# ---- design 1 ----
==> design_1/metal_stack.png <==
Only two layers are drawn.
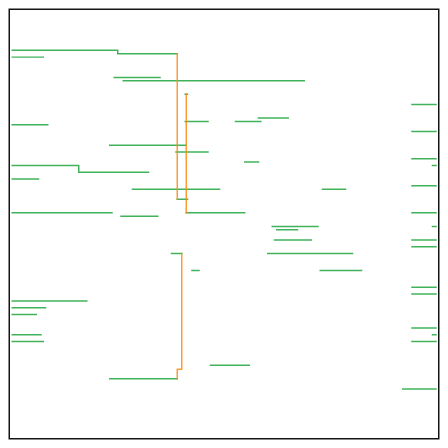
==> design_1/port_nets.png <==
Bar = 20 microns.
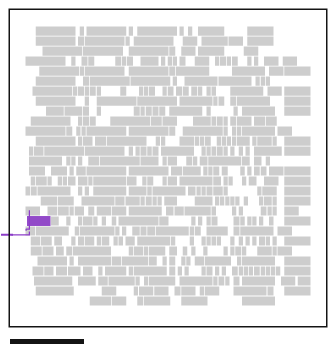
==> design_1/registers.png <==
Other sequential cells in the stronger grey, the rest of the logic in the fainter grey.
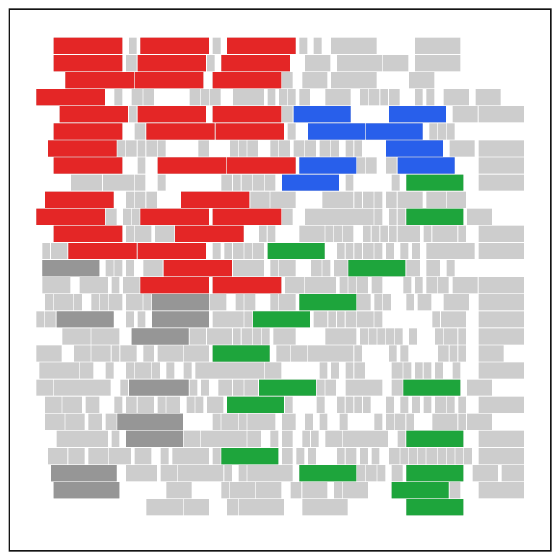
==> config.mk <==
export PLATFORM = sky130hd
export DESIGN_NAME = start_sequencer
export DESIGN_NICKNAME = d
export VERILOG_FILES = /design/src/rtl/start_sequencer.sv
export SDC_FILE = /design/constraint.sdc
export NUM_CORES = 1
export LEC_CHECK = 0
export ABC_AREA = 1
export ABC_CLOCK_PERIOD_IN_PS = 1900
export CORE_MARGIN = 4
export CORE_UTILIZATION = 55
export DETAILED_ROUTE_END_ITERATION = 8
export DONT_BUFFER_PORTS = 1
export PLACE_DENSITY = 0.73
export SYNTH_ARGS = -nofsm -noshare
export SYNTH_HDL_FRONTEND = slang
export SYNTH_SLANG_ARGS = --single-unit
==> constraint.sdc <==
create_clock -name i_clk -period 1.9 [get_ports i_clk]
set_input_delay 0.38 -clock i_clk [delete_from_list [all_inputs] [get_ports i_clk]]
set_output_delay 0.38 -clock i_clk [all_outputs]
set_load 0.1 [all_outputs]
==> src/rtl/start_sequencer.sv <==
// start_sequencer: queues job tags in a small FIFO and launches them one at a
// time to a downstream busy counter. For each launched job it reports the tag
// and the number of cycles the busy flag stayed high.
module start_sequencer #(
    parameter int TAG_W   = 8,
    parameter int LGDEPTH = 2
) (
    input  logic               i_clk,
    input  logic               i_reset_n,
    input  logic               i_req_valid,
    input  logic [TAG_W-1:0]   i_req_tag,
    output logic               o_req_ready,
    output logic               o_start,
    input  logic               i_busy,
    output logic               o_done_valid,
    output logic [TAG_W-1:0]   o_done_tag,
    output logic [15:0]        o_done_cycles,
    output logic [LGDEPTH:0]   o_pending
);

    localparam int               DEPTH = 1 << LGDEPTH;
    localparam logic [LGDEPTH:0] FULL  = (LGDEPTH+1)'(DEPTH);

    typedef enum logic [2:0] {IDLE, LAUNCH, WAIT, RUN, DONE} state_t;

    state_t             state, state_nx;
    logic [TAG_W-1:0]   mem [DEPTH];
    logic [LGDEPTH-1:0] wr_ptr, rd_ptr;
    logic [LGDEPTH:0]   count;
    logic [TAG_W-1:0]   cur_tag;
    logic [15:0]        cycles;
    logic               push, pop;

    // Ready depends on the registered count only, so a same-cycle pop never
    // opens a slot in a full FIFO.
    assign o_req_ready = (count != FULL);
    assign o_pending   = count;
    assign push        = i_req_valid && o_req_ready;
    // A launch is only allowed while idle and nothing downstream is busy,
    // including a busy period that was started by someone else.
    assign pop         = (state == IDLE) && (count != '0) && !i_busy;

    // State register
    always_ff @(posedge i_clk or negedge i_reset_n) begin
        if (!i_reset_n) state <= IDLE;
        else            state <= state_nx;
    end

    // Next-state logic for the launch / measure / report sequence
    always_comb begin
        state_nx = state;
        case (state)
            IDLE:    if (pop) state_nx = LAUNCH;
            LAUNCH:  state_nx = WAIT;
            WAIT:    state_nx = i_busy ? RUN : DONE;
            RUN:     if (!i_busy) state_nx = DONE;
            DONE:    state_nx = IDLE;
            default: state_nx = IDLE;
        endcase
    end

    // Outputs decoded from the registered state, so they clear with reset
    always_comb begin
        o_start       = (state == LAUNCH);
        o_done_valid  = (state == DONE);
        o_done_tag    = (state == DONE) ? cur_tag : '0;
        o_done_cycles = (state == DONE) ? cycles  : '0;
    end

    // FIFO storage; contents are qualified by the pointers and need no reset
    always_ff @(posedge i_clk) begin
        if (push) mem[wr_ptr] <= i_req_tag;
    end

    // FIFO pointers and occupancy
    always_ff @(posedge i_clk or negedge i_reset_n) begin
        if (!i_reset_n) begin
            wr_ptr <= '0;
            rd_ptr <= '0;
            count  <= '0;
        end else begin
            if (push) wr_ptr <= wr_ptr + 1'b1;
            if (pop)  rd_ptr <= rd_ptr + 1'b1;
            case ({push, pop})
                2'b10:   count <= count + 1'b1;
                2'b01:   count <= count - 1'b1;
                default: ;
            endcase
        end
    end

    // Current job tag and saturating busy-cycle counter
    always_ff @(posedge i_clk or negedge i_reset_n) begin
        if (!i_reset_n) begin
            cur_tag <= '0;
            cycles  <= '0;
        end else begin
            if (pop) cur_tag <= mem[rd_ptr];
            case (state)
                LAUNCH:  cycles <= '0;
                WAIT:    cycles <= i_busy ? 16'd1 : 16'd0;
                RUN:     if (i_busy && cycles != '1) cycles <= cycles + 16'd1;
                default: ;
            endcase
        end
    end

endmodule

==> changes_impl.md <==
### Implementation results

* Die area at approximately 7400 sq um
* Final Critical Period at about 2100 ps
* Cells after Synth at slightly below 400
* Final Setup Violations at 25
* Post-Syn Nets at 408
* Async set-reset flop share out of synthesis at roughly 50%
* P&R area growth vs syn at 38.66%
* Int Power at roughly 3.4 mW
* Cell with the most instances after synthesis: nand2_1
* Max reg flops at 32
* Top cells by instance count after synthesis: nand2_1, nor2_1, inv_1, o21ai_0, dfrtp_1
* Largest area class, layout: flip-flops and latches
* Synth Warn # at 0
* CTS tree: done
* Synth unique cells at 30
* Max rail drop VDD at ~0.0017 V
* Setup WS post-layout at -194.2 ps
* Die height at roughly 86 microns
* Outcome: complete, but fails checks
* Reg2Reg Setup Slack at -30 ps
* Crit path cell chain: buf_6, nor3_4, buf_4, inv_6, nor2_4, buf_12
* Tot Pwr at ~6 mW
* DR pass1 iterations at 4
* Xor/xnor share at ~1.3%
* Failing checks: setup timing
* # Cells Yosys at 389
About design_1/metal_stack.png:
legend:
  green:
    layer: met3
    wire_length: 402 microns
  orange:
    layer: met4
    wire_length: 79.1 microns
Global Route Usage Sum: 22.66%
DR WL/cell: 14.59 microns
Vias: 2,757
routed wire length: 7.644 mm

About design_1/port_nets.png:
legend:
  purple:
    port: o_req_ready
    bits: 1
    direction: output
    end_cells: 1
    buffers: 1
    wire: 12.0 microns
io pins: 42
Port Buffers: 0

About design_1/registers.png:
legend:
  blue:
    signal: cur_tag
    sequential_cells: 8
  red:
    signal: mem
    sequential_cells: 32
  green:
    signal: cycles
    sequential_cells: 16
not coloured: 10
P_seq: 2.08 mW
Seq area share: 39.35%
Final Core Density: 78.30%
FF+latch area: 1824 sq um

-- layout by cell type, fill, tap and decap left out, types with 5 or more instances in the layout --
cell type | netlist | final
buf_12 | 1 | 26
inv_1 | 47 | 42
clkbuf_8 | 0 | 9
nand2_1 | 80 | 78
ha_1 | 6 | 5
o21ai_0 | 40 | 38
nand4_1 | 6 | 6
nor2_1 | 78 | 54
buf_4 | 0 | 21
dfrtp_1 | 34 | 30
edfxtp_1 | 32 | 32
nand3_1 | 24 | 23
nor2_4 | 2 | 26

# ---- design 2 ----
==> design_2/registers.png <==
Other sequential cells in the stronger grey, the rest of the logic in the fainter grey.
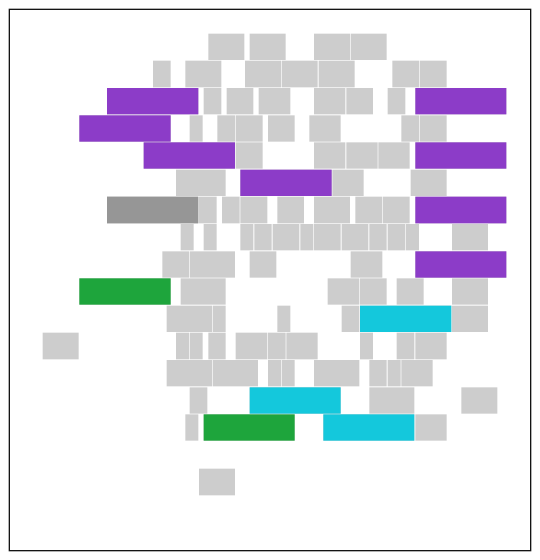
==> design_2/met2.png <==
Bar = 20 microns.
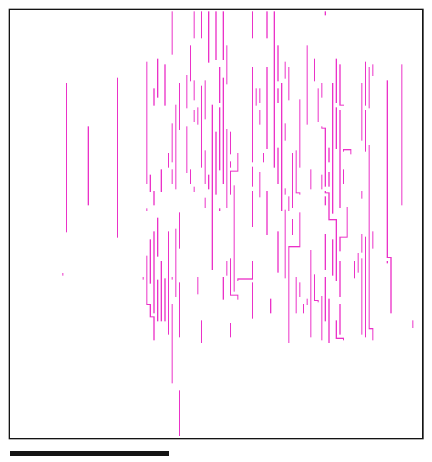
`src/rtl/eight_bit_piso_shifter_if.sv`:
```
// Load/serial bundle for the 8-bit serial link transmitter.
//   d          : parallel word offered for transmission
//   load_valid : d holds a word to send
//   load_ready : transmitter can take a word this cycle
//   sdata      : serial data bit
//   sframe     : high while sdata carries a data or parity bit
//   sdone      : one-cycle pulse after the last serial bit
//   busy       : transmitter is not idle
// master = word source / link observer, slave = transmitter.
interface eight_bit_piso_shifter_if #(
   parameter int WIDTH = 8
);
   logic [WIDTH-1:0] d;
   logic             load_valid;
   logic             load_ready;
   logic             sdata;
   logic             sframe;
   logic             sdone;
   logic             busy;

   modport master (
      output d, load_valid,
      input  load_ready, sdata, sframe, sdone, busy
   );

   modport slave (
      input  d, load_valid,
      output load_ready, sdata, sframe, sdone, busy
   );
endinterface

```
`src/rtl/eight_bit_piso_shifter.sv`:
```
// Parallel-in, serial-out transmitter for the 8-bit serial link.
// Takes one WIDTH-bit word on a valid/ready handshake, then sends it one bit
// per clock with a framing strobe, an optional parity bit and a done pulse.
// Ports:
//   clk     : system clock, rising edge
//   reset_n : asynchronous active-low reset
//   bus     : slave side of eight_bit_piso_shifter_if (d, load_valid in;
//             load_ready, sdata, sframe, sdone, busy out)
// All outputs decode registered state only; no input reaches an output
// combinationally.
//
// state | meaning
// IDLE  | waiting for load_valid, load_ready=1
// SHIFT | sending data bits, head of shift register on sdata
// PAR   | sending the parity bit captured at accept
// DONE  | one-cycle sdone pulse, then back to IDLE
module eight_bit_piso_shifter #(
   parameter int WIDTH      = 8,
   parameter bit MSB_FIRST  = 1'b1,
   parameter bit PARITY_EN  = 1'b0,
   parameter bit PARITY_ODD = 1'b0
) (
   input  logic                     clk,
   input  logic                     reset_n,
   eight_bit_piso_shifter_if.slave  bus
);
   localparam int CW = (WIDTH > 1) ? $clog2(WIDTH) : 1;
   localparam logic [CW-1:0] CNT_LAST = CW'(WIDTH - 1);

   typedef enum logic [1:0] {
      IDLE  = 2'd0,
      SHIFT = 2'd1,
      PAR   = 2'd2,
      DONE  = 2'd3
   } state_t;

   state_t           state_q, state_d;
   logic [WIDTH-1:0] shift_q, shift_d;
   logic [CW-1:0]    cnt_q, cnt_d;
   logic             par_q, par_d;
   logic             head_bit;

   always_ff @(posedge clk or negedge reset_n) begin
      if (!reset_n) begin
         state_q <= IDLE;
         shift_q <= '0;
         cnt_q   <= '0;
         par_q   <= 1'b0;
      end else begin
         state_q <= state_d;
         shift_q <= shift_d;
         cnt_q   <= cnt_d;
         par_q   <= par_d;
      end
   end

   always_comb begin
      state_d = state_q;
      shift_d = shift_q;
      cnt_d   = cnt_q;
      par_d   = par_q;
      case (state_q)
         IDLE: begin
            if (bus.load_valid) begin
               shift_d = bus.d;
               // Parity is taken from d at accept so it never depends on
               // how far the shift register has advanced.
               par_d   = (^bus.d) ^ PARITY_ODD;
               cnt_d   = '0;
               state_d = SHIFT;
            end
         end
         SHIFT: begin
            shift_d = MSB_FIRST ? (shift_q << 1) : (shift_q >> 1);
            if (cnt_q == CNT_LAST) begin
               state_d = PARITY_EN ? PAR : DONE;
            end else begin
               cnt_d = cnt_q + 1'b1;
            end
         end
         PAR:     state_d = DONE;
         DONE:    state_d = IDLE;
         default: state_d = IDLE;
      endcase
   end

   assign head_bit = MSB_FIRST ? shift_q[WIDTH-1] : shift_q[0];

   assign bus.load_ready = (state_q == IDLE);
   assign bus.busy       = (state_q != IDLE);
   assign bus.sframe     = (state_q == SHIFT) || (state_q == PAR);
   assign bus.sdone      = (state_q == DONE);
   assign bus.sdata      = (state_q == SHIFT) ? head_bit :
                           (state_q == PAR)   ? par_q    : 1'b0;
endmodule

```
`src/flat_wrapper.sv`:
```
// flat-port wrapper written by rule: the top's interface ports become plain ports
module eight_bit_piso_shifter_flat 
#(
   parameter int WIDTH      = 8,
   parameter bit MSB_FIRST  = 1'b1,
   parameter bit PARITY_EN  = 1'b0,
   parameter bit PARITY_ODD = 1'b0
)
  (clk, reset_n, bus_d, bus_load_valid, bus_load_ready, bus_sdata, bus_sframe, bus_sdone, bus_busy);
  eight_bit_piso_shifter_if #(.WIDTH(WIDTH)) bus_i ();
  input  logic clk;
  input  logic reset_n;
  input wire logic [$bits(bus_i.d)-1:0] bus_d;
  input wire logic [$bits(bus_i.load_valid)-1:0] bus_load_valid;
  output wire logic [$bits(bus_i.load_ready)-1:0] bus_load_ready;
  output wire logic [$bits(bus_i.sdata)-1:0] bus_sdata;
  output wire logic [$bits(bus_i.sframe)-1:0] bus_sframe;
  output wire logic [$bits(bus_i.sdone)-1:0] bus_sdone;
  output wire logic [$bits(bus_i.busy)-1:0] bus_busy;
  assign bus_i.d = bus_d;
  assign bus_i.load_valid = bus_load_valid;
  assign bus_load_ready = bus_i.load_ready;
  assign bus_sdata = bus_i.sdata;
  assign bus_sframe = bus_i.sframe;
  assign bus_sdone = bus_i.sdone;
  assign bus_busy = bus_i.busy;
  eight_bit_piso_shifter #(.WIDTH(WIDTH), .MSB_FIRST(MSB_FIRST), .PARITY_EN(PARITY_EN), .PARITY_ODD(PARITY_ODD)) u_core (.clk(clk), .reset_n(reset_n), .bus(bus_i));
endmodule
```
`config.mk`:
```
export PLATFORM = sky130hd
export DESIGN_NAME = eight_bit_piso_shifter_flat
export DESIGN_NICKNAME = d
export VERILOG_FILES = /design/src/rtl/eight_bit_piso_shifter_if.sv /design/src/rtl/eight_bit_piso_shifter.sv /design/src/flat_wrapper.sv
export SDC_FILE = /design/constraint.sdc
export NUM_CORES = 1
export LEC_CHECK = 0
export ABC_CLOCK_PERIOD_IN_PS = 4300
export CAP_MARGIN = 5
export CORE_AREA = 2 2 50 52
export CTS_CLUSTER_DIAMETER = 80
export DETAILED_ROUTE_END_ITERATION = 12
export DIE_AREA = 0 0 52 54
export PLACE_DENSITY = 0.71
export SYNTH_ARGS = -nofsm -noshare
export SYNTH_HDL_FRONTEND = slang
export SYNTH_SLANG_ARGS = --single-unit
```
`constraint.sdc`:
```
create_clock -name clk -period 4.3 [get_ports clk]
set_input_delay 0.43 -clock clk [delete_from_list [all_inputs] [get_ports clk]]
set_output_delay 0.43 -clock clk [all_outputs]
set_load 0.1 [all_outputs]
```
==> changes_impl.md <==
### Implementation results

* Outcome: complete, no violations
* Antenna Nets Post-Route at 0
* Cycle use final at a little under three quarters
* Actual slew at the worst max-slew pin at 980.4 ps
* Cell with the most instances after synthesis: dfrtp_1
* Setup WS pre-CTS at 1517 ps
* Crit start category: flip-flop
* Critical-path top delay cell: clkdlybuf4s50_1
* Ys flops at 14
* GRT Max-Usage Layer: met2
* Flops at 14
* Main area contributors: dfrtp_1, a22oi_1, ha_1, o21ai_0, xnor2_1
* Detailed Route Iter0 Violations at 32
* Die area at 2808 sq um
* Final Core Density at between 40% and 50%
* Mapped Avg Cell Area at around 9.8 sq um
* DP HPWL at ~1.4 mm
* Global Route Usage Sum at about 14%
* Post-cts hold-fix buffer tally at 0
* Die height at between 50 and 60 microns
* Combinational share of cell area at roughly 44%
* Clk sinks at 14
* Post-synth area from yosys stat at approximately 850 sq um
* Switching power at roughly 0.43 mW
* Reg2Reg Setup Slack at around 2400 ps
About design_2/registers.png:
legend:
  green:
    signal: u_core.state_q
    sequential_cells: 2
  cyan:
    signal: u_core.cnt_q
    sequential_cells: 3
  purple:
    signal: u_core.shift_q
    sequential_cells: 8
Seq area share: 33.33%
FF+latch area: 350.3 sq um

About design_2/met2.png:
wire length on this layer: 850 microns
longest straight run: 23.1 microns
nets with wire on the layer: 99
main direction: vertical
routed wire length: 1.829 mm
met2 track utilization from global routing: 20.89%
Vias: 695

worst max path at each step:
stage               slack (ps)        end  cells past startpoint              start
floorplan                  860  bus_sdata                      4  u_core.state_q[1]
global placement          1610  bus_sdata                      5  u_core.state_q[1]
detailed placement        1520  bus_sdata                      5  u_core.state_q[1]
CTS                       1200  bus_sdata                      5  u_core.state_q[1]
global route              1050  bus_sdata                      5  u_core.state_q[1]
finish                    1210  bus_sdata                      5  u_core.state_q[1]
flip-flops by register name, indices dropped and copies added, names as in the netlist:
signal and flops:
u_core.cnt_q 3, u_core.shift_q 8, u_core.state_q 2, u_core.par_q 1

# ---- design 3 ----
==> design_3/metal_stack.png <==
Only two layers are drawn.
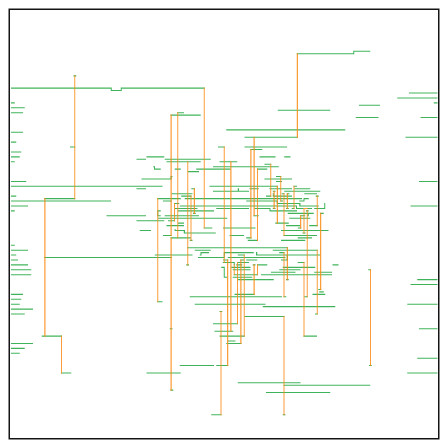
==> design_3/met2.png <==
Bar = 20 microns.
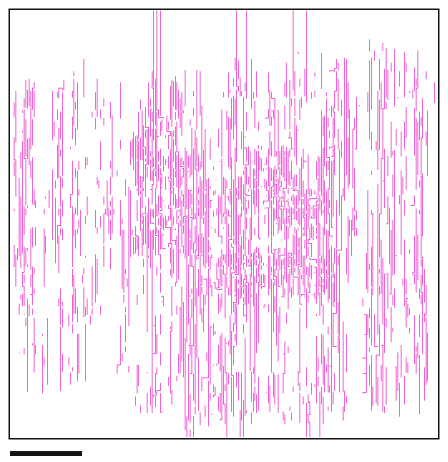
<file path="src/rtl/vg64_pkg.sv">
// Shared types and constants for the VGA/SRAM write path: register map, tokens
// and the write-request layout handed to the SRAM sequencer.
package vg64_pkg;

  localparam int SRAM_AW = 17;

  typedef enum logic [2:0] {
    REG_TOKEN = 3'd0,
    REG_LSB   = 3'd1,
    REG_MSB   = 3'd2,
    REG_DATA  = 3'd3,
    REG_CTRL  = 3'd4
  } reg_off_e;

  localparam logic [7:0] TOKEN_L = 8'h4C;
  localparam logic [7:0] TOKEN_M = 8'h4D;

  localparam int CTRL_AUTOINC = 0;
  localparam int CTRL_FLUSH   = 1;
  localparam int CTRL_CLR_OVF = 2;

  typedef struct packed {
    logic [SRAM_AW-1:0] addr;
    logic [7:0]         data;
  } wr_req_t;

  localparam int WR_REQ_W = $bits(wr_req_t);

  typedef struct packed {
    logic        rw;
    logic [15:0] addr;
    logic [7:0]  data;
  } c64_bus_t;

endpackage

</file>
<file path="src/rtl/sync_fifo.sv">
// Single-clock FIFO with flush and occupancy count; push while full is accepted
// only when a pop happens in the same cycle. No write-to-read bypass.
module sync_fifo #(
  parameter int WIDTH = 25,
  parameter int DEPTH = 4
) (
  input  logic                     clk,
  input  logic                     rst,
  input  logic                     push_i,
  input  logic                     pop_i,
  input  logic                     flush_i,
  input  logic [WIDTH-1:0]         wdata_i,
  output logic [WIDTH-1:0]         rdata_o,
  output logic                     full_o,
  output logic                     empty_o,
  output logic [$clog2(DEPTH):0]   level_o
);

  localparam int AW = $clog2(DEPTH);

  logic [WIDTH-1:0] mem [DEPTH];
  logic [AW-1:0]    wr_ptr_q, wr_ptr_d;
  logic [AW-1:0]    rd_ptr_q, rd_ptr_d;
  logic [AW:0]      level_q, level_d;
  logic             push_ok, pop_ok;

  assign empty_o = (level_q == '0);
  assign full_o  = (level_q == (AW+1)'(DEPTH));
  assign level_o = level_q;
  assign rdata_o = mem[rd_ptr_q];

  assign pop_ok  = pop_i && !empty_o;
  assign push_ok = push_i && (!full_o || pop_ok);

  always_comb begin
    // NOTE: every combinational output gets a default first so no path leaves it unassigned (no latch).
    wr_ptr_d = wr_ptr_q;
    rd_ptr_d = rd_ptr_q;
    level_d  = level_q;
    if (flush_i) begin
      wr_ptr_d = '0;
      rd_ptr_d = '0;
      level_d  = '0;
    end else begin
      if (push_ok) wr_ptr_d = wr_ptr_q + 1'b1;
      if (pop_ok)  rd_ptr_d = rd_ptr_q + 1'b1;
      case ({push_ok, pop_ok})
        2'b10:   level_d = level_q + 1'b1;
        2'b01:   level_d = level_q - 1'b1;
        default: ;
      endcase
    end
  end

  // NOTE: state registers use non-blocking assignments so all flops update together at the edge.
  always_ff @(posedge clk) begin
    if (rst) begin
      wr_ptr_q <= '0;
      rd_ptr_q <= '0;
      level_q  <= '0;
    end else begin
      wr_ptr_q <= wr_ptr_d;
      rd_ptr_q <= rd_ptr_d;
      level_q  <= level_d;
    end
  end

  // NOTE: storage is deliberately not reset; level/empty gate every read, so stale words are never seen.
  always_ff @(posedge clk) begin
    if (push_ok) mem[wr_ptr_q] <= wdata_i;
  end

endmodule

</file>
<file path="src/rtl/c64_write_queue.sv">
// Snoops C64 writes to the I/O1 register window, builds SRAM addresses and
// queues {addr,data} requests for the SRAM sequencer in the pixel-clock domain.
module c64_write_queue
  import vg64_pkg::*;
#(
  parameter logic [15:0] BASE_ADDR   = 16'hDE00,
  parameter int          FIFO_DEPTH  = 4,
  parameter int          SYNC_STAGES = 3
) (
  input  logic                        clk,
  input  logic                        rst,
  input  logic                        i_phi2,
  input  logic                        i_rw,
  input  logic [15:0]                 i_addr,
  input  logic [7:0]                  i_data,
  output logic                        o_wr_valid,
  input  logic                        i_wr_ready,
  output logic [SRAM_AW-1:0]          o_wr_addr,
  output logic [7:0]                  o_wr_data,
  output logic [$clog2(FIFO_DEPTH):0] o_level,
  output logic                        o_overflow
);

  logic [SYNC_STAGES-1:0] phi_q;
  c64_bus_t [SYNC_STAGES-1:0] bus_q;

  // Bus travels alongside PHI2 so the sampled word matches the last pre-fall PHI2 sample.
  always_ff @(posedge clk) begin
    if (rst) begin
      phi_q <= '0;
      bus_q <= '0;
    end else begin
      phi_q    <= {phi_q[SYNC_STAGES-2:0], i_phi2};
      bus_q[0] <= '{rw: i_rw, addr: i_addr, data: i_data};
      for (int i = 1; i < SYNC_STAGES; i++) bus_q[i] <= bus_q[i-1];
    end
  end

  c64_bus_t    bus_s;
  logic [15:0] reg_diff;
  logic        evt_hit;
  reg_off_e    reg_off;

  assign bus_s    = bus_q[SYNC_STAGES-1];
  assign reg_diff = bus_s.addr - BASE_ADDR;
  assign evt_hit  = !phi_q[SYNC_STAGES-2] && phi_q[SYNC_STAGES-1] && !bus_s.rw
                    && (reg_diff <= 16'(REG_CTRL));
  assign reg_off  = reg_off_e'(reg_diff[2:0]);

  logic               bank_q, bank_d;
  logic [7:0]         msb_q, msb_d;
  logic [7:0]         lsb_q, lsb_d;
  logic               autoinc_q, autoinc_d;
  logic               ovf_q, ovf_d;
  logic [SRAM_AW-1:0] cur_addr, next_addr;

  logic    fifo_push, fifo_pop, fifo_flush, fifo_full, fifo_empty;
  wr_req_t fifo_wdata, fifo_rdata, last_q, head;

  assign cur_addr   = {bank_q, msb_q, lsb_q};
  assign next_addr  = cur_addr + SRAM_AW'(1);
  assign fifo_pop   = !fifo_empty && i_wr_ready;
  assign fifo_wdata = '{addr: cur_addr, data: bus_s.data};

  always_comb begin
    bank_d     = bank_q;
    msb_d      = msb_q;
    lsb_d      = lsb_q;
    autoinc_d  = autoinc_q;
    ovf_d      = ovf_q;
    fifo_push  = 1'b0;
    fifo_flush = 1'b0;
    if (evt_hit) begin
      case (reg_off)
        REG_TOKEN: begin
          if (bus_s.data == TOKEN_L)      bank_d = 1'b0;
          else if (bus_s.data == TOKEN_M) bank_d = 1'b1;
        end
        REG_LSB: lsb_d = bus_s.data;
        REG_MSB: msb_d = bus_s.data;
        REG_DATA: begin
          // A full queue only takes the write if the head leaves this same cycle.
          if (!fifo_full || fifo_pop) begin
            fifo_push = 1'b1;
            if (autoinc_q) {bank_d, msb_d, lsb_d} = next_addr;
          end else begin
            ovf_d = 1'b1;
          end
        end
        REG_CTRL: begin
          autoinc_d  = bus_s.data[CTRL_AUTOINC];
          fifo_flush = bus_s.data[CTRL_FLUSH];
          if (bus_s.data[CTRL_CLR_OVF]) ovf_d = 1'b0;
        end
        default: ;
      endcase
    end
  end

  always_ff @(posedge clk) begin
    if (rst) begin
      bank_q    <= 1'b0;
      msb_q     <= '0;
      lsb_q     <= '0;
      autoinc_q <= 1'b0;
      ovf_q     <= 1'b0;
      last_q    <= '0;
    end else begin
      bank_q    <= bank_d;
      msb_q     <= msb_d;
      lsb_q     <= lsb_d;
      autoinc_q <= autoinc_d;
      ovf_q     <= ovf_d;
      if (!fifo_empty) last_q <= fifo_rdata;
    end
  end

  sync_fifo #(
    .WIDTH (WR_REQ_W),
    .DEPTH (FIFO_DEPTH)
  ) u_fifo (
    .clk     (clk),
    .rst     (rst),
    .push_i  (fifo_push),
    .pop_i   (fifo_pop),
    .flush_i (fifo_flush),
    .wdata_i (fifo_wdata),
    .rdata_o (fifo_rdata),
    .full_o  (fifo_full),
    .empty_o (fifo_empty),
    .level_o (o_level)
  );

  // The port shows the last delivered request while the queue is empty.
  assign head       = fifo_empty ? last_q : fifo_rdata;
  assign o_wr_valid = !fifo_empty;
  assign o_wr_addr  = head.addr;
  assign o_wr_data  = head.data;
  assign o_overflow = ovf_q;

endmodule

</file>
<file path="config.mk">
export PLATFORM = sky130hd
export DESIGN_NAME = c64_write_queue
export DESIGN_NICKNAME = d
export VERILOG_FILES = /design/src/rtl/vg64_pkg.sv /design/src/rtl/sync_fifo.sv /design/src/rtl/c64_write_queue.sv
export SDC_FILE = /design/constraint.sdc
export NUM_CORES = 1
export LEC_CHECK = 0
export CORE_MARGIN = 2
export CORE_UTILIZATION = 65
export DETAILED_ROUTE_END_ITERATION = 16
export DONT_BUFFER_PORTS = 1
export PLACE_DENSITY = 0.93
export SYNTH_ARGS = -nofsm -noshare
export SYNTH_HDL_FRONTEND = slang
export SYNTH_HIERARCHICAL = 1
export SYNTH_SLANG_ARGS = --single-unit
</file>
<file path="constraint.sdc">
create_clock -name clk -period 5.2 [get_ports clk]
set_clock_uncertainty 0.05 [all_clocks]
set_input_delay 1.3 -clock clk [delete_from_list [all_inputs] [get_ports clk]]
set_output_delay 1.3 -clock clk [all_outputs]
set_load 0.01 [all_outputs]
</file>
==> changes_impl.md <==
### Implementation results

* Synth unique cells at around 56
* Part of the power in combinational logic at less than 1%
* Actual slew at the worst max-slew pin at 1307 ps
* Max Slew Vio Count at 0
* Share of layout cells above drive strength 1 at approximately 16%
* Clk sinks at ~230
* Met1 WL at between 5 and 6 mm
* Sw Share at roughly a fifth
* Clk pwr share at a little over two fifths
* Die outline width at approximately 120 microns
* Switching power at 0.6464 mW
* Unrepaired setup endpoints after global routing: no
* Outcome: complete, no violations
* Nets at ~660
* Port Buffers at 0
* Crit start category: flip-flop
* FF-to-FF Start: bus_q[67]
* Complex Gates by Area at under 10%
* Antenna Nets Post-Route at 0
* CP Data Arrival Time at 2570 ps
* Latency at later pin at around 490 ps
* Vias/cell at roughly 6.2
* Setup Fix Bufs, Post-CTS at 0
* Simple Share, Synth at ~15%
* Global placement routability congestion at around 0.86
* Clock Path Buffers at 3
* WL met3 at between 1 and 1.5 mm
* Setup crit end kind: output port
* Crit path cell chain: buf_4, mux4_2, mux2_2
* Root Buffer: clkbuf_16
* Max-Slew Margin vs Limit at 12.72%
* Core Rows at between 40 and 50
* Top comb family, area: simple AND/OR/NAND/NOR gates
* Hold slack at roughly 380 ps
## Picture notes: design_3/metal_stack.png
legend:
  green:
    layer: met3
    wire_length: 1,330 microns
  orange:
    layer: met4
    wire_length: 843 microns
Global Route Usage Sum: 22.62%
Vias: 5,035
routed wire length: 15.86 mm
DR WL/cell: 19.65 microns

## Picture notes: design_3/met2.png
nets with wire on the layer: 573
share of all routed wire: 50%
longest straight run: 50.7 microns
wire length on this layer: 7,970 microns
main direction: vertical
met2 track utilization from global routing: 39.26%

-- layout make-up --
type,instances,area (sq um)
clock buffer,29,608.1
multi-input combinational,353,2745
clock inverter,9,71.32
fill,758,3401
inverter,11,41.29
timing repair buffer,2,15.01
sequential,231,5625
tap,172,215.2
-- cells by family after synthesis --
| group | after synthesis |
|---|---|
| muxes | 51 |
| xor gates and xnor gates | 2 |
| buffers and inverters | 41 |
| adders and majority gates | 8 |
| DFF | 231 |
| AOI/OAI and AO/OA | 75 |
| and+or+nand+nor | 217 |

# ---- design 4 ----
==> design_4/metal_stack.png <==
Only two layers are drawn.
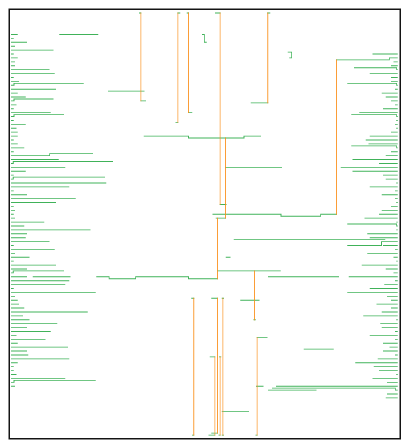
==> design_4/met2.png <==
Bar = 50 microns.
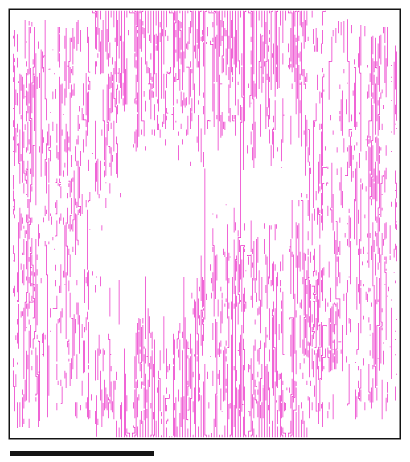
==> design_4/registers.png <==
Other sequential cells in the stronger grey, the rest of the logic in the fainter grey.
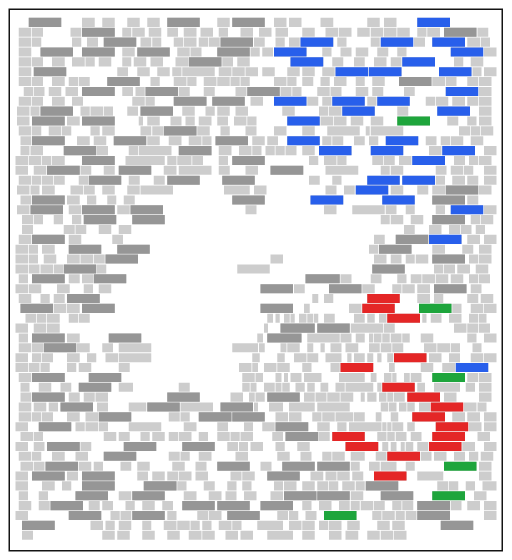
--- config.mk ---
export PLATFORM = sky130hd
export DESIGN_NAME = id_ex_stage_flat
export DESIGN_NICKNAME = d
export VERILOG_FILES = /design/src/rtl/id_ex_stage_if.sv /design/src/rtl/id_ex_stage.sv /design/src/flat_wrapper.sv
export SDC_FILE = /design/constraint.sdc
export NUM_CORES = 1
export LEC_CHECK = 0
export CORE_ASPECT_RATIO = 1.1
export CORE_UTILIZATION = 40
export DETAILED_ROUTE_END_ITERATION = 7
export HOLD_SLACK_MARGIN = 0.08
export PLACE_DENSITY = 0.76
export SYNTH_ARGS = -nofsm -noshare
export SYNTH_HDL_FRONTEND = slang
export SYNTH_SLANG_ARGS = --single-unit
--- constraint.sdc ---
create_clock -name clk -period 2.75 [get_ports clk]
set_input_delay 0.55 -clock clk [delete_from_list [all_inputs] [get_ports clk]]
set_output_delay 0.55 -clock clk [all_outputs]
set_load 0.05 [all_outputs]
--- src/rtl/id_ex_stage_if.sv ---
// -----------------------------------------------------------------------------
// id_ex_stage_if
// Bundle between the decode stage, the ID/EX pipeline register and the
// execute stage / forwarding unit.
//
//   Decode side (_D) : valid, pc, rs1/rs2 indices and read enables, rd,
//                      register file read data, immediate, alu_op,
//                      reg_write_en, mem_read, ctrl
//   Pipeline control : flush_E (taken branch/jump in EX), hold (freeze)
//   Execute side (_x): registered copies of the decode fields
//   Status           : stall_F, stall_D, load_use_cnt
//
// Modports
//   master : the surrounding core (drives decode fields and control)
//   slave  : the ID/EX stage itself
// -----------------------------------------------------------------------------
interface id_ex_stage_if #(
    parameter int XLEN  = 32,
    parameter int CNT_W = 16
);
    // Decode-stage fields
    logic            valid_D;
    logic [XLEN-1:0] pc_D;
    logic [4:0]      rs1_D;
    logic [4:0]      rs2_D;
    logic            uses_rs1_D;
    logic            uses_rs2_D;
    logic [4:0]      rd_D;
    logic [XLEN-1:0] rdata1_D;
    logic [XLEN-1:0] rdata2_D;
    logic [XLEN-1:0] imm_D;
    logic [3:0]      alu_op_D;
    logic            reg_write_en_D;
    logic            mem_read_D;
    logic [5:0]      ctrl_D;  // {mem_write, branch, jump, alu_src, wb_sel[1:0]}

    // Pipeline control
    logic            flush_E;
    logic            hold;

    // Execute-stage fields
    logic            valid_x;
    logic [XLEN-1:0] pc_x;
    logic [4:0]      rs1_x;
    logic [4:0]      rs2_x;
    logic [4:0]      rd_x;
    logic [XLEN-1:0] rdata1_x;
    logic [XLEN-1:0] rdata2_x;
    logic [XLEN-1:0] imm_x;
    logic [3:0]      alu_op_x;
    logic            reg_write_en_x;
    logic            mem_read_x;
    logic [5:0]      ctrl_x;

    // Hazard status
    logic            stall_F;
    logic            stall_D;
    logic [CNT_W-1:0] load_use_cnt;

    modport master (
        output valid_D, pc_D, rs1_D, rs2_D, uses_rs1_D, uses_rs2_D, rd_D,
               rdata1_D, rdata2_D, imm_D, alu_op_D, reg_write_en_D,
               mem_read_D, ctrl_D, flush_E, hold,
        input  valid_x, pc_x, rs1_x, rs2_x, rd_x, rdata1_x, rdata2_x, imm_x,
               alu_op_x, reg_write_en_x, mem_read_x, ctrl_x,
               stall_F, stall_D, load_use_cnt
    );

    modport slave (
        input  valid_D, pc_D, rs1_D, rs2_D, uses_rs1_D, uses_rs2_D, rd_D,
               rdata1_D, rdata2_D, imm_D, alu_op_D, reg_write_en_D,
               mem_read_D, ctrl_D, flush_E, hold,
        output valid_x, pc_x, rs1_x, rs2_x, rd_x, rdata1_x, rdata2_x, imm_x,
               alu_op_x, reg_write_en_x, mem_read_x, ctrl_x,
               stall_F, stall_D, load_use_cnt
    );
endinterface

--- src/rtl/id_ex_stage.sv ---
// -----------------------------------------------------------------------------
// id_ex_stage
// ID/EX pipeline register of the 5-stage RV32I core. Registers the decode
// fields into the execute stage, detects load-use hazards (which forwarding
// cannot cover) and inserts a one-cycle bubble while stalling fetch/decode.
// Branch flush squashes the slot, hold freezes it, and a saturating counter
// records how many load-use bubbles were inserted.
//
// Ports
//   clk   : core clock, rising edge
//   rst_n : asynchronous active-low reset; clears every _x field and counter
//   bus   : id_ex_stage_if.slave -- decode fields in, execute fields out,
//           flush_E/hold in, stall_F/stall_D/load_use_cnt out
// -----------------------------------------------------------------------------
module id_ex_stage #(
    parameter int XLEN  = 32,
    parameter int CNT_W = 16
) (
    input  logic          clk,
    input  logic          rst_n,
    id_ex_stage_if.slave  bus
);

    typedef struct packed {
        logic            valid;
        logic [XLEN-1:0] pc;
        logic [4:0]      rs1;
        logic [4:0]      rs2;
        logic [4:0]      rd;
        logic [XLEN-1:0] rdata1;
        logic [XLEN-1:0] rdata2;
        logic [XLEN-1:0] imm;
        logic [3:0]      alu_op;
        logic            reg_write_en;
        logic            mem_read;
        logic [5:0]      ctrl;
    } ex_fields_t;

    ex_fields_t       ex_q, ex_d;
    ex_fields_t       dec_fields;
    logic [CNT_W-1:0] cnt_q, cnt_d;
    logic             load_use;
    logic             rs1_match;
    logic             rs2_match;

    assign dec_fields = '{
        valid:        bus.valid_D,
        pc:           bus.pc_D,
        rs1:          bus.rs1_D,
        rs2:          bus.rs2_D,
        rd:           bus.rd_D,
        rdata1:       bus.rdata1_D,
        rdata2:       bus.rdata2_D,
        imm:          bus.imm_D,
        alu_op:       bus.alu_op_D,
        reg_write_en: bus.reg_write_en_D,
        mem_read:     bus.mem_read_D,
        ctrl:         bus.ctrl_D
    };

    // A load into x0 is architecturally dead, so rd_x == 0 never stalls.
    assign rs1_match = bus.uses_rs1_D && (bus.rs1_D == ex_q.rd);
    assign rs2_match = bus.uses_rs2_D && (bus.rs2_D == ex_q.rd);
    assign load_use  = ex_q.valid && ex_q.mem_read && (ex_q.rd != 5'd0) &&
                       bus.valid_D && (rs1_match || rs2_match);

    // Not gated by hold: the decode instruction must stay put while frozen.
    assign bus.stall_F = load_use && !bus.flush_E;
    assign bus.stall_D = load_use && !bus.flush_E;

    // Priority: flush > hold > load-use bubble > normal advance.
    always_comb begin
        // NOTE: every output of this block gets a default first so no path
        // leaves it unassigned, which would infer a latch.
        ex_d  = dec_fields;
        cnt_d = cnt_q;
        if (bus.flush_E) begin
            ex_d = '0;  // data fields zeroed too, so bubbles are deterministic
        end else if (bus.hold) begin
            ex_d = ex_q;
        end else if (load_use) begin
            ex_d = '0;
            if (cnt_q != '1) begin
                cnt_d = cnt_q + 1'b1;
            end
        end
    end

    always_ff @(posedge clk or negedge rst_n) begin
        if (!rst_n) begin
            ex_q  <= '0;
            cnt_q <= '0;
        end else begin
            // NOTE: non-blocking assignments here so all registers sample the
            // pre-edge values, independent of statement order.
            ex_q  <= ex_d;
            cnt_q <= cnt_d;
        end
    end

    assign bus.valid_x        = ex_q.valid;
    assign bus.pc_x           = ex_q.pc;
    assign bus.rs1_x          = ex_q.rs1;
    assign bus.rs2_x          = ex_q.rs2;
    assign bus.rd_x           = ex_q.rd;
    assign bus.rdata1_x       = ex_q.rdata1;
    assign bus.rdata2_x       = ex_q.rdata2;
    assign bus.imm_x          = ex_q.imm;
    assign bus.alu_op_x       = ex_q.alu_op;
    assign bus.reg_write_en_x = ex_q.reg_write_en;
    assign bus.mem_read_x     = ex_q.mem_read;
    assign bus.ctrl_x         = ex_q.ctrl;
    assign bus.load_use_cnt   = cnt_q;

endmodule

--- src/flat_wrapper.sv ---
// flat-port wrapper written by rule: the top's interface ports become plain ports
module id_ex_stage_flat 
#(
    parameter int XLEN  = 32,
    parameter int CNT_W = 16
)
  (clk, rst_n, bus_valid_D, bus_pc_D, bus_rs1_D, bus_rs2_D, bus_uses_rs1_D, bus_uses_rs2_D, bus_rd_D, bus_rdata1_D, bus_rdata2_D, bus_imm_D, bus_alu_op_D, bus_reg_write_en_D, bus_mem_read_D, bus_ctrl_D, bus_flush_E, bus_hold, bus_valid_x, bus_pc_x, bus_rs1_x, bus_rs2_x, bus_rd_x, bus_rdata1_x, bus_rdata2_x, bus_imm_x, bus_alu_op_x, bus_reg_write_en_x, bus_mem_read_x, bus_ctrl_x, bus_stall_F, bus_stall_D, bus_load_use_cnt);
  id_ex_stage_if #(.XLEN(XLEN), .CNT_W(CNT_W)) bus_i ();
  input  logic clk;
  input  logic rst_n;
  input wire logic [$bits(bus_i.valid_D)-1:0] bus_valid_D;
  input wire logic [$bits(bus_i.pc_D)-1:0] bus_pc_D;
  input wire logic [$bits(bus_i.rs1_D)-1:0] bus_rs1_D;
  input wire logic [$bits(bus_i.rs2_D)-1:0] bus_rs2_D;
  input wire logic [$bits(bus_i.uses_rs1_D)-1:0] bus_uses_rs1_D;
  input wire logic [$bits(bus_i.uses_rs2_D)-1:0] bus_uses_rs2_D;
  input wire logic [$bits(bus_i.rd_D)-1:0] bus_rd_D;
  input wire logic [$bits(bus_i.rdata1_D)-1:0] bus_rdata1_D;
  input wire logic [$bits(bus_i.rdata2_D)-1:0] bus_rdata2_D;
  input wire logic [$bits(bus_i.imm_D)-1:0] bus_imm_D;
  input wire logic [$bits(bus_i.alu_op_D)-1:0] bus_alu_op_D;
  input wire logic [$bits(bus_i.reg_write_en_D)-1:0] bus_reg_write_en_D;
  input wire logic [$bits(bus_i.mem_read_D)-1:0] bus_mem_read_D;
  input wire logic [$bits(bus_i.ctrl_D)-1:0] bus_ctrl_D;
  input wire logic [$bits(bus_i.flush_E)-1:0] bus_flush_E;
  input wire logic [$bits(bus_i.hold)-1:0] bus_hold;
  output wire logic [$bits(bus_i.valid_x)-1:0] bus_valid_x;
  output wire logic [$bits(bus_i.pc_x)-1:0] bus_pc_x;
  output wire logic [$bits(bus_i.rs1_x)-1:0] bus_rs1_x;
  output wire logic [$bits(bus_i.rs2_x)-1:0] bus_rs2_x;
  output wire logic [$bits(bus_i.rd_x)-1:0] bus_rd_x;
  output wire logic [$bits(bus_i.rdata1_x)-1:0] bus_rdata1_x;
  output wire logic [$bits(bus_i.rdata2_x)-1:0] bus_rdata2_x;
  output wire logic [$bits(bus_i.imm_x)-1:0] bus_imm_x;
  output wire logic [$bits(bus_i.alu_op_x)-1:0] bus_alu_op_x;
  output wire logic [$bits(bus_i.reg_write_en_x)-1:0] bus_reg_write_en_x;
  output wire logic [$bits(bus_i.mem_read_x)-1:0] bus_mem_read_x;
  output wire logic [$bits(bus_i.ctrl_x)-1:0] bus_ctrl_x;
  output wire logic [$bits(bus_i.stall_F)-1:0] bus_stall_F;
  output wire logic [$bits(bus_i.stall_D)-1:0] bus_stall_D;
  output wire logic [$bits(bus_i.load_use_cnt)-1:0] bus_load_use_cnt;
  assign bus_i.valid_D = bus_valid_D;
  assign bus_i.pc_D = bus_pc_D;
  assign bus_i.rs1_D = bus_rs1_D;
  assign bus_i.rs2_D = bus_rs2_D;
  assign bus_i.uses_rs1_D = bus_uses_rs1_D;
  assign bus_i.uses_rs2_D = bus_uses_rs2_D;
  assign bus_i.rd_D = bus_rd_D;
  assign bus_i.rdata1_D = bus_rdata1_D;
  assign bus_i.rdata2_D = bus_rdata2_D;
  assign bus_i.imm_D = bus_imm_D;
  assign bus_i.alu_op_D = bus_alu_op_D;
  assign bus_i.reg_write_en_D = bus_reg_write_en_D;
  assign bus_i.mem_read_D = bus_mem_read_D;
  assign bus_i.ctrl_D = bus_ctrl_D;
  assign bus_i.flush_E = bus_flush_E;
  assign bus_i.hold = bus_hold;
  assign bus_valid_x = bus_i.valid_x;
  assign bus_pc_x = bus_i.pc_x;
  assign bus_rs1_x = bus_i.rs1_x;
  assign bus_rs2_x = bus_i.rs2_x;
  assign bus_rd_x = bus_i.rd_x;
  assign bus_rdata1_x = bus_i.rdata1_x;
  assign bus_rdata2_x = bus_i.rdata2_x;
  assign bus_imm_x = bus_i.imm_x;
  assign bus_alu_op_x = bus_i.alu_op_x;
  assign bus_reg_write_en_x = bus_i.reg_write_en_x;
  assign bus_mem_read_x = bus_i.mem_read_x;
  assign bus_ctrl_x = bus_i.ctrl_x;
  assign bus_stall_F = bus_i.stall_F;
  assign bus_stall_D = bus_i.stall_D;
  assign bus_load_use_cnt = bus_i.load_use_cnt;
  id_ex_stage #(.XLEN(XLEN), .CNT_W(CNT_W)) u_core (.clk(clk), .rst_n(rst_n), .bus(bus_i));
endmodule
==> changes_impl.md <==
### Implementation results

* DP HPWL at roughly 16 mm
* CP Launch Point: bus_rs1_D[3]
* Nets at roughly 1,100
* Setup TNS Final at 0 ps
* Switching power at 1.965 mW
* # H-tree levels at 4
* Cell family with most CP delay: buffers and inverters
* Root Buffer: clkbuf_16
* FF-to-FF End: u_core.bus.rdata1_x[31]
* Warning total across the stage logs at 28
* Comb. pwr at 1.39 mW
* Simple Share, Synth at about a fifth
* Final Critical Period at ~2600 ps
* Part of the power in combinational logic at between 20% and 30%
* Nonclk buf count at between 300 and 400
* Worst hold path type: flip-flop to flip-flop
* GRT Max-Usage Layer: met2
* Mi-comb count at a little over 400
* Vias in the first global route at around 6,800
* Crit path DRT at roughly 2200 ps
* Most frequent logic cell in the layout: clkdlybuf4s50_1
* Crit path capture: bus_stall_D
* Complex Gates by Area at between 10% and 20%
* Die area at between 20,000 and 25,000 sq um
* DR pass1 iterations at 4
* Unrepaired setup endpoints after global routing: no
* Worst reg-to-reg path cell count at 5
* Outcome: complete, no violations
* Detailed Route Iter0 Violations at about 400
* Setup Fix Bufs, Post-CTS at 0
* Async set-reset flop share out of synthesis at 100.0%
* Synth Cell Area at between 7000 and 8000 sq um
* Post-Syn Nets at 812
* WL met3 at around 1.8 mm
* Cells after Synth at roughly 650
* Seq area share at between 30 and 40%
* Worst hold stages at 1
* # Cells Yosys at between 600 and 700
* Ys flops at ~170
* Critical-path top delay cell: clkdlybuf4s50_1
* Worst hold start: u_core.bus.pc_x[5]
* MI comb area at about 3100 sq um
* Setup crit end kind: output port
* Top cells by instance count after synthesis: dfrtp_1, a22o_1, nor3b_1, clkbuf_1, xnor2_1
* Critical path depth at 7
* CP Data Arrival Time at roughly 2100 ps
Notes on design_4/metal_stack.png above:
legend:
  orange:
    layer: met4
    wire_length: 552 microns
  green:
    layer: met3
    wire_length: 1,830 microns
Vias: 6,555
DR WL/cell: 19.83 microns
routed wire length: 23.93 mm
Global Route Usage Sum: 24.01%

Notes on design_4/met2.png above:
share of all routed wire: 48%
wire length on this layer: 11,500 microns
nets with wire on the layer: 976
main direction: vertical
longest straight run: 55.6 microns
met2 track utilization from global routing: 37.88%

Notes on design_4/registers.png above:
legend:
  blue:
    signal: u_core.bus.pc_x
    sequential_cells: 32
    where: top right
  red:
    signal: u_core.bus.load_use_cnt
    sequential_cells: 16
    where: bottom right
  green:
    signal: u_core.bus.ctrl_x
    sequential_cells: 6
not coloured: 118
Final Core Density: 62.14%
FF+latch area: 4308 sq um

sequential cells by signal (all words and copies together) (netlist names):
signal	flops
u_core.bus.ctrl_x	6
u_core.bus.reg_write_en_x	1
u_core.bus.valid_x	1
u_core.bus.rd_x	5
u_core.bus.rs1_x	5
u_core.bus.mem_read_x	1
u_core.bus.alu_op_x	4
u_core.bus.load_use_cnt	16
u_core.bus.imm_x	32
u_core.bus.pc_x	32
u_core.bus.rdata2_x	32
u_core.bus.rdata1_x	32
u_core.bus.rs2_x	5

# ---- design 5 ----
==> design_5/port_nets.png <==
Bar = 100 microns.
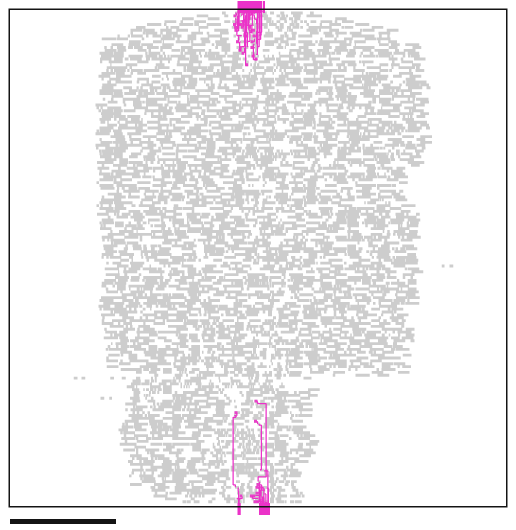
==> design_5/final_placement.png <==
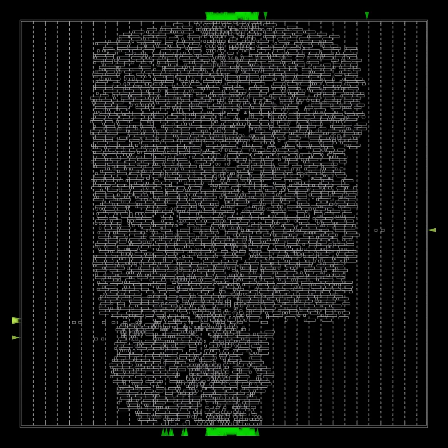
<file path="src/rtl/arf_rat_pkg.sv">
// rtl/arf_rat_pkg.sv - shared types and source-resolve helper for the ARF/RAT block
package arf_rat_pkg;

    localparam int N_ARF          = 32;
    localparam int ROB_N_ENTRIES  = 16;
    localparam int REG_DATA_WIDTH = 32;
    localparam int ARF_ID_W       = $clog2(N_ARF);
    localparam int ROB_ID_W       = $clog2(ROB_N_ENTRIES);

    typedef logic [ARF_ID_W-1:0]       arf_id_t;
    typedef logic [ROB_ID_W-1:0]       rob_id_t;
    typedef logic [REG_DATA_WIDTH-1:0] reg_data_t;

    typedef struct packed {
        logic    busy;
        rob_id_t rob_id;
    } rat_entry_t;

    typedef struct packed {
        logic      renamed;
        rob_id_t   rob_id;
        reg_data_t data;
    } src_res_t;

    // A retiring producer that still owns the mapping is forwarded as committed data,
    // so the consumer never waits on a tag that is leaving the ROB.
    function automatic src_res_t resolve_src(
        input arf_id_t    id,
        input rat_entry_t ent,
        input reg_data_t  arf_data,
        input logic       ret,
        input arf_id_t    ret_arf_id,
        input rob_id_t    ret_rob_id,
        input reg_data_t  ret_data
    );
        src_res_t res;
        logic     byp;
        byp         = ret && (ret_arf_id == id) && ent.busy && (ent.rob_id == ret_rob_id);
        res.renamed = (id != '0) && ent.busy && !byp;
        res.rob_id  = ent.rob_id;
        if (id == '0)
            res.data = '0;
        else if (byp)
            res.data = ret_data;
        else
            res.data = arf_data;
        return res;
    endfunction

endpackage

</file>
<file path="src/rtl/arf_regfile.sv">
// rtl/arf_regfile.sv - 32x32 architectural register file, 1 write / 2 read ports, x0 reads zero
module arf_regfile
    import arf_rat_pkg::*;
(
    input  logic      clk,
    input  logic      rst,
    input  logic      i_wr_en,
    input  arf_id_t   i_wr_addr,
    input  reg_data_t i_wr_data,
    input  arf_id_t   i_rd0_addr,
    output reg_data_t o_rd0_data,
    input  arf_id_t   i_rd1_addr,
    output reg_data_t o_rd1_data
);

    reg_data_t r_data [N_ARF];

    always_ff @(posedge clk) begin
        if (rst) begin
            for (int i = 0; i < N_ARF; i++)
                r_data[i] <= '0;
        end else if (i_wr_en && (i_wr_addr != '0)) begin
            r_data[i_wr_addr] <= i_wr_data;
        end
    end

    assign o_rd0_data = (i_rd0_addr == '0) ? '0 : r_data[i_rd0_addr];
    assign o_rd1_data = (i_rd1_addr == '0) ? '0 : r_data[i_rd1_addr];

endmodule

</file>
<file path="src/rtl/arf_rat.sv">
// rtl/arf_rat.sv - architectural register file plus register alias table at dispatch
module arf_rat
    import arf_rat_pkg::*;
(
    input  logic      clk,
    input  logic      rst,
    input  logic      dispatch_fire,
    input  rob_id_t   dispatch_rob_id,
    input  logic      dispatch_dst_valid,
    input  arf_id_t   dispatch_dst_arf_id,
    input  arf_id_t   src1_arf_id,
    input  arf_id_t   src2_arf_id,
    output logic      src1_renamed,
    output rob_id_t   src1_rob_id,
    output reg_data_t src1_reg_data,
    output logic      src2_renamed,
    output rob_id_t   src2_rob_id,
    output reg_data_t src2_reg_data,
    input  logic      retire,
    input  rob_id_t   retire_rob_id,
    input  arf_id_t   retire_arf_id,
    input  reg_data_t retire_reg_data,
    input  logic      flush
);

    rat_entry_t r_rat [N_ARF];

    logic      w_ret_we;
    logic      w_disp_we;
    reg_data_t w_rf_rd0;
    reg_data_t w_rf_rd1;
    src_res_t  w_src1;
    src_res_t  w_src2;

    assign w_ret_we  = retire && (retire_arf_id != '0);
    assign w_disp_we = dispatch_fire && dispatch_dst_valid && (dispatch_dst_arf_id != '0);

    arf_regfile u_regfile (
        .clk        (clk),
        .rst        (rst),
        .i_wr_en    (w_ret_we),
        .i_wr_addr  (retire_arf_id),
        .i_wr_data  (retire_reg_data),
        .i_rd0_addr (src1_arf_id),
        .o_rd0_data (w_rf_rd0),
        .i_rd1_addr (src2_arf_id),
        .o_rd1_data (w_rf_rd1)
    );

    // Dispatch is ordered after the retire clear so a same-cycle new mapping wins.
    always_ff @(posedge clk) begin
        if (rst) begin
            for (int i = 0; i < N_ARF; i++)
                r_rat[i] <= '0;
        end else if (flush) begin
            for (int i = 0; i < N_ARF; i++)
                r_rat[i].busy <= 1'b0;
        end else begin
            if (w_ret_we && (r_rat[retire_arf_id].rob_id == retire_rob_id))
                r_rat[retire_arf_id].busy <= 1'b0;
            if (w_disp_we) begin
                r_rat[dispatch_dst_arf_id].busy   <= 1'b1;
                r_rat[dispatch_dst_arf_id].rob_id <= dispatch_rob_id;
            end
        end
    end

    always_comb begin
        w_src1 = resolve_src(src1_arf_id, r_rat[src1_arf_id], w_rf_rd0,
                             retire, retire_arf_id, retire_rob_id, retire_reg_data);
        w_src2 = resolve_src(src2_arf_id, r_rat[src2_arf_id], w_rf_rd1,
                             retire, retire_arf_id, retire_rob_id, retire_reg_data);
    end

    assign src1_renamed  = w_src1.renamed;
    assign src1_rob_id   = w_src1.rob_id;
    assign src1_reg_data = w_src1.data;
    assign src2_renamed  = w_src2.renamed;
    assign src2_rob_id   = w_src2.rob_id;
    assign src2_reg_data = w_src2.data;

endmodule

</file>
<file path="config.mk">
export PLATFORM = sky130hd
export DESIGN_NAME = arf_rat
export DESIGN_NICKNAME = d
export VERILOG_FILES = /design/src/rtl/arf_rat_pkg.sv /design/src/rtl/arf_regfile.sv /design/src/rtl/arf_rat.sv
export SDC_FILE = /design/constraint.sdc
export NUM_CORES = 2
export LEC_CHECK = 0
export CORE_MARGIN = 1
export CORE_UTILIZATION = 30
export DETAILED_ROUTE_END_ITERATION = 8
export GPL_ROUTABILITY_DRIVEN = 0
export SYNTH_ARGS = -nofsm -noshare
export SYNTH_HDL_FRONTEND = slang
export SYNTH_SLANG_ARGS = --single-unit
export TNS_END_PERCENT = 1
</file>
<file path="constraint.sdc">
create_clock -name clk -period 7.55 [get_ports clk]
set_input_delay 0.755 -clock clk [delete_from_list [all_inputs] [get_ports clk]]
set_output_delay 0.755 -clock clk [all_outputs]
set_load 0.01 [all_outputs]
</file>
==> changes_impl.md <==
### Implementation results

* GR Overflow Total at 0
* # Cells Yosys at between 4,000 and 5,000
* Tot Pwr at approximately 16 mW
* Clock buffers at ~140
* Max-Slew Margin vs Limit at under 10%
* Non-Clock Inverter Count at 17
* MUX area fraction at approximately a quarter
* Global Route Usage Sum at roughly a fifth
* Synth Area in Adders at 0%
* Unrepaired setup endpoints after global routing: no
* Post-cts hold-fix buffer tally at 0
* Clock network area share at 4.916%
* Clk sinks at roughly 1,200
* Async set-reset flop share out of synthesis at 0%
* Crit path buf inv count at 3
* Die outline width at 469.4 microns
* Mapped Avg Cell Area at between 10 and 15 sq um
* Final Setup Violations at 0
* Initial antenna violation count at 14
* Complex Gates by Area at under 10%
* Outcome: complete, no violations
* DP HPWL at 138.7 mm
* Antenna Nets Post-Route at 0
* Actual slew at the worst max-slew pin at around 1400 ps
* Total of max-cap violations at 0
* Largest net degree at the start of global routing at ~120
* Vias at about 43,000
* FF+latch area at approximately 35,000 sq um
* Flip-flops with a built-in enable at 1,152
* Max reg flops at about 1,000
* Synth unique cells at around 53
* Crit start category: primary input
* Sw Share at a little over a quarter
* Post-route DRC at 0
* First-pass GRT wire length at 326.7 mm
* Setup Skew at 67.51 ps
* Yosys top cell by area: edfxtp_1
* Cycle use final at roughly four fifths
* Number of diodes at 2
* Pleak at about 25 nW
* Setup Fix Bufs, Post-CTS at 0
* DR WL/cell at approximately 32 microns
* CTS tree: done
* Flops at 1,184
* Share of layout cells above drive strength 1 at between 20% and 30%
About design_5/port_nets.png:
legend:
  magenta:
    port: src1_reg_data
    bits: 32
    direction: output
    end_cells: 32
    buffers: 35
    wire: 1,090 microns
Port Buffers: 139
io pins: 140

About design_5/final_placement.png:
Finished Layout Cells: 7,438
# Taps: 2,854
Final Core Density: 33.97%

-- worst paths after layout --
| check | from | endpoint | slack, ps | cells past startpoint |
|---|---|---|---|---|
| max | src1_arf_id[0] | src1_reg_data[6] | 1480 | 10 |
| min | rst | r_rat[0][2] | 420 | 1 |
| max reg2reg | r_rat[11][2] | r_rat[21][4] | 4800 | 8 |
| min reg2reg | r_rat[0][4] | r_rat[0][4] | 500 | 1 |
-- metal layers --
layer  track usage [%]  share of wire [%]  vias to the layer above
met3             3.837                9.4                      596
li1                  -                  -                    17260
met4             12.61                6.7                        8
met1             25.65                 37                    22260
met2             33.99                 47                     2593
met5                 0              0.015                        -

# ---- design 6 ----
==> design_6/metal_stack.png <==
Only two layers are drawn.
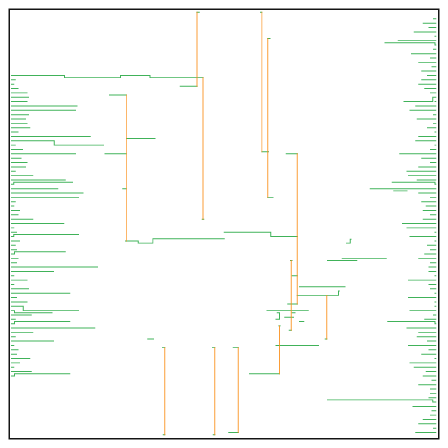
==> design_6/registers.png <==
Other sequential cells in the stronger grey, the rest of the logic in the fainter grey.
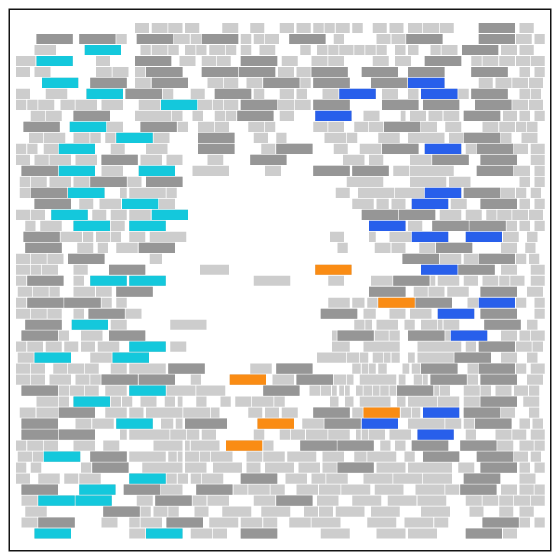
==> design_6/port_nets.png <==
Bar = 50 microns.
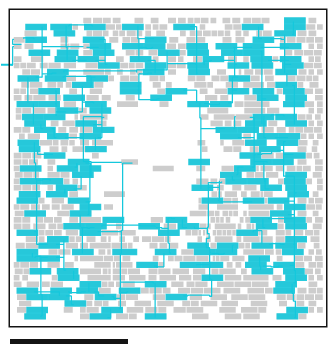
`src/rtl/id_issue_stage.sv`:
```
// Decode/issue stage: valid/ready from fetch, registered operand packet to execute.
// Define ID_SCOREBOARD_EN to add the pending-write scoreboard that stalls RAW/WAW hazards.
module id_issue_stage (
  input  logic        clk,
  input  logic        rst_n,
  input  logic        if_valid,
  input  logic [31:0] if_instr,
  input  logic [31:0] if_pc,
  output logic        id_ready,
  output logic [4:0]  rf_r1_addr,
  output logic [4:0]  rf_r2_addr,
  input  logic [31:0] rf_r1_dout,
  input  logic [31:0] rf_r2_dout,
  input  logic        wb_wr,
  input  logic [4:0]  wb_addr,
  input  logic        flush,
  output logic        ex_valid,
  input  logic        ex_ready,
  output logic [31:0] ex_pc,
  output logic [31:0] ex_rs_val,
  output logic [31:0] ex_rt_val,
  output logic [31:0] ex_imm,
  output logic [5:0]  ex_op,
  output logic [5:0]  ex_funct,
  output logic [4:0]  ex_dst,
  output logic        ex_wr
);

  logic        d_valid;
  logic [31:0] d_instr;
  logic [31:0] d_pc;
  logic        acc;
  logic        d_fire;
  logic        hazard;
  logic [5:0]  op;
  logic [5:0]  funct;
  logic [4:0]  rs;
  logic [4:0]  rt;
  logic [4:0]  rd;
  logic [4:0]  dst;
  logic        wr;
  logic [31:0] imm;

  assign op    = d_instr[31:26];
  assign rs    = d_instr[25:21];
  assign rt    = d_instr[20:16];
  assign rd    = d_instr[15:11];
  assign funct = d_instr[5:0];

  assign d_fire   = d_valid & ~hazard & (~ex_valid | ex_ready);
  assign id_ready = ~d_valid | d_fire;
  assign acc      = if_valid & id_ready;

  // A held instruction keeps presenting its own sources so write-through data stays fresh.
  assign rf_r1_addr = acc ? if_instr[25:21] : rs;
  assign rf_r2_addr = acc ? if_instr[20:16] : rt;

  always_comb begin
    dst = 5'd0;
    wr  = 1'b0;
    if (op == 6'h00) begin
      dst = rd;
      wr  = (funct != 6'h08);
    end else if (op == 6'h03) begin
      dst = 5'd31;
      wr  = 1'b1;
    end else if ((op >= 6'h08 && op <= 6'h0F) || (op >= 6'h20 && op <= 6'h25)) begin
      dst = rt;
      wr  = 1'b1;
    end
    if (dst == 5'd0) wr = 1'b0;
  end

  assign imm = (op == 6'h0C || op == 6'h0D || op == 6'h0E) ? {16'h0000, d_instr[15:0]}
                                                          : {{16{d_instr[15]}}, d_instr[15:0]};

`ifdef ID_SCOREBOARD_EN
  logic [31:0] busy;
  logic [31:0] busy_nxt;
  logic        rs_used;
  logic        rt_used;
  logic        rs_haz;
  logic        rt_haz;

  assign rs_used = ~(op == 6'h02 || op == 6'h03 || op == 6'h0F) && (rs != 5'd0);
  assign rt_used = (op == 6'h00 || op == 6'h04 || op == 6'h05 ||
                    op == 6'h28 || op == 6'h29 || op == 6'h2B) && (rt != 5'd0);

  // A writeback landing this cycle is already forwarded by the register file.
  assign rs_haz = rs_used & busy[rs] & ~(wb_wr & (wb_addr == rs));
  assign rt_haz = rt_used & busy[rt] & ~(wb_wr & (wb_addr == rt));
  assign hazard = rs_haz | rt_haz | (wr & busy[dst]);

  always_comb begin
    busy_nxt = busy;
    if (wb_wr) busy_nxt[wb_addr] = 1'b0;
    if (flush & ex_valid & ex_wr & ~ex_ready) busy_nxt[ex_dst] = 1'b0;
    if (d_fire & wr & ~flush) busy_nxt[dst] = 1'b1;
    busy_nxt[0] = 1'b0;
  end

  always_ff @(posedge clk or negedge rst_n) begin
    if (!rst_n) busy <= 32'h0;
    else        busy <= busy_nxt;
  end
`else
  logic unused_wb;
  assign hazard    = 1'b0;
  assign unused_wb = ^{wb_wr, wb_addr};
`endif

  always_ff @(posedge clk or negedge rst_n) begin
    if (!rst_n) begin
      d_valid <= 1'b0;
      d_instr <= 32'h0;
      d_pc    <= 32'h0;
    end else if (flush) begin
      d_valid <= 1'b0;
    end else if (acc) begin
      d_valid <= 1'b1;
      d_instr <= if_instr;
      d_pc    <= if_pc;
    end else if (d_fire) begin
      d_valid <= 1'b0;
    end
  end

  always_ff @(posedge clk or negedge rst_n) begin
    if (!rst_n) begin
      ex_valid  <= 1'b0;
      ex_pc     <= 32'h0;
      ex_rs_val <= 32'h0;
      ex_rt_val <= 32'h0;
      ex_imm    <= 32'h0;
      ex_op     <= 6'h0;
      ex_funct  <= 6'h0;
      ex_dst    <= 5'h0;
      ex_wr     <= 1'b0;
    end else if (flush) begin
      ex_valid <= 1'b0;
    end else if (d_fire) begin
      ex_valid  <= 1'b1;
      ex_pc     <= d_pc;
      ex_rs_val <= rf_r1_dout;
      ex_rt_val <= rf_r2_dout;
      ex_imm    <= imm;
      ex_op     <= op;
      ex_funct  <= funct;
      ex_dst    <= dst;
      ex_wr     <= wr;
    end else if (ex_ready) begin
      ex_valid <= 1'b0;
    end
  end

endmodule

```
`config.mk`:
```
export PLATFORM = sky130hd
export DESIGN_NAME = id_issue_stage
export DESIGN_NICKNAME = d
export VERILOG_FILES = /design/src/rtl/id_issue_stage.sv
export SDC_FILE = /design/constraint.sdc
export NUM_CORES = 1
export LEC_CHECK = 0
export CORE_UTILIZATION = 44
export DETAILED_ROUTE_END_ITERATION = 12
export PLACE_DENSITY = 0.81
export SETUP_SLACK_MARGIN = 0.15
export SLEW_MARGIN = 20
export SYNTH_ARGS = -nofsm -noshare
export SYNTH_HDL_FRONTEND = slang
export SYNTH_SLANG_ARGS = --single-unit
```
`constraint.sdc`:
```
create_clock -name clk -period 2.05 [get_ports clk]
set_input_delay 0.3075 -clock clk [delete_from_list [all_inputs] [get_ports clk]]
set_output_delay 0.3075 -clock clk [all_outputs]
set_load 0.1 [all_outputs]
```
==> changes_impl.md <==
### Implementation results

* Outcome: complete, but fails checks
* Failing checks: setup timing
* Post-Syn Nets at about 620
* Die area at ~18,000 sq um
* Combinational share of cell area at between 20% and 30%
* Largest net degree at the start of global routing at slightly above 60
* Clk pwr share at between 15 and 20%
* Latency at later pin at around 420 ps
* MUX area fraction at between 20 and 30%
* Met2 track utilization from global routing at a little over a third
* Complex Gates by Area at between 1 and 1.5%
* Actual slew at the worst max-slew pin at about 540 ps
* Crit path DRT at 1740 ps
* Final Cell Area at roughly 12,000 sq um
* Clock network area share at 5.217%
* Yosys top cell by area: dfrtp_1
* Vias in the first global route at 5,386
* Top Layout Cells: dfrtp_1, buf_4, clkdlybuf4s50_1
* Sw Share at roughly half
* Largest power group: combinational logic
* Core Rows at approximately 47
* Mi-comb count at 245
* Die height at between 100 and 150 microns
* Worst hold path type: primary input to async pin
* Setup WS post-layout at -57.61 ps
* Root Buffer: clkbuf_16
* Init Core Util at a little under half
* Final Setup Violations at 10
* Comb. pwr at slightly below 9 mW
* Max rail drop VDD at ~0.0012 V
## Picture notes: design_6/metal_stack.png
legend:
  orange:
    layer: met4
    wire_length: 384 microns
  green:
    layer: met3
    wire_length: 1,310 microns
Global Route Usage Sum: 20.86%
Vias: 5,003
DR WL/cell: 18.01 microns
routed wire length: 18.12 mm

## Picture notes: design_6/registers.png
legend:
  blue:
    signal: ex_imm
    sequential_cells: 17
  cyan:
    signal: d_pc
    sequential_cells: 32
    where: a column on the left
  orange:
    signal: ex_op
    sequential_cells: 6
FF+latch area: 4783 sq um
P_seq: 5.10 mW
Final Core Density: 69.41%

## Picture notes: design_6/port_nets.png
legend:
  cyan:
    port: rst_n
    bits: 1
    direction: input
    end_cells: 191
    buffers: 8
    wire: 1,450 microns
io pins: 297
Port Buffers: 290

synthesized netlist by cell type, drive strengths merged:
cell type,n
a211oi,1
or4,2
and4,1
a22o,1
dfrtp,191
nor2,10
or3,5
inv,2
nand2,2
nor3b,1
mux2,192
nand3,6
o211ai,1
buf,45
nor3,1
a31oi,5
nor4,2
and2,1
a21o,1
o22a,1
o21ai,1
or2,1
nor2b,1
nand3b,2
a21oi,6
or4b,1
state kept, by name, summed over array words and instances, names as in the netlist, 5 cells and up:
signal and count:
d_instr 32, d_pc 32, ex_dst 5, ex_imm 17, ex_op 6, ex_pc 32, ex_rs_val 32, ex_rt_val 32

# ---- design 7 ----
==> design_7/final_placement.png <==
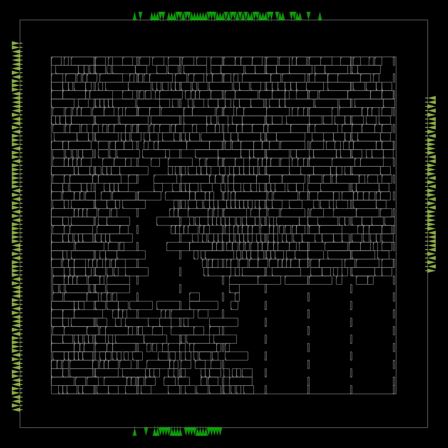
==> design_7/metal_stack.png <==
Only two layers are drawn.
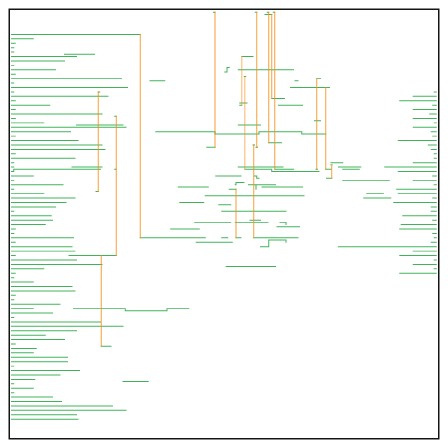
`src/rtl/apb_master_ctrl.sv`:
```
// APB master sequencer: runs single read/write commands through IDLE/SETUP/ACCESS,
// drives the slave-select decoder inputs and returns one response per command.
module apb_master_ctrl #(
    parameter int ADDR_WIDTH = 32,
    parameter int DATA_WIDTH = 32,
    parameter int TIMEOUT    = 16
) (
    input  logic                  CLK,
    input  logic                  RST,
    input  logic                  cmd_valid,
    output logic                  cmd_ready,
    input  logic                  cmd_write,
    input  logic [ADDR_WIDTH-1:0] cmd_addr,
    input  logic [DATA_WIDTH-1:0] cmd_wdata,
    output logic                  rsp_valid,
    output logic [DATA_WIDTH-1:0] rsp_rdata,
    output logic                  rsp_error,
    output logic                  rsp_timeout,
    output logic [2:0]            sel_index,
    output logic                  sel_enable,
    output logic [ADDR_WIDTH-1:0] PADDR,
    output logic                  PWRITE,
    output logic [DATA_WIDTH-1:0] PWDATA,
    output logic                  PENABLE,
    input  logic [DATA_WIDTH-1:0] PRDATA,
    input  logic                  PREADY,
    input  logic                  PSLVERR
);

    typedef enum logic [1:0] {
        ST_IDLE   = 2'd0,
        ST_SETUP  = 2'd1,
        ST_ACCESS = 2'd2
    } state_t;

    // Last wait-counter value before an abort; unused when TIMEOUT is 0.
    localparam logic [15:0] WAIT_LAST = (TIMEOUT == 0) ? 16'd0 : 16'(TIMEOUT - 1);

    state_t      state_r;
    logic [15:0] wait_cnt_r;

    // Command acceptance is only possible while idle.
    assign cmd_ready = (state_r == ST_IDLE);

    // Transfer sequencer; sel_enable/PENABLE are loaded from the next state.
    always_ff @(posedge CLK) begin
        if (RST) begin
            state_r     <= ST_IDLE;
            wait_cnt_r  <= 16'd0;
            rsp_valid   <= 1'b0;
            rsp_rdata   <= '0;
            rsp_error   <= 1'b0;
            rsp_timeout <= 1'b0;
            sel_index   <= 3'd0;
            sel_enable  <= 1'b0;
            PADDR       <= '0;
            PWRITE      <= 1'b0;
            PWDATA      <= '0;
            PENABLE     <= 1'b0;
        end else begin
            rsp_valid <= 1'b0;
            case (state_r)
                ST_IDLE: begin
                    if (cmd_valid) begin
                        PADDR      <= cmd_addr;
                        PWRITE     <= cmd_write;
                        PWDATA     <= cmd_wdata;
                        sel_index  <= cmd_addr[ADDR_WIDTH-1 -: 3];
                        wait_cnt_r <= 16'd0;
                        sel_enable <= 1'b1;
                        PENABLE    <= 1'b0;
                        state_r    <= ST_SETUP;
                    end else begin
                        sel_enable <= 1'b0;
                        PENABLE    <= 1'b0;
                    end
                end
                ST_SETUP: begin
                    sel_enable <= 1'b1;
                    PENABLE    <= 1'b1;
                    state_r    <= ST_ACCESS;
                end
                ST_ACCESS: begin
                    if (PREADY) begin
                        rsp_rdata   <= PWRITE ? '0 : PRDATA;
                        rsp_error   <= PSLVERR;
                        rsp_timeout <= 1'b0;
                        rsp_valid   <= 1'b1;
                        sel_enable  <= 1'b0;
                        PENABLE     <= 1'b0;
                        state_r     <= ST_IDLE;
                    end else if (TIMEOUT != 0) begin
                        if (wait_cnt_r == WAIT_LAST) begin
                            rsp_rdata   <= '0;
                            rsp_error   <= 1'b1;
                            rsp_timeout <= 1'b1;
                            rsp_valid   <= 1'b1;
                            sel_enable  <= 1'b0;
                            PENABLE     <= 1'b0;
                            state_r     <= ST_IDLE;
                        end else begin
                            wait_cnt_r <= wait_cnt_r + 16'd1;
                        end
                    end else begin
                        wait_cnt_r <= wait_cnt_r;
                    end
                end
                default: begin
                    sel_enable <= 1'b0;
                    PENABLE    <= 1'b0;
                    state_r    <= ST_IDLE;
                end
            endcase
        end
    end

endmodule

```
`config.mk`:
```
export PLATFORM = sky130hd
export DESIGN_NAME = apb_master_ctrl
export DESIGN_NICKNAME = d
export VERILOG_FILES = /design/src/rtl/apb_master_ctrl.sv
export SDC_FILE = /design/constraint.sdc
export NUM_CORES = 1
export LEC_CHECK = 0
export ABC_AREA = 1
export CAP_MARGIN = 25
export CORE_MARGIN = 10
export CORE_UTILIZATION = 38
export DETAILED_ROUTE_END_ITERATION = 10
export PLACE_DENSITY = 0.89
export SLEW_MARGIN = 15
export SYNTH_ARGS = -nofsm -noshare
export SYNTH_HDL_FRONTEND = slang
export SYNTH_SLANG_ARGS = --single-unit
```
`constraint.sdc`:
```
create_clock -name CLK -period 1.6 [get_ports CLK]
set_clock_uncertainty 0.15 [all_clocks]
set_input_delay 0.32 -clock CLK [delete_from_list [all_inputs] [get_ports CLK]]
set_output_delay 0.32 -clock CLK [all_outputs]
set_load 0.01 [all_outputs]
```
==> changes_impl.md <==
### Implementation results

* Outcome: complete, but fails checks
* Failing checks: setup timing
* Final Setup Violations at 35
* Setup TNS Final at -1563 ps
* Crit path buf inv count at 4
* Clock buffers at 19
* Global Route met1 Usage at 19.43%
* Cell Pwr Density at ~1000 nW/um^2
* Pleak at roughly 3.7 nW
* Largest power group: the clock network
* Setup CP Type: flip-flop to flip-flop
* Top cells by instance count after synthesis: nor2_1, dfxtp_1, nand2_1, o21ai_0, nand3_1
* P_seq at between 3 and 4 mW
* Number of diodes at 0
* # H-tree levels at 4
* Synth Area in Adders at less than 1%
* Critical Path Most Common Cell: nor2_4
* Clk sinks at ~120
* Worst hold start: rsp_timeout
* Crit path DRT at between 1500 and 2000 ps
* Final Core Density at 67.70%
* Cell Count Post-Placement at approximately 1,000
* Non-Clock Inverter Count at 21
* Setup WS post-layout at -96.64 ps
* Io pins at ~210
* Die height at ~130 microns
* Worst hold path type: flip-flop to flip-flop
* Die outline width at 131.6 microns
* Yosys top cell by area: dfxtp_1
## Picture notes: design_7/final_placement.png
Seq area share: 29.38%
Finished Layout Cells: 1,070
# Taps: 168
Flops: 120

## Picture notes: design_7/metal_stack.png
legend:
  green:
    layer: met3
    wire_length: 1,900 microns
  orange:
    layer: met4
    wire_length: 505 microns
routed wire length: 18.04 mm
DR WL/cell: 16.86 microns

## how the worst max path moves through the flow
stage / endpoint / slack (ps) / cells past startpoint / from
2_1_floorplan: wait_cnt_r[7] / 20 / 9 / wait_cnt_r[0]
3_3_place_gp: rsp_rdata[27] / -160 / 6 / PREADY
3_5_place_dp: rsp_rdata[27] / -200 / 6 / PREADY
4_1_cts: wait_cnt_r[0] / 10 / 9 / wait_cnt_r[1]
5_1_grt: rsp_rdata[30] / -170 / 9 / state_r[1]
6_report: rsp_rdata[30] / -100 / 9 / state_r[1]

# ---- design 8 ----
==> design_8/registers.png <==
Other sequential cells in the stronger grey, the rest of the logic in the fainter grey.
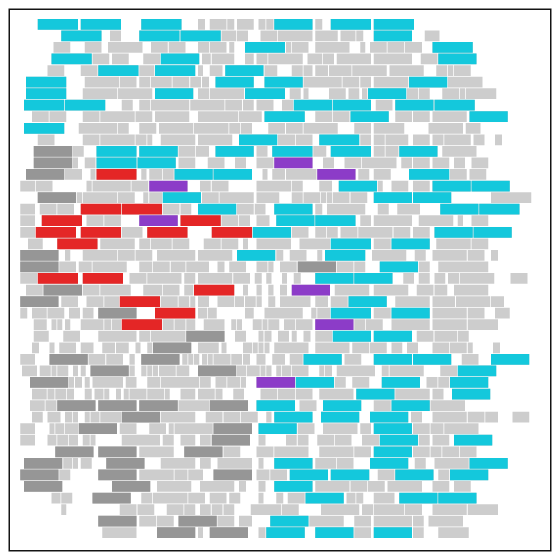
## config.mk

```make
export PLATFORM = sky130hd
export DESIGN_NAME = bank_mapper
export DESIGN_NICKNAME = d
export VERILOG_FILES = /design/src/rtl/bank_mapper.sv
export SDC_FILE = /design/constraint.sdc
export NUM_CORES = 1
export LEC_CHECK = 0
export CORE_MARGIN = 2
export CORE_UTILIZATION = 60
export DETAILED_ROUTE_END_ITERATION = 10
export PLACE_DENSITY = 0.79
export RECOVER_POWER = 100
export SYNTH_ARGS = -nofsm -noshare
export SYNTH_HDL_FRONTEND = slang
export SYNTH_SLANG_ARGS = --single-unit
```

## constraint.sdc

```tcl
create_clock -name clk -period 2.2 [get_ports clk]
set_input_delay 0.33 -clock clk [delete_from_list [all_inputs] [get_ports clk]]
set_output_delay 0.33 -clock clk [all_outputs]
set_load 0.005 [all_outputs]
```

## src/rtl/bank_mapper.sv

```systemverilog
// bank_mapper: 16-entry SRAM bank map with host register window.
// Lookup and readback are combinational; host byte writes go through a small FSM.
module bank_mapper #(
  parameter int NUM_BANKS = 16,
  parameter int PAGE_BITS = 7
) (
  input  logic                         clk,
  input  logic                         reset,
  input  logic [$clog2(NUM_BANKS)-1:0] bank_sel,
  output logic                         bank_mapped,
  output logic                         bank_readonly,
  output logic [PAGE_BITS-1:0]         bank_address,
  input  logic                         map_enable,
  input  logic                         mm_enable,
  input  logic [15:0]                  address_bus,
  input  logic [7:0]                   data_bus,
  input  logic                         dbin,
  input  logic                         we,
  input  logic                         a15,
  output logic [7:0]                   mm_data_out,
  output logic                         mm_data_oe
);

  localparam int IW = $clog2(NUM_BANKS);

  typedef enum logic [1:0] {
    W_IDLE,
    W_HAVE_LO,
    W_COMMIT
  } wstate_t;

  wstate_t state;

  logic [NUM_BANKS-1:0] map_v;
  logic [NUM_BANKS-1:0] map_ro;
  logic [PAGE_BITS-1:0] map_pg [NUM_BANKS];

  logic we_s1, we_s2, we_s3;
  logic we_rise, rise_held, rise_any, wr_ok;

  logic [7:0]           lo_hold;
  logic [IW-1:0]        idx_hold;
  logic                 off_cnt;
  logic                 stg_v, stg_ro;
  logic [PAGE_BITS-1:0] stg_pg;
  logic [IW-1:0]        stg_idx;

  logic [IW-1:0]        idx;
  logic [PAGE_BITS-1:0] cur_pg;
  logic [7:0]           rd_hi, rd_lo;
  logic                 unused_bits;

  assign idx      = address_bus[IW:1];
  assign cur_pg   = map_pg[idx];
  assign we_rise  = we_s2 & ~we_s3;
  assign rise_any = we_rise | rise_held;
  assign wr_ok    = mm_enable & ~dbin;

  assign unused_bits = ^{address_bus[15:IW+1], address_bus[0], lo_hold[7]};

  // Lookup: programmed map, or identity when the CRU disables mapping.
  always_comb begin
    bank_mapped   = 1'b1;
    bank_readonly = 1'b0;
    bank_address  = PAGE_BITS'(bank_sel);
    if (map_enable) begin
      bank_mapped   = map_v[bank_sel];
      bank_readonly = map_ro[bank_sel];
      bank_address  = map_pg[bank_sel];
    end
  end

  // Readback: odd byte carries page, even byte carries flags.
  always_comb begin
    rd_hi       = {map_v[idx], map_ro[idx], 6'b0};
    rd_lo       = 8'(map_pg[idx]);
    mm_data_oe  = reset & mm_enable & dbin;
    mm_data_out = 8'h00;
    if (mm_data_oe) mm_data_out = a15 ? rd_lo : rd_hi;
  end

  // Bring the asynchronous host strobe into the clk domain.
  always_ff @(posedge clk or negedge reset) begin
    if (!reset) begin
      we_s1 <= 1'b0;
      we_s2 <= 1'b0;
      we_s3 <= 1'b0;
    end else begin
      we_s1 <= we;
      we_s2 <= we_s1;
      we_s3 <= we_s2;
    end
  end

  // Byte-pairing write FSM; a strobe during commit is held for idle.
  always_ff @(posedge clk or negedge reset) begin
    if (!reset) begin
      state     <= W_IDLE;
      lo_hold   <= 8'h00;
      idx_hold  <= '0;
      off_cnt   <= 1'b0;
      rise_held <= 1'b0;
      stg_v     <= 1'b0;
      stg_ro    <= 1'b0;
      stg_pg    <= '0;
      stg_idx   <= '0;
    end else begin
      unique case (state)
        W_IDLE: begin
          rise_held <= 1'b0;
          if (rise_any && wr_ok) begin
            if (a15) begin
              lo_hold  <= data_bus;
              idx_hold <= idx;
              off_cnt  <= 1'b0;
              state    <= W_HAVE_LO;
            end else begin
              stg_v   <= data_bus[7];
              stg_ro  <= data_bus[6];
              stg_pg  <= cur_pg;
              stg_idx <= idx;
              state   <= W_COMMIT;
            end
          end
        end
        W_HAVE_LO: begin
          if (rise_any && wr_ok) begin
            if (a15) begin
              lo_hold  <= data_bus;
              idx_hold <= idx;
              off_cnt  <= 1'b0;
            end else begin
              stg_v   <= data_bus[7];
              stg_ro  <= data_bus[6];
              stg_pg  <= (idx == idx_hold) ? lo_hold[PAGE_BITS-1:0] : cur_pg;
              stg_idx <= idx;
              state   <= W_COMMIT;
            end
          end else if (!mm_enable) begin
            off_cnt <= ~off_cnt;
            if (off_cnt) state <= W_IDLE;
          end else begin
            off_cnt <= 1'b0;
          end
        end
        W_COMMIT: begin
          rise_held <= we_rise;
          state     <= W_IDLE;
        end
        default: state <= W_IDLE;
      endcase
    end
  end

  // Map storage: identity on reset, one entry updated per commit.
  always_ff @(posedge clk or negedge reset) begin
    if (!reset) begin
      for (int i = 0; i < NUM_BANKS; i++) begin
        map_v[i]  <= 1'b1;
        map_ro[i] <= 1'b0;
        map_pg[i] <= PAGE_BITS'(i);
      end
    end else if (state == W_COMMIT) begin
      map_v[stg_idx]  <= stg_v;
      map_ro[stg_idx] <= stg_ro;
      map_pg[stg_idx] <= stg_pg;
    end
  end

endmodule

```

==> changes_impl.md <==
### Implementation results

* Hold slack at roughly 360 ps
* Reg2Reg Setup Slack at -10 ps
* Fin. Hold Viols at 0
* Largest net degree at the start of global routing at between 150 and 200
* Warning total across the stage logs at ~42
* Latency at later pin at 430 ps
* CTS tree: done
* Top layer in use: met4
* # H-tree levels at 4
* Max Slew Vio Count at roughly 180
* P&R area growth vs syn at 25.86%
* Vias at approximately 6,500
* Top cells by instance count after synthesis: mux2_2, dfrtp_1, mux4_2, dfstp_2, nand2_1
* Setup WS post-layout at -180.0 ps
* Outcome: complete, but fails checks
* First-pass GRT wire length at just over 40 mm
* Clock Path Buffers at 2
* Top Layout Cells: mux2_2, dfrtp_1, buf_4
* # Cells Yosys at 602
* Synth unique cells at ~45
* Die outline width at 127.1 microns
* Clk pin slew, worst setup/hold paths at around 60 ps
* Max rail drop VDD at around 0.00053 V
* Number of buffers created by CTS at 17
* Met2 wire length at ~13 mm
* Sw Share at 24.69%
* Setup Fix Bufs, Post-CTS at 35
* Mapped Avg Cell Area at approximately 15 sq um
* Main area contributors: dfrtp_1, mux2_2, mux4_2, dfstp_2, nand2_1
* Int Power at between 5 and 6 mW
* Area leader share at about a third
* Critical-path top delay cell: mux4_2
* Comb. pwr at 0.759 mW
* Sequential power share at roughly half
* Crit start category: flip-flop
* Actual slew at the worst max-slew pin at 2162 ps
* Final Setup Violations at 18
* DP HPWL at roughly 17 mm
* Final Critical Period at around 2400 ps
* Initial antenna violation count at 0
* Largest power group: registers
* Ys flops at around 180
* Part of the power in combinational logic at between 10% and 20%
* Failing checks: capacitance limit, slew limit, setup timing
* Unrepaired setup endpoints after global routing: yes
* Total of max-cap violations at 1
* Met3 Use GR at under 10%
* Die height at 127.1 microns
* Io pins at around 53
* DR WL/cell at ~27 microns
* Root Buffer: clkbuf_16
* Largest regs: map_pg: 112 flops, map_ro: 16 flops, map_v: 16 flops
* Met1 WL at 10.11 mm
* Synth Warn # at 0
About design_8/registers.png:
legend:
  cyan:
    signal: map_pg
    sequential_cells: 112
    where: spread over the die
  red:
    signal: map_v
    sequential_cells: 16
    where: left middle
  purple:
    signal: stg_pg
    sequential_cells: 7
not coloured: 40
FF+latch area: 4439 sq um
Final Core Density: 76.15%
P_seq: 3.49 mW
Seq area share: 38.78%

[area by class of cell]
cell class | count | area, sq um | share of cell area (%)
multi-input combinational | 374 | 4518 | 39.46
sequential | 175 | 4439 | 38.78
timing repair buffer | 199 | 1663 | 14.52
clock buffer | 28 | 516.7 | 4.514
tap | 188 | 235.2 | 2.055
inverter | 13 | 48.80 | 0.4262
clock inverter | 4 | 27.53 | 0.2404
[critical path: cells and delay by family (launching register included)]
family / cells / cell delay, ps
flip-flops: 1 / 400
AND/OR/NAND/NOR: 1 / 140
buffers and inverters: 1 / 120
multiplexers: 2 / 950

# ---- design 9 ----
==> design_9/registers.png <==
Other sequential cells in the stronger grey, the rest of the logic in the fainter grey.
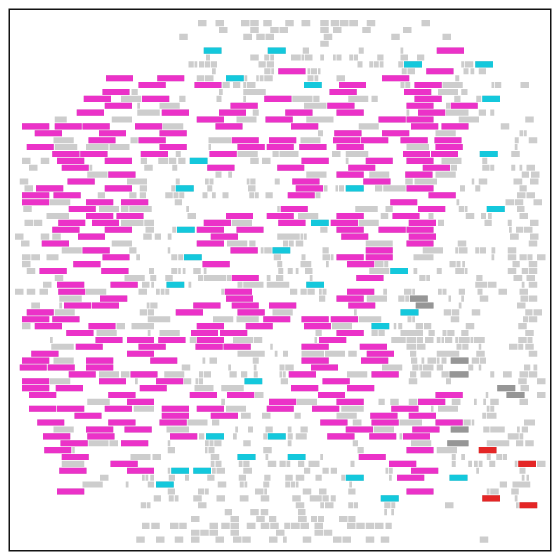
--- config.mk ---
export PLATFORM = sky130hd
export DESIGN_NAME = program_counter_ras
export DESIGN_NICKNAME = d
export VERILOG_FILES = /design/src/rtl/program_counter_ras.sv
export SDC_FILE = /design/constraint.sdc
export NUM_CORES = 1
export LEC_CHECK = 0
export CELL_PAD_IN_SITES_DETAIL_PLACEMENT = 0
export CELL_PAD_IN_SITES_GLOBAL_PLACEMENT = 2
export CORE_MARGIN = 1.5
export CORE_UTILIZATION = 30
export DETAILED_ROUTE_END_ITERATION = 16
export GPL_ROUTABILITY_DRIVEN = 0
export PLACE_DENSITY_LB_ADDON = 0.12
export SLEW_MARGIN = 20
export SYNTH_ARGS = -nofsm -noshare
export SYNTH_HDL_FRONTEND = slang
export SYNTH_SLANG_ARGS = --single-unit
--- constraint.sdc ---
create_clock -name clock -period 17.94 [get_ports clock]
set_clock_uncertainty 0.1 [all_clocks]
set_input_delay 3.588 -clock clock [delete_from_list [all_inputs] [get_ports clock]]
set_output_delay 3.588 -clock clock [all_outputs]
set_load 0.03 [all_outputs]
--- src/rtl/program_counter_ras.sv ---
// Fetch-stage PC generator with prioritised redirects,
// call/return prediction and a circular return-address stack.
module program_counter_ras #(
  parameter int                      WIDTH          = 32,
  parameter logic [WIDTH-1:0]        PC_INIT        = 32'h0000_3000,
  parameter int                      STEP           = 4,
  parameter int                      NUM_REDIRECT   = 3,
  parameter logic [NUM_REDIRECT-1:0] STALL_OVERRIDE = 3'b001,
  parameter int                      RAS_DEPTH      = 8
) (
  input  logic                            clock,
  input  logic                            reset,
  input  logic                            stall,
  input  logic [NUM_REDIRECT-1:0]         redirectValid,
  input  logic [NUM_REDIRECT*WIDTH-1:0]   redirectTarget,
  input  logic                            callEnable,
  input  logic [WIDTH-1:0]                callTarget,
  input  logic                            returnEnable,
  output logic [WIDTH-1:0]                pcValue,
  output logic [$clog2(RAS_DEPTH+1)-1:0]  rasCount,
  output logic                            rasOverflow,
  output logic                            rasUnderflow
);

  localparam int PW = $clog2(RAS_DEPTH);
  localparam int CW = $clog2(RAS_DEPTH+1);
  localparam logic [WIDTH-1:0] STEP_W = WIDTH'(STEP);
  localparam logic [CW-1:0]    FULL   = CW'(RAS_DEPTH);

  logic [WIDTH-1:0]        pc_q, pc_d;
  logic [PW-1:0]           top_q, top_d;
  logic [CW-1:0]           cnt_q, cnt_d;
  logic                    ovf_q, ovf_d;
  logic                    unf_q, unf_d;
  logic [WIDTH-1:0]        ras_q [RAS_DEPTH];

  logic [NUM_REDIRECT-1:0] eff;
  logic [WIDTH-1:0]        tgt;
  logic [WIDTH-1:0]        seq;
  logic [PW-1:0]           wptr;
  logic                    push;

  // Next-PC arbitration: redirect > return > call > sequential
  always_comb begin
    eff   = stall ? (redirectValid & STALL_OVERRIDE)
                  : redirectValid;
    tgt   = '0;
    for (int i = NUM_REDIRECT-1; i >= 0; i--) begin
      if (eff[i]) tgt = redirectTarget[i*WIDTH +: WIDTH];
    end
    seq   = pc_q + STEP_W;
    wptr  = top_q + PW'(1);
    pc_d  = pc_q;
    top_d = top_q;
    cnt_d = cnt_q;
    ovf_d = 1'b0;
    unf_d = 1'b0;
    push  = 1'b0;
    if (|eff) begin
      pc_d = tgt;
    end else if (stall) begin
      pc_d = pc_q;
    end else if (returnEnable) begin
      if (cnt_q == '0) begin
        pc_d  = seq;
        unf_d = 1'b1;
      end else begin
        pc_d  = ras_q[top_q];
        top_d = top_q - PW'(1);
        cnt_d = cnt_q - CW'(1);
      end
    end else if (callEnable) begin
      pc_d  = callTarget;
      push  = 1'b1;
      top_d = wptr;
      if (cnt_q == FULL) ovf_d = 1'b1;
      else               cnt_d = cnt_q + CW'(1);
    end else begin
      pc_d = seq;
    end
  end

  // PC, stack pointer, occupancy and event pulses
  always_ff @(posedge clock) begin
    if (reset) begin
      pc_q  <= PC_INIT - STEP_W;
      top_q <= '0;
      cnt_q <= '0;
      ovf_q <= 1'b0;
      unf_q <= 1'b0;
    end else begin
      pc_q  <= pc_d;
      top_q <= top_d;
      cnt_q <= cnt_d;
      ovf_q <= ovf_d;
      unf_q <= unf_d;
    end
  end

  // Stack storage; contents are meaningless after reset
  always_ff @(posedge clock) begin
    if (push && !reset) ras_q[wptr] <= seq;
  end

  assign pcValue      = pc_q;
  assign rasCount     = cnt_q;
  assign rasOverflow  = ovf_q;
  assign rasUnderflow = unf_q;

endmodule

==> changes_impl.md <==
### Implementation results

* Outcome: complete, no violations
* Pleak at 5.371 nW
* Comb. pwr at approximately 0.16 mW
* Die outline width at about 210 microns
* CTS-repair resized insts at 0
* Global Route Usage Sum at roughly a fifth
* Crit path cell chain: clkdlybuf4s50_1, buf_4, or4_1, buf_4, nor3_1, nand2_1, nor3_2, buf_4
* Cell Pwr Density at ~97 nW/um^2
* Routed wire length at 45.52 mm
* Post-synthesis sequential area ratio at 64.61%
* # Cells Yosys at about 870
* Int Power at between 1 and 1.5 mW
* Fin. Hold Viols at 0
* Clk pwr share at 41.7%
* Max rail drop VDD at ~0.000055 V
* Worst hold stages at 2
* Clk sinks at ~300
* Nonclk buf count at about 200
* Clk pin slew, worst setup/hold paths at 60 ps
* Register name with the most flops: ras_q
* Non-clk buf share at roughly 11%
* MI comb area at 4437 sq um
* Root Buffer: clkbuf_16
* Initial antenna violation count at 0
* Antenna Nets Post-Route at 0
* Core ar. at roughly 43,000 sq um
* Share of layout cells above drive strength 1 at 15.81%
* Cell family with most CP delay: simple AND/OR/NAND/NOR gates
* Unrepaired setup endpoints after global routing: no
* Reg2Reg Setup Slack at 14,590 ps
* Post-cts hold-fix buffer tally at 0
* Tot Pwr at about 1.6 mW
* Die area at between 40,000 and 50,000 sq um
* Final Cell Area at roughly 17,000 sq um
* Post-route DRC at 0
* Xor/xnor share at 2.047%
* Setup TNS Final at 0 ps
* # H-tree levels at 2
* P_clk at between 0.6 and 0.7 mW
* Warning total across the stage logs at 27
* # Taps at just under 600
* Critical Path Max Stage Delay at approximately 530 ps
* Final Critical Period at 6302 ps
* Post-synth area from yosys stat at 13,260 sq um
* Port Buffers at around 170
* Synth Cell Area at between 10,000 and 15,000 sq um
* Hold slack at about 450 ps
* Worst hold path type: flip-flop to flip-flop
* Mi-comb count at approximately 500
* Part of the power in combinational logic at about a tenth
* Top layer in use: met4
* Cell with the most instances after synthesis: edfxtp_1
* CTS tree: done
* FF-to-FF End: ras_q[1][19]
* Ys flops at about 300
* Synth Warn # at 0
* Core Rows at ~76
* Synth Area in Adders at 0.6227%
* Area leader share at between 50% and 60%
* Setup WS pre-CTS at about 11,000 ps
* Setup crit end kind: flip-flop
## Picture notes: design_9/registers.png
legend:
  red:
    signal: rasCount
    sequential_cells: 4
    where: bottom right
  magenta:
    signal: ras_q
    sequential_cells: 256
  cyan:
    signal: pcValue
    sequential_cells: 32
not coloured: 8
P_seq: 0.793 mW
FF+latch area: 8573 sq um

==> worst max-delay path by stage <==
stage,start,end,slack (ps)
after floorplan,redirectValid[1],ras_q[1][0],9630
after global placement,redirectValid[0],ras_q[4][26],11070
after detailed placement,redirectValid[0],ras_q[4][26],11070
after CTS,redirectValid[0],ras_q[4][26],11600
after global routing,redirectValid[0],ras_q[4][26],11450
final,redirectValid[0],ras_q[4][26],11640
==> layer usage <==
metal	vias to the layer above	global-route usage, %
li1	3892	-
met1	4582	28.93
met2	253	32.92
met3	43	2.544
met4	0	4.371
met5	-	0

# ---- design 10 ----
==> design_10/metal_stack.png <==
Only two layers are drawn.
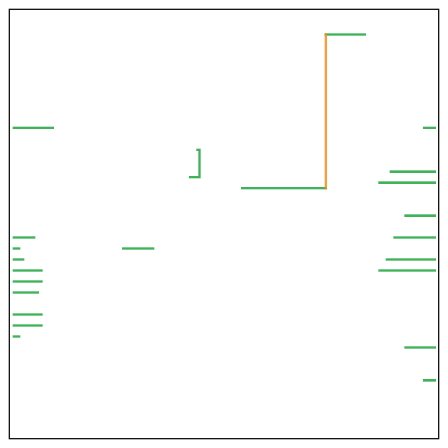
===== src/rtl/phase_timer.sv =====
`default_nettype none
// ============================================================================
// Module   : phase_timer
// Brief    : multi-phase countdown timer with auto-sequencing, hold, forced
//            load and optional one-shot extension (PHASE_TIMER_EXTEND_EN)
// Revision : 1.0
// ============================================================================
module phase_timer #(
  parameter int pNUM_PHASES = 3,
  parameter int pCNT_WIDTH  = 5,
  parameter int pPH_WIDTH   = 2,
  parameter int pEXT_TIME   = 5
) (
  input  logic                              clk,
  input  logic                              rst,
  input  logic                              en,
  input  logic                              hold,
  input  logic [pNUM_PHASES-1:0]            init,
  input  logic [pNUM_PHASES*pCNT_WIDTH-1:0] dur,
  input  logic                              ext_req,
  output logic [pPH_WIDTH-1:0]              phase,
  output logic [pCNT_WIDTH-1:0]             cnt_out,
  output logic                              last,
  output logic                              phase_done,
  output logic                              ext_used
);

  localparam logic [pPH_WIDTH-1:0]  c_LAST_PH = pPH_WIDTH'(pNUM_PHASES - 1);
  localparam logic [pPH_WIDTH-1:0]  c_PH_ONE  = pPH_WIDTH'(1);
  localparam logic [pCNT_WIDTH-1:0] c_CNT_ONE = pCNT_WIDTH'(1);

  logic [pPH_WIDTH-1:0]  r_phase;
  logic [pCNT_WIDTH-1:0] r_cnt;
  logic                  r_phase_done;

  logic                  w_init_hit;
  logic [pPH_WIDTH-1:0]  w_init_idx;
  logic [pCNT_WIDTH-1:0] w_init_dur;
  logic [pPH_WIDTH-1:0]  w_next_phase;
  logic [pCNT_WIDTH-1:0] w_next_dur;
  logic                  w_zero;
  logic                  w_ext_grant;
  logic [pCNT_WIDTH-1:0] w_ext_cnt;

  assign w_zero       = (r_cnt == '0);
  assign w_next_phase = (r_phase == c_LAST_PH) ? '0 : r_phase + c_PH_ONE;

  // Scan downwards so the lowest set init bit is the one that sticks.
  always_comb begin
    w_init_hit = 1'b0;
    w_init_idx = '0;
    w_init_dur = '0;
    for (int k = pNUM_PHASES - 1; k >= 0; k--) begin
      if (init[k]) begin
        w_init_hit = 1'b1;
        w_init_idx = pPH_WIDTH'(k);
        w_init_dur = dur[k*pCNT_WIDTH +: pCNT_WIDTH];
      end
    end
  end

  always_comb begin
    w_next_dur = '0;
    for (int k = 0; k < pNUM_PHASES; k++) begin
      if (w_next_phase == pPH_WIDTH'(k)) begin
        w_next_dur = dur[k*pCNT_WIDTH +: pCNT_WIDTH];
      end
    end
  end

`ifdef PHASE_TIMER_EXTEND_EN
  logic                  r_ext_used;
  logic [pCNT_WIDTH:0]   w_ext_sum;

  // Grant is evaluated below init and hold in the register priority chain.
  assign w_ext_grant = ext_req && !w_zero && !r_ext_used;
  assign w_ext_sum   = {1'b0, r_cnt} + (pCNT_WIDTH+1)'(pEXT_TIME);
  assign w_ext_cnt   = w_ext_sum[pCNT_WIDTH] ? '1 : w_ext_sum[pCNT_WIDTH-1:0];

  always_ff @(posedge clk) begin
    if (rst) begin
      r_ext_used <= 1'b0;
    end else if (w_init_hit) begin
      r_ext_used <= 1'b0;
    end else if (hold) begin
      r_ext_used <= r_ext_used;
    end else if (w_ext_grant) begin
      r_ext_used <= 1'b1;
    end else if (en && w_zero) begin
      r_ext_used <= 1'b0;
    end
  end

  assign ext_used = r_ext_used;
`else
  logic w_unused_ext;

  assign w_unused_ext = ext_req;
  assign w_ext_grant  = 1'b0;
  assign w_ext_cnt    = r_cnt;
  assign ext_used     = 1'b0;
`endif

  always_ff @(posedge clk) begin
    if (rst) begin
      r_phase      <= c_LAST_PH;
      r_cnt        <= '0;
      r_phase_done <= 1'b0;
    end else if (w_init_hit) begin
      r_phase      <= w_init_idx;
      r_cnt        <= w_init_dur;
      r_phase_done <= 1'b0;
    end else if (hold) begin
      r_phase_done <= 1'b0;
    end else if (w_ext_grant) begin
      r_cnt        <= w_ext_cnt;
      r_phase_done <= 1'b0;
    end else if (en && w_zero) begin
      r_phase      <= w_next_phase;
      r_cnt        <= w_next_dur;
      r_phase_done <= 1'b1;
    end else begin
      r_phase_done <= 1'b0;
      if (en) begin
        r_cnt <= r_cnt - c_CNT_ONE;
      end
    end
  end

  assign phase      = r_phase;
  assign cnt_out    = r_cnt;
  assign last       = w_zero;
  assign phase_done = r_phase_done;

endmodule
`default_nettype wire


===== config.mk =====
export PLATFORM = sky130hd
export DESIGN_NAME = phase_timer
export DESIGN_NICKNAME = d
export VERILOG_FILES = /design/src/rtl/phase_timer.sv
export SDC_FILE = /design/constraint.sdc
export NUM_CORES = 1
export LEC_CHECK = 0
export ABC_AREA = 1
export CAP_MARGIN = 15
export CELL_PAD_IN_SITES_DETAIL_PLACEMENT = 1
export CELL_PAD_IN_SITES_GLOBAL_PLACEMENT = 1
export CORE_UTILIZATION = 29
export DETAILED_ROUTE_END_ITERATION = 10
export PLACE_DENSITY_LB_ADDON = 0.1
export SYNTH_ARGS = -nofsm -noshare
export SYNTH_HDL_FRONTEND = slang
export SYNTH_SLANG_ARGS = --single-unit

===== constraint.sdc =====
create_clock -name clk -period 2.04 [get_ports clk]
set_clock_uncertainty 0.05 [all_clocks]
set_input_delay 0.408 -clock clk [delete_from_list [all_inputs] [get_ports clk]]
set_output_delay 0.408 -clock clk [all_outputs]
set_load 0.01 [all_outputs]

==> changes_impl.md <==
### Implementation results

* FF-to-FF End: cnt_out[0]
* # H-tree levels at 1
* Warning total across the stage logs at 27
* Yosys top cell by area: dfxtp_1
* FMAX at between 0.5 and 0.6 GHz
* Post-synth area from yosys stat at around 750 sq um
* Clk pin slew, worst setup/hold paths at 60 ps
* Area after DPL at between 1000 and 1500 sq um
* Init Core Util at 30.45%
* Mapped Avg Cell Area at 5.804 sq um
* MI comb area at roughly 520 sq um
* Clock network area share at ~2.0%
* Cell family with most CP delay: buffers and inverters
* # Cells Yosys at roughly 130
* First-pass GRT wire length at around 4.1 mm
* Setup crit end kind: output port
* Vias in the first global route at slightly below 1,000
* Outcome: complete, but fails checks
* Latency at later pin at between 200 and 300 ps
* Simple Share, Synth at 55.06%
* Setup Fix Bufs, Post-CTS at 0
* CP Launch Point: phase[0]
* Main area contributors: dfxtp_1, nand2_1, nand3_1, nor2_1, a21oi_1
* Failing checks: DRC
* Critical path depth at 1
* Post-route DRC at 1
* Max Slew Vio Count at 0
* FF-to-FF Start: cnt_out[0]
* Pleak at roughly 0.49 nW
* Cells after Synth at 130
Notes on design_10/metal_stack.png above:
legend:
  green:
    layer: met3
    wire_length: 90.2 microns
  orange:
    layer: met4
    wire_length: 19.0 microns
DR WL/cell: 12.77 microns
routed wire length: 2.451 mm
Global Route Usage Sum: 20.00%
Vias: 964

## report_power, final
part	switching, mW	internal [mW]
Sequential	0.0118	0.167
Clock	0.0618	0.0678
Combinational	0.107	0.105
## through the flow
step	hold WS, ps	cells
finish	457.3	192
floorplan	460.8	130
CTS	457.0	192
global placement	439.6	189
detailed placement	448.6	189
global route	502.1	192
## registers in the layout, indices dropped and copies added (netlist names)
signal / count
phase: 2
phase_done: 1
cnt_out: 5
## metal layers
layer,share of wire [%],track usage (%)
met3,3.7,3.448
met4,0.78,3.947
met2,49,36.71
met5,0,0
met1,47,23.98

# ---- design 11 ----
**src/rtl/dmem_arbiter.sv**
```systemverilog
// dmem_arbiter: arbitrates a single-port data memory between a CPU port (0) and a debug/DMA port (1).
// Define DMEM_ARB_CPU_PRIORITY_EN to give port 0 fixed priority instead of round-robin.
module dmem_arbiter #(
  parameter int unsigned AW      = 16,
  parameter int unsigned DW      = 16,
  parameter int unsigned MEM_LAT = 1
) (
  input  logic          CLK,
  input  logic          RESET,
  input  logic          req0,
  input  logic          we0,
  input  logic [AW-1:0] addr0,
  input  logic [DW-1:0] wdata0,
  output logic          ack0,
  output logic [DW-1:0] rdata0,
  input  logic          req1,
  input  logic          we1,
  input  logic [AW-1:0] addr1,
  input  logic [DW-1:0] wdata1,
  output logic          ack1,
  output logic [DW-1:0] rdata1,
  output logic          mem_wmem,
  output logic [AW-1:0] mem_addr,
  output logic [DW-1:0] mem_wdata,
  input  logic [DW-1:0] mem_rdata,
  output logic          busy,
  output logic          gnt_id
);

  typedef enum logic [1:0] {S_IDLE, S_ACCESS, S_DONE} state_t;

  localparam logic [3:0] CNT_INIT = 4'(MEM_LAT - 1);

  state_t        state_q, state_d;
  logic [3:0]    cnt_q, cnt_d;
  logic          we_q, we_d;
  logic          gnt_q, gnt_d;
  logic          ack0_q, ack0_d, ack1_q, ack1_d;
  logic [DW-1:0] rdata0_q, rdata0_d, rdata1_q, rdata1_d;
  logic          wmem_q, wmem_d;
  logic [AW-1:0] addr_q, addr_d;
  logic [DW-1:0] wdata_q, wdata_d;
  logic          busy_q, busy_d;
  logic          win;
  logic          win_we;
`ifndef DMEM_ARB_CPU_PRIORITY_EN
  logic          ptr_q, ptr_d;
`endif

  always_comb begin
    state_d  = state_q;
    cnt_d    = cnt_q;
    we_d     = we_q;
    gnt_d    = gnt_q;
    ack0_d   = 1'b0;
    ack1_d   = 1'b0;
    rdata0_d = rdata0_q;
    rdata1_d = rdata1_q;
    wmem_d   = 1'b0;
    addr_d   = addr_q;
    wdata_d  = wdata_q;
    busy_d   = busy_q;
    win      = 1'b0;
    win_we   = 1'b0;
`ifndef DMEM_ARB_CPU_PRIORITY_EN
    ptr_d    = ptr_q;
`endif
    case (state_q)
      S_IDLE: begin
        if (req0 || req1) begin
`ifdef DMEM_ARB_CPU_PRIORITY_EN
          win = ~req0;
`else
          // On a tie the port that did not win last time is granted.
          win   = (req0 && req1) ? ~ptr_q : req1;
          ptr_d = win;
`endif
          win_we  = win ? we1 : we0;
          gnt_d   = win;
          we_d    = win_we;
          addr_d  = win ? addr1 : addr0;
          wdata_d = win ? wdata1 : wdata0;
          cnt_d   = CNT_INIT;
          wmem_d  = win_we && (CNT_INIT == '0);
          busy_d  = 1'b1;
          state_d = S_ACCESS;
        end
      end
      S_ACCESS: begin
        if (cnt_q == '0) begin
          if (!we_q) begin
            if (gnt_q) rdata1_d = mem_rdata;
            else       rdata0_d = mem_rdata;
          end
          ack0_d  = ~gnt_q;
          ack1_d  = gnt_q;
          state_d = S_DONE;
        end else begin
          cnt_d  = cnt_q - 4'd1;
          // Strobe is registered, so raise it one cycle ahead of the final ACCESS cycle.
          wmem_d = we_q && (cnt_q == 4'd1);
        end
      end
      S_DONE: begin
        busy_d  = 1'b0;
        state_d = S_IDLE;
      end
      default: state_d = S_IDLE;
    endcase
  end

  always_ff @(posedge CLK or posedge RESET) begin
    if (RESET) begin
      state_q  <= S_IDLE;
      cnt_q    <= '0;
      we_q     <= 1'b0;
      gnt_q    <= 1'b0;
      ack0_q   <= 1'b0;
      ack1_q   <= 1'b0;
      rdata0_q <= '0;
      rdata1_q <= '0;
      wmem_q   <= 1'b0;
      addr_q   <= '0;
      wdata_q  <= '0;
      busy_q   <= 1'b0;
`ifndef DMEM_ARB_CPU_PRIORITY_EN
      ptr_q    <= 1'b1;
`endif
    end else begin
      state_q  <= state_d;
      cnt_q    <= cnt_d;
      we_q     <= we_d;
      gnt_q    <= gnt_d;
      ack0_q   <= ack0_d;
      ack1_q   <= ack1_d;
      rdata0_q <= rdata0_d;
      rdata1_q <= rdata1_d;
      wmem_q   <= wmem_d;
      addr_q   <= addr_d;
      wdata_q  <= wdata_d;
      busy_q   <= busy_d;
`ifndef DMEM_ARB_CPU_PRIORITY_EN
      ptr_q    <= ptr_d;
`endif
    end
  end

  assign ack0      = ack0_q;
  assign ack1      = ack1_q;
  assign rdata0    = rdata0_q;
  assign rdata1    = rdata1_q;
  assign mem_wmem  = wmem_q;
  assign mem_addr  = addr_q;
  assign mem_wdata = wdata_q;
  assign busy      = busy_q;
  assign gnt_id    = gnt_q;

endmodule

```
**config.mk**
```make
export PLATFORM = sky130hd
export DESIGN_NAME = dmem_arbiter
export DESIGN_NICKNAME = d
export VERILOG_FILES = /design/src/rtl/dmem_arbiter.sv
export SDC_FILE = /design/constraint.sdc
export NUM_CORES = 1
export LEC_CHECK = 0
export CORE_ASPECT_RATIO = 1.5
export CORE_UTILIZATION = 46
export CTS_BUF_LIST = sky130_fd_sc_hd__clkbuf_8
export DETAILED_ROUTE_END_ITERATION = 10
export PLACE_DENSITY = 0.88
export SYNTH_ARGS = -nofsm -noshare
export SYNTH_HDL_FRONTEND = slang
export SYNTH_SLANG_ARGS = --single-unit
```
**constraint.sdc**
```tcl
create_clock -name CLK -period 4.5 [get_ports CLK]
set_input_delay 0.9 -clock CLK [delete_from_list [all_inputs] [get_ports CLK]]
set_output_delay 0.9 -clock CLK [all_outputs]
set_load 0.01 [all_outputs]
```
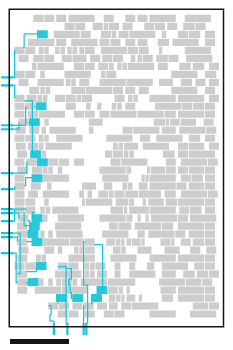
(design_11/port_nets.png)
Bar = 20 microns.
legend:
  cyan:
    port: addr1
    bits: 16
    direction: input
    end_cells: 16
    buffers: 16
    wire: 259 microns
Port Buffers: 154
io pins: 155

==> changes_impl.md <==
### Implementation results

* Outcome: complete, no violations
* Clock network area share at ~3.2%
* Pleak at roughly 2.3 nW
* Detailed Route Iter0 Violations at around 78
* Simple Share, Synth at under 10%
* Flops at ~77
* Number of diodes at 0
* Core Rows at 38
* Clk pwr share at a little over an eighth
* Async set-reset flop share out of synthesis at 100.0%
* Reg2Reg Setup Slack at 2010 ps
* Non-Clock Inverter Count at 7
* Largest area class, layout: flip-flops and latches
* Cycle use final at 58.14%
* P_clk at about 0.43 mW
* Crit start category: primary input
* Post-cts hold-fix buffer tally at 0
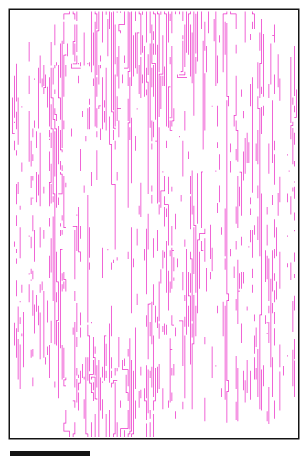
(design_11/met2.png)
Bar = 20 microns.
share of all routed wire: 52%
nets with wire on the layer: 457
Vias: 2,724
routed wire length: 8.042 mm

## critical path, stage by stage
cell             delay [ps]
clkdlybuf4s50_1         570
a21bo_2                 490
buf_4                   410
mux2i_1                 240
o21ai_0                 130
## per-stage QoR
step	util, %	total power, mW
6_report	71.43	3.225
5_1_grt	71.43	3.439
4_1_cts	71.43	3.260
3_5_place_dp	69.18	2.812
3_3_place_gp	69.18	2.756
2_1_floorplan	-	2.006
## sequential cells by signal, summed over array words and instances (netlist names), 2 cells and up
name and cells:
rdata0 16, mem_wdata 16, rdata1 16, cnt_q 4, mem_addr 16, state_q 2

# ---- design 12 ----
==> src/rtl/router_bus_arbiter.sv <==
// Shared-bus fabric: round-robin pop from terminal source FIFOs, destination-ID
// routing into per-terminal output FIFOs with all-or-nothing broadcast and drop counting.
module router_bus_arbiter #(
  parameter int unsigned     NUM_NTRFS  = 4,
  parameter int unsigned     PCKG_SZ    = 16,
  parameter int unsigned     ID_W       = 8,
  parameter logic [ID_W-1:0] BROADCAST  = {ID_W{1'b1}},
  parameter bit              BCAST_SELF = 1'b0,
  parameter int unsigned     FIFO_DEPTH = 16
) (
  input  logic                           clk,
  input  logic                           reset,
  input  logic [NUM_NTRFS-1:0]           pndng_i_in,
  input  logic [NUM_NTRFS*PCKG_SZ-1:0]   data_out_i_in,
  output logic [NUM_NTRFS-1:0]           popin,
  input  logic [NUM_NTRFS-1:0]           pop,
  output logic [NUM_NTRFS-1:0]           pndng,
  output logic [NUM_NTRFS*PCKG_SZ-1:0]   data_out,
  output logic [15:0]                    drop_cnt,
  output logic                           busy
);

  localparam int unsigned IDX_W = (NUM_NTRFS > 1) ? $clog2(NUM_NTRFS) : 1;
  localparam int unsigned PTR_W = $clog2(FIFO_DEPTH);
  localparam int unsigned CNT_W = PTR_W + 1;

  typedef enum logic [1:0] {IDLE, POP, PUSH} state_t;

  state_t               state;
  logic [IDX_W-1:0]     winner;
  logic [IDX_W-1:0]     last_grant;
  logic [IDX_W-1:0]     grant;
  logic                 grant_vld;
  int unsigned          rr_idx;
  logic [PCKG_SZ-1:0]   pkt_q;
  logic [ID_W-1:0]      dst;
  logic                 dst_uni;
  logic                 dst_bcast;
  logic                 drop;
  logic                 blocked;
  logic [NUM_NTRFS-1:0] targets;
  logic [NUM_NTRFS-1:0] full;
  logic [NUM_NTRFS-1:0] push_vec;
  logic [NUM_NTRFS-1:0] pop_ok;

  logic [PCKG_SZ-1:0]   mem    [NUM_NTRFS][FIFO_DEPTH];
  logic [PTR_W-1:0]     rd_ptr [NUM_NTRFS];
  logic [PTR_W-1:0]     wr_ptr [NUM_NTRFS];
  logic [CNT_W-1:0]     cnt    [NUM_NTRFS];

  // Round-robin search starting one past the last served terminal
  always_comb begin
    grant     = last_grant;
    grant_vld = 1'b0;
    rr_idx    = 0;
    for (int unsigned k = 1; k <= NUM_NTRFS; k++) begin
      rr_idx = (32'(last_grant) + k) % NUM_NTRFS;
      if (!grant_vld && pndng_i_in[IDX_W'(rr_idx)]) begin
        grant     = IDX_W'(rr_idx);
        grant_vld = 1'b1;
      end
    end
  end

  // Destination decode into a target set; a broadcast may exclude its source
  always_comb begin
    dst       = pkt_q[PCKG_SZ-1 -: ID_W];
    dst_uni   = (32'(dst) < NUM_NTRFS);
    dst_bcast = (dst == BROADCAST);
    targets   = '0;
    if (dst_uni) begin
      targets[dst[IDX_W-1:0]] = 1'b1;
    end else if (dst_bcast) begin
      targets = '1;
      if (!BCAST_SELF) targets[winner] = 1'b0;
    end
  end

  assign drop     = !dst_uni && !dst_bcast;
  assign blocked  = |(targets & full);
  assign push_vec = (state == PUSH && !drop && !blocked) ? targets : '0;

  always_ff @(posedge clk or negedge reset) begin
    if (!reset) begin
      state      <= IDLE;
      winner     <= '0;
      last_grant <= IDX_W'(NUM_NTRFS - 1);
      pkt_q      <= '0;
      popin      <= '0;
      busy       <= 1'b0;
      drop_cnt   <= '0;
    end else begin
      popin <= '0;
      case (state)
        IDLE: begin
          if (grant_vld) begin
            winner <= grant;
            popin  <= NUM_NTRFS'(1) << grant;
            state  <= POP;
            busy   <= 1'b1;
          end
        end
        POP: begin
          pkt_q <= data_out_i_in[32'(winner)*PCKG_SZ +: PCKG_SZ];
          state <= PUSH;
        end
        PUSH: begin
          // Hold until every target has room, so a broadcast is never split
          if (drop || !blocked) begin
            if (drop && drop_cnt != 16'hFFFF) drop_cnt <= drop_cnt + 16'd1;
            last_grant <= winner;
            state      <= IDLE;
            busy       <= 1'b0;
          end
        end
        default: begin
          state <= IDLE;
          busy  <= 1'b0;
        end
      endcase
    end
  end

  always_ff @(posedge clk or negedge reset) begin
    if (!reset) begin
      for (int unsigned i = 0; i < NUM_NTRFS; i++) begin
        rd_ptr[i] <= '0;
        wr_ptr[i] <= '0;
        cnt[i]    <= '0;
      end
    end else begin
      for (int unsigned i = 0; i < NUM_NTRFS; i++) begin
        if (push_vec[i]) wr_ptr[i] <= wr_ptr[i] + PTR_W'(1);
        if (pop_ok[i])   rd_ptr[i] <= rd_ptr[i] + PTR_W'(1);
        if (push_vec[i] && !pop_ok[i])      cnt[i] <= cnt[i] + CNT_W'(1);
        else if (!push_vec[i] && pop_ok[i]) cnt[i] <= cnt[i] - CNT_W'(1);
      end
    end
  end

  // Storage needs no reset; emptiness is tracked by the counters
  always_ff @(posedge clk) begin
    for (int unsigned i = 0; i < NUM_NTRFS; i++) begin
      if (push_vec[i]) mem[i][wr_ptr[i]] <= pkt_q;
    end
  end

  for (genvar g = 0; g < NUM_NTRFS; g++) begin : g_out
    assign full[g]   = (cnt[g] == CNT_W'(FIFO_DEPTH));
    assign pop_ok[g] = pop[g] && (cnt[g] != '0);
    assign pndng[g]  = (cnt[g] != '0);
    assign data_out[g*PCKG_SZ +: PCKG_SZ] = (cnt[g] != '0) ? mem[g][rd_ptr[g]] : '0;
  end

endmodule

==> config.mk <==
export PLATFORM = sky130hd
export DESIGN_NAME = router_bus_arbiter
export DESIGN_NICKNAME = d
export VERILOG_FILES = /design/src/rtl/router_bus_arbiter.sv
export SDC_FILE = /design/constraint.sdc
export NUM_CORES = 1
export LEC_CHECK = 0
export CORE_UTILIZATION = 55
export CTS_CLUSTER_DIAMETER = 60
export DETAILED_ROUTE_END_ITERATION = 8
export PLACE_DENSITY = 0.76
export SYNTH_ARGS = -nofsm -noshare
export SYNTH_HDL_FRONTEND = slang
export SYNTH_SLANG_ARGS = --single-unit
==> constraint.sdc <==
create_clock -name clk -period 4.3 [get_ports clk]
set_clock_uncertainty 0.2 [all_clocks]
set_input_delay 0.645 -clock clk [delete_from_list [all_inputs] [get_ports clk]]
set_output_delay 0.645 -clock clk [all_outputs]
set_load 0.05 [all_outputs]
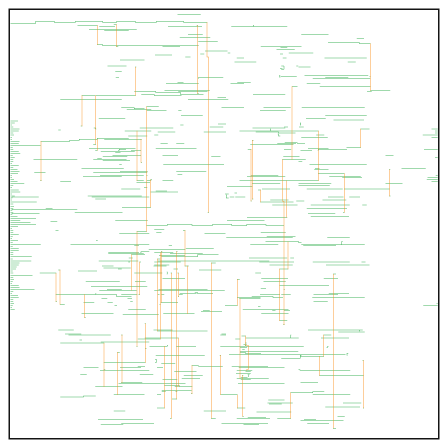
(design_12/metal_stack.png)
Only two layers are drawn.
legend:
  orange:
    layer: met4
    wire_length: 2,140 microns
  green:
    layer: met3
    wire_length: 6,960 microns
DR WL/cell: 28.24 microns
routed wire length: 98.30 mm
Vias: 21,620
Global Route Usage Sum: 24.52%

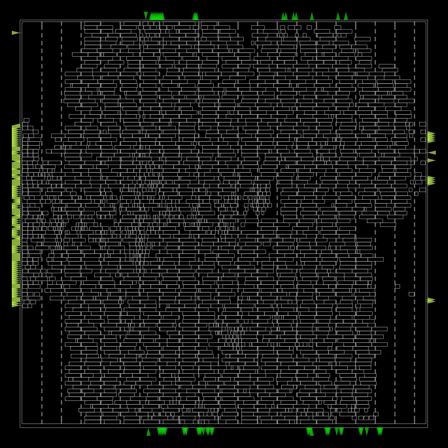
(design_12/final_placement.png)
Core Rows: 104
Finished Layout Cells: 3,481
number of fill cells: 5,190
Seq area share: 64.01%

==> changes_impl.md <==
### Implementation results

* Clk pwr share at 24.9%
* Vias in the first global route at approximately 23,000
* Sequential power share at between 40% and 50%
* P&R area growth vs syn at 16.15%
* Met1 WL at 37.70 mm
* Hold slack at roughly 270 ps
* Sink of the worst hold path: cnt[4]
* Largest area class, layout: flip-flops and latches
* Outcome: complete, no violations
* Met3 Use GR at between 3 and 4%
* Io pins at approximately 160
* Max-Slew Margin vs Limit at between 10% and 20%
* Sw Share at 33.64%
* Clock network area share at 6.683%
* MI comb area at 10,990 sq um
* # Taps at between 1,000 and 1,500
* Clk sinks at 1,119
* Max rail drop VDD at roughly 0.00047 V
* Critical Path Fanout Max at 8
* Area after DPL at 48,250 sq um
* Fin. Hold Viols at 0
* Crit path DRT at between 3000 and 4000 ps
* Global Route met1 Usage at approximately a third
* Unrepaired setup endpoints after global routing: no
* Synth Area in Adders at under 10%
* DR pass1 iterations at 5
* Initial antenna violation count at 1
* Cell family with most CP delay: multiplexers
* Critical Path Max Stage Delay at between 700 and 800 ps
* Main area contributors: edfxtp_1, mux4_2, dfrtp_1, ha_1, and2_1
* Root Buffer: clkbuf_16
* Worst hold path type: flip-flop to flip-flop
* # H-tree levels at 3
* Setup CP Type: flip-flop to output port
* Flip-flops with a built-in enable at 1,024
* Most used flip-flop cell: edfxtp_1
* Post-synth area from yosys stat at between 40,000 and 50,000 sq um
* Top comb family, area: multiplexers
* Number of buffers created by CTS at 107
* Clock buffers at around 130
* Number of diodes at 2
* DP HPWL at about 56 mm
* Critical-path top delay cell: clkdlybuf4s50_1
* Flops at between 1,000 and 1,500
-- power groups by stage --
stage	clock network (mW)	registers (mW)	logic (mW)
floorplan	0	15.1	8.60
global placement	0	15.5	12.2
detailed placement	0	15.7	12.4
CTS	9.33	15.4	12.5
global route	9.75	15.5	12.9
finish	9.20	15.4	12.3
-- registers in the layout, indices dropped and copies added, names as in the netlist --
name,cells
drop_cnt,16
pkt_q,16
cnt,20
popin,4
wr_ptr,16
last_grant,2
rd_ptr,16
winner,2
busy,1
mem,1024
state,2


==> screenshots <==
Cell placement.
shot_01.png
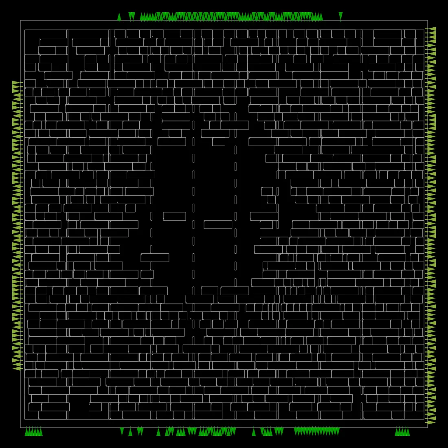
shot_02.png
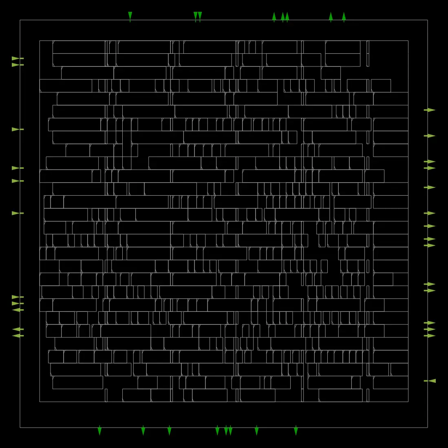
shot_03.png
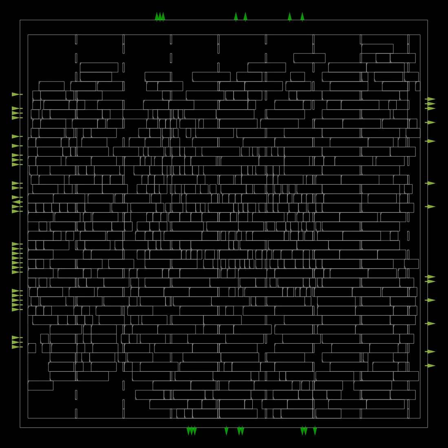
shot_04.png
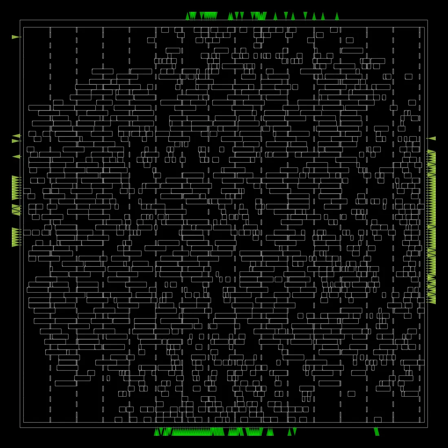
shot_05.png
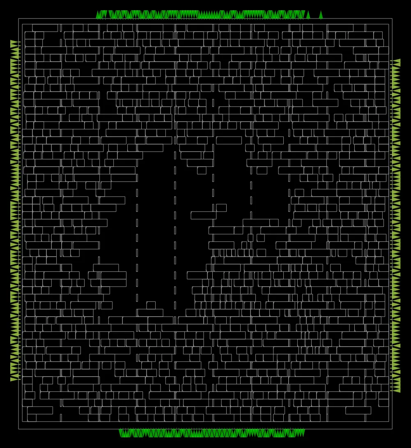
shot_06.png
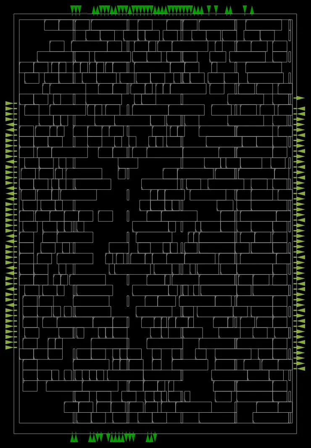
The one with the lowest utilization is shot_04.png.
The one with the most cells is shot_04.png.
Design 4 is shot_05.png.
Design 9 is shot_04.png.
Design 1 is shot_02.png.
Design 11 is shot_06.png.
Design 6 is shot_01.png.
Design 3 is shot_03.png.


==> notes/layouts.md <==
Pictures saved along the way, in no particular order.

Metal 2.
Plate I
Bar = 50 microns.
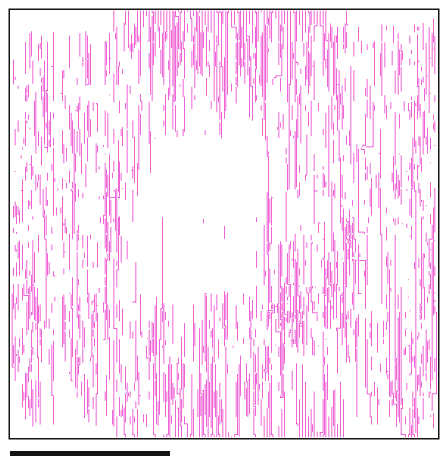
Plate II
Bar = 100 microns.
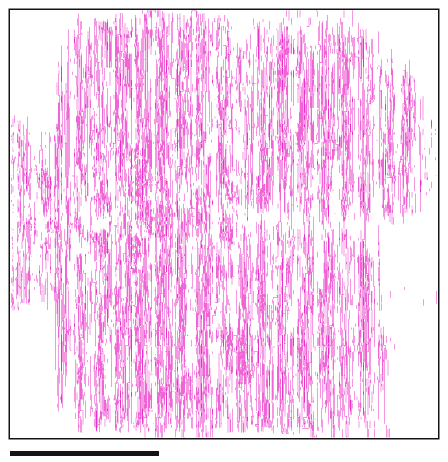
Plate III
Bar = 20 microns.
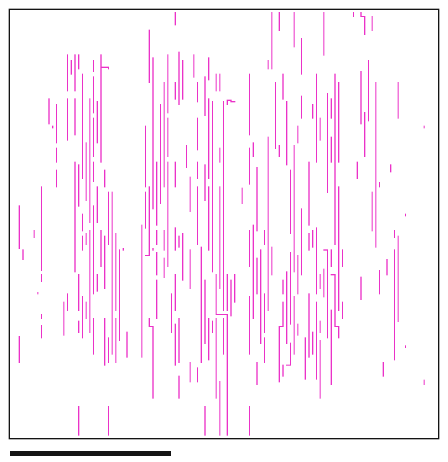
Plate IV
Bar = 50 microns.
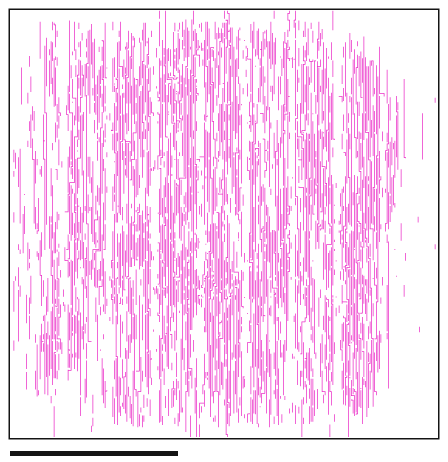
Plate V
Bar = 100 microns.
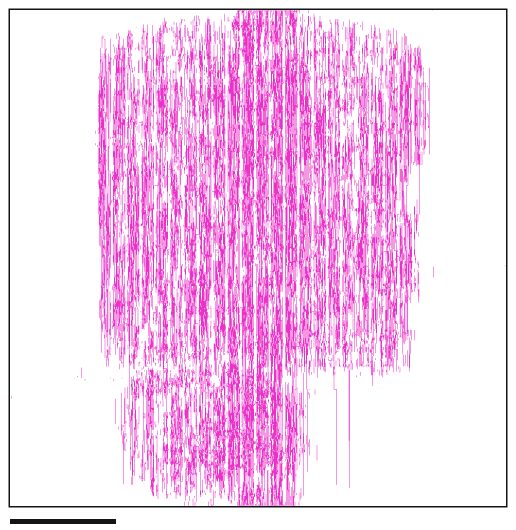
Plate VI
Bar = 20 microns.
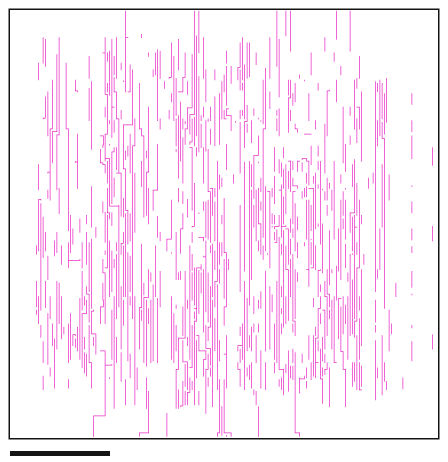
Plate I -> design 6
Plate VI -> design 1
Plate II -> design 12
Plate IV -> design 8
Plate III -> design 10
Plate V -> design 5
The one with the smallest die is Plate III.

Key to Plate I:
share of all routed wire: 51%
main direction: vertical

Power is estimated from default activity; no workload was simulated.
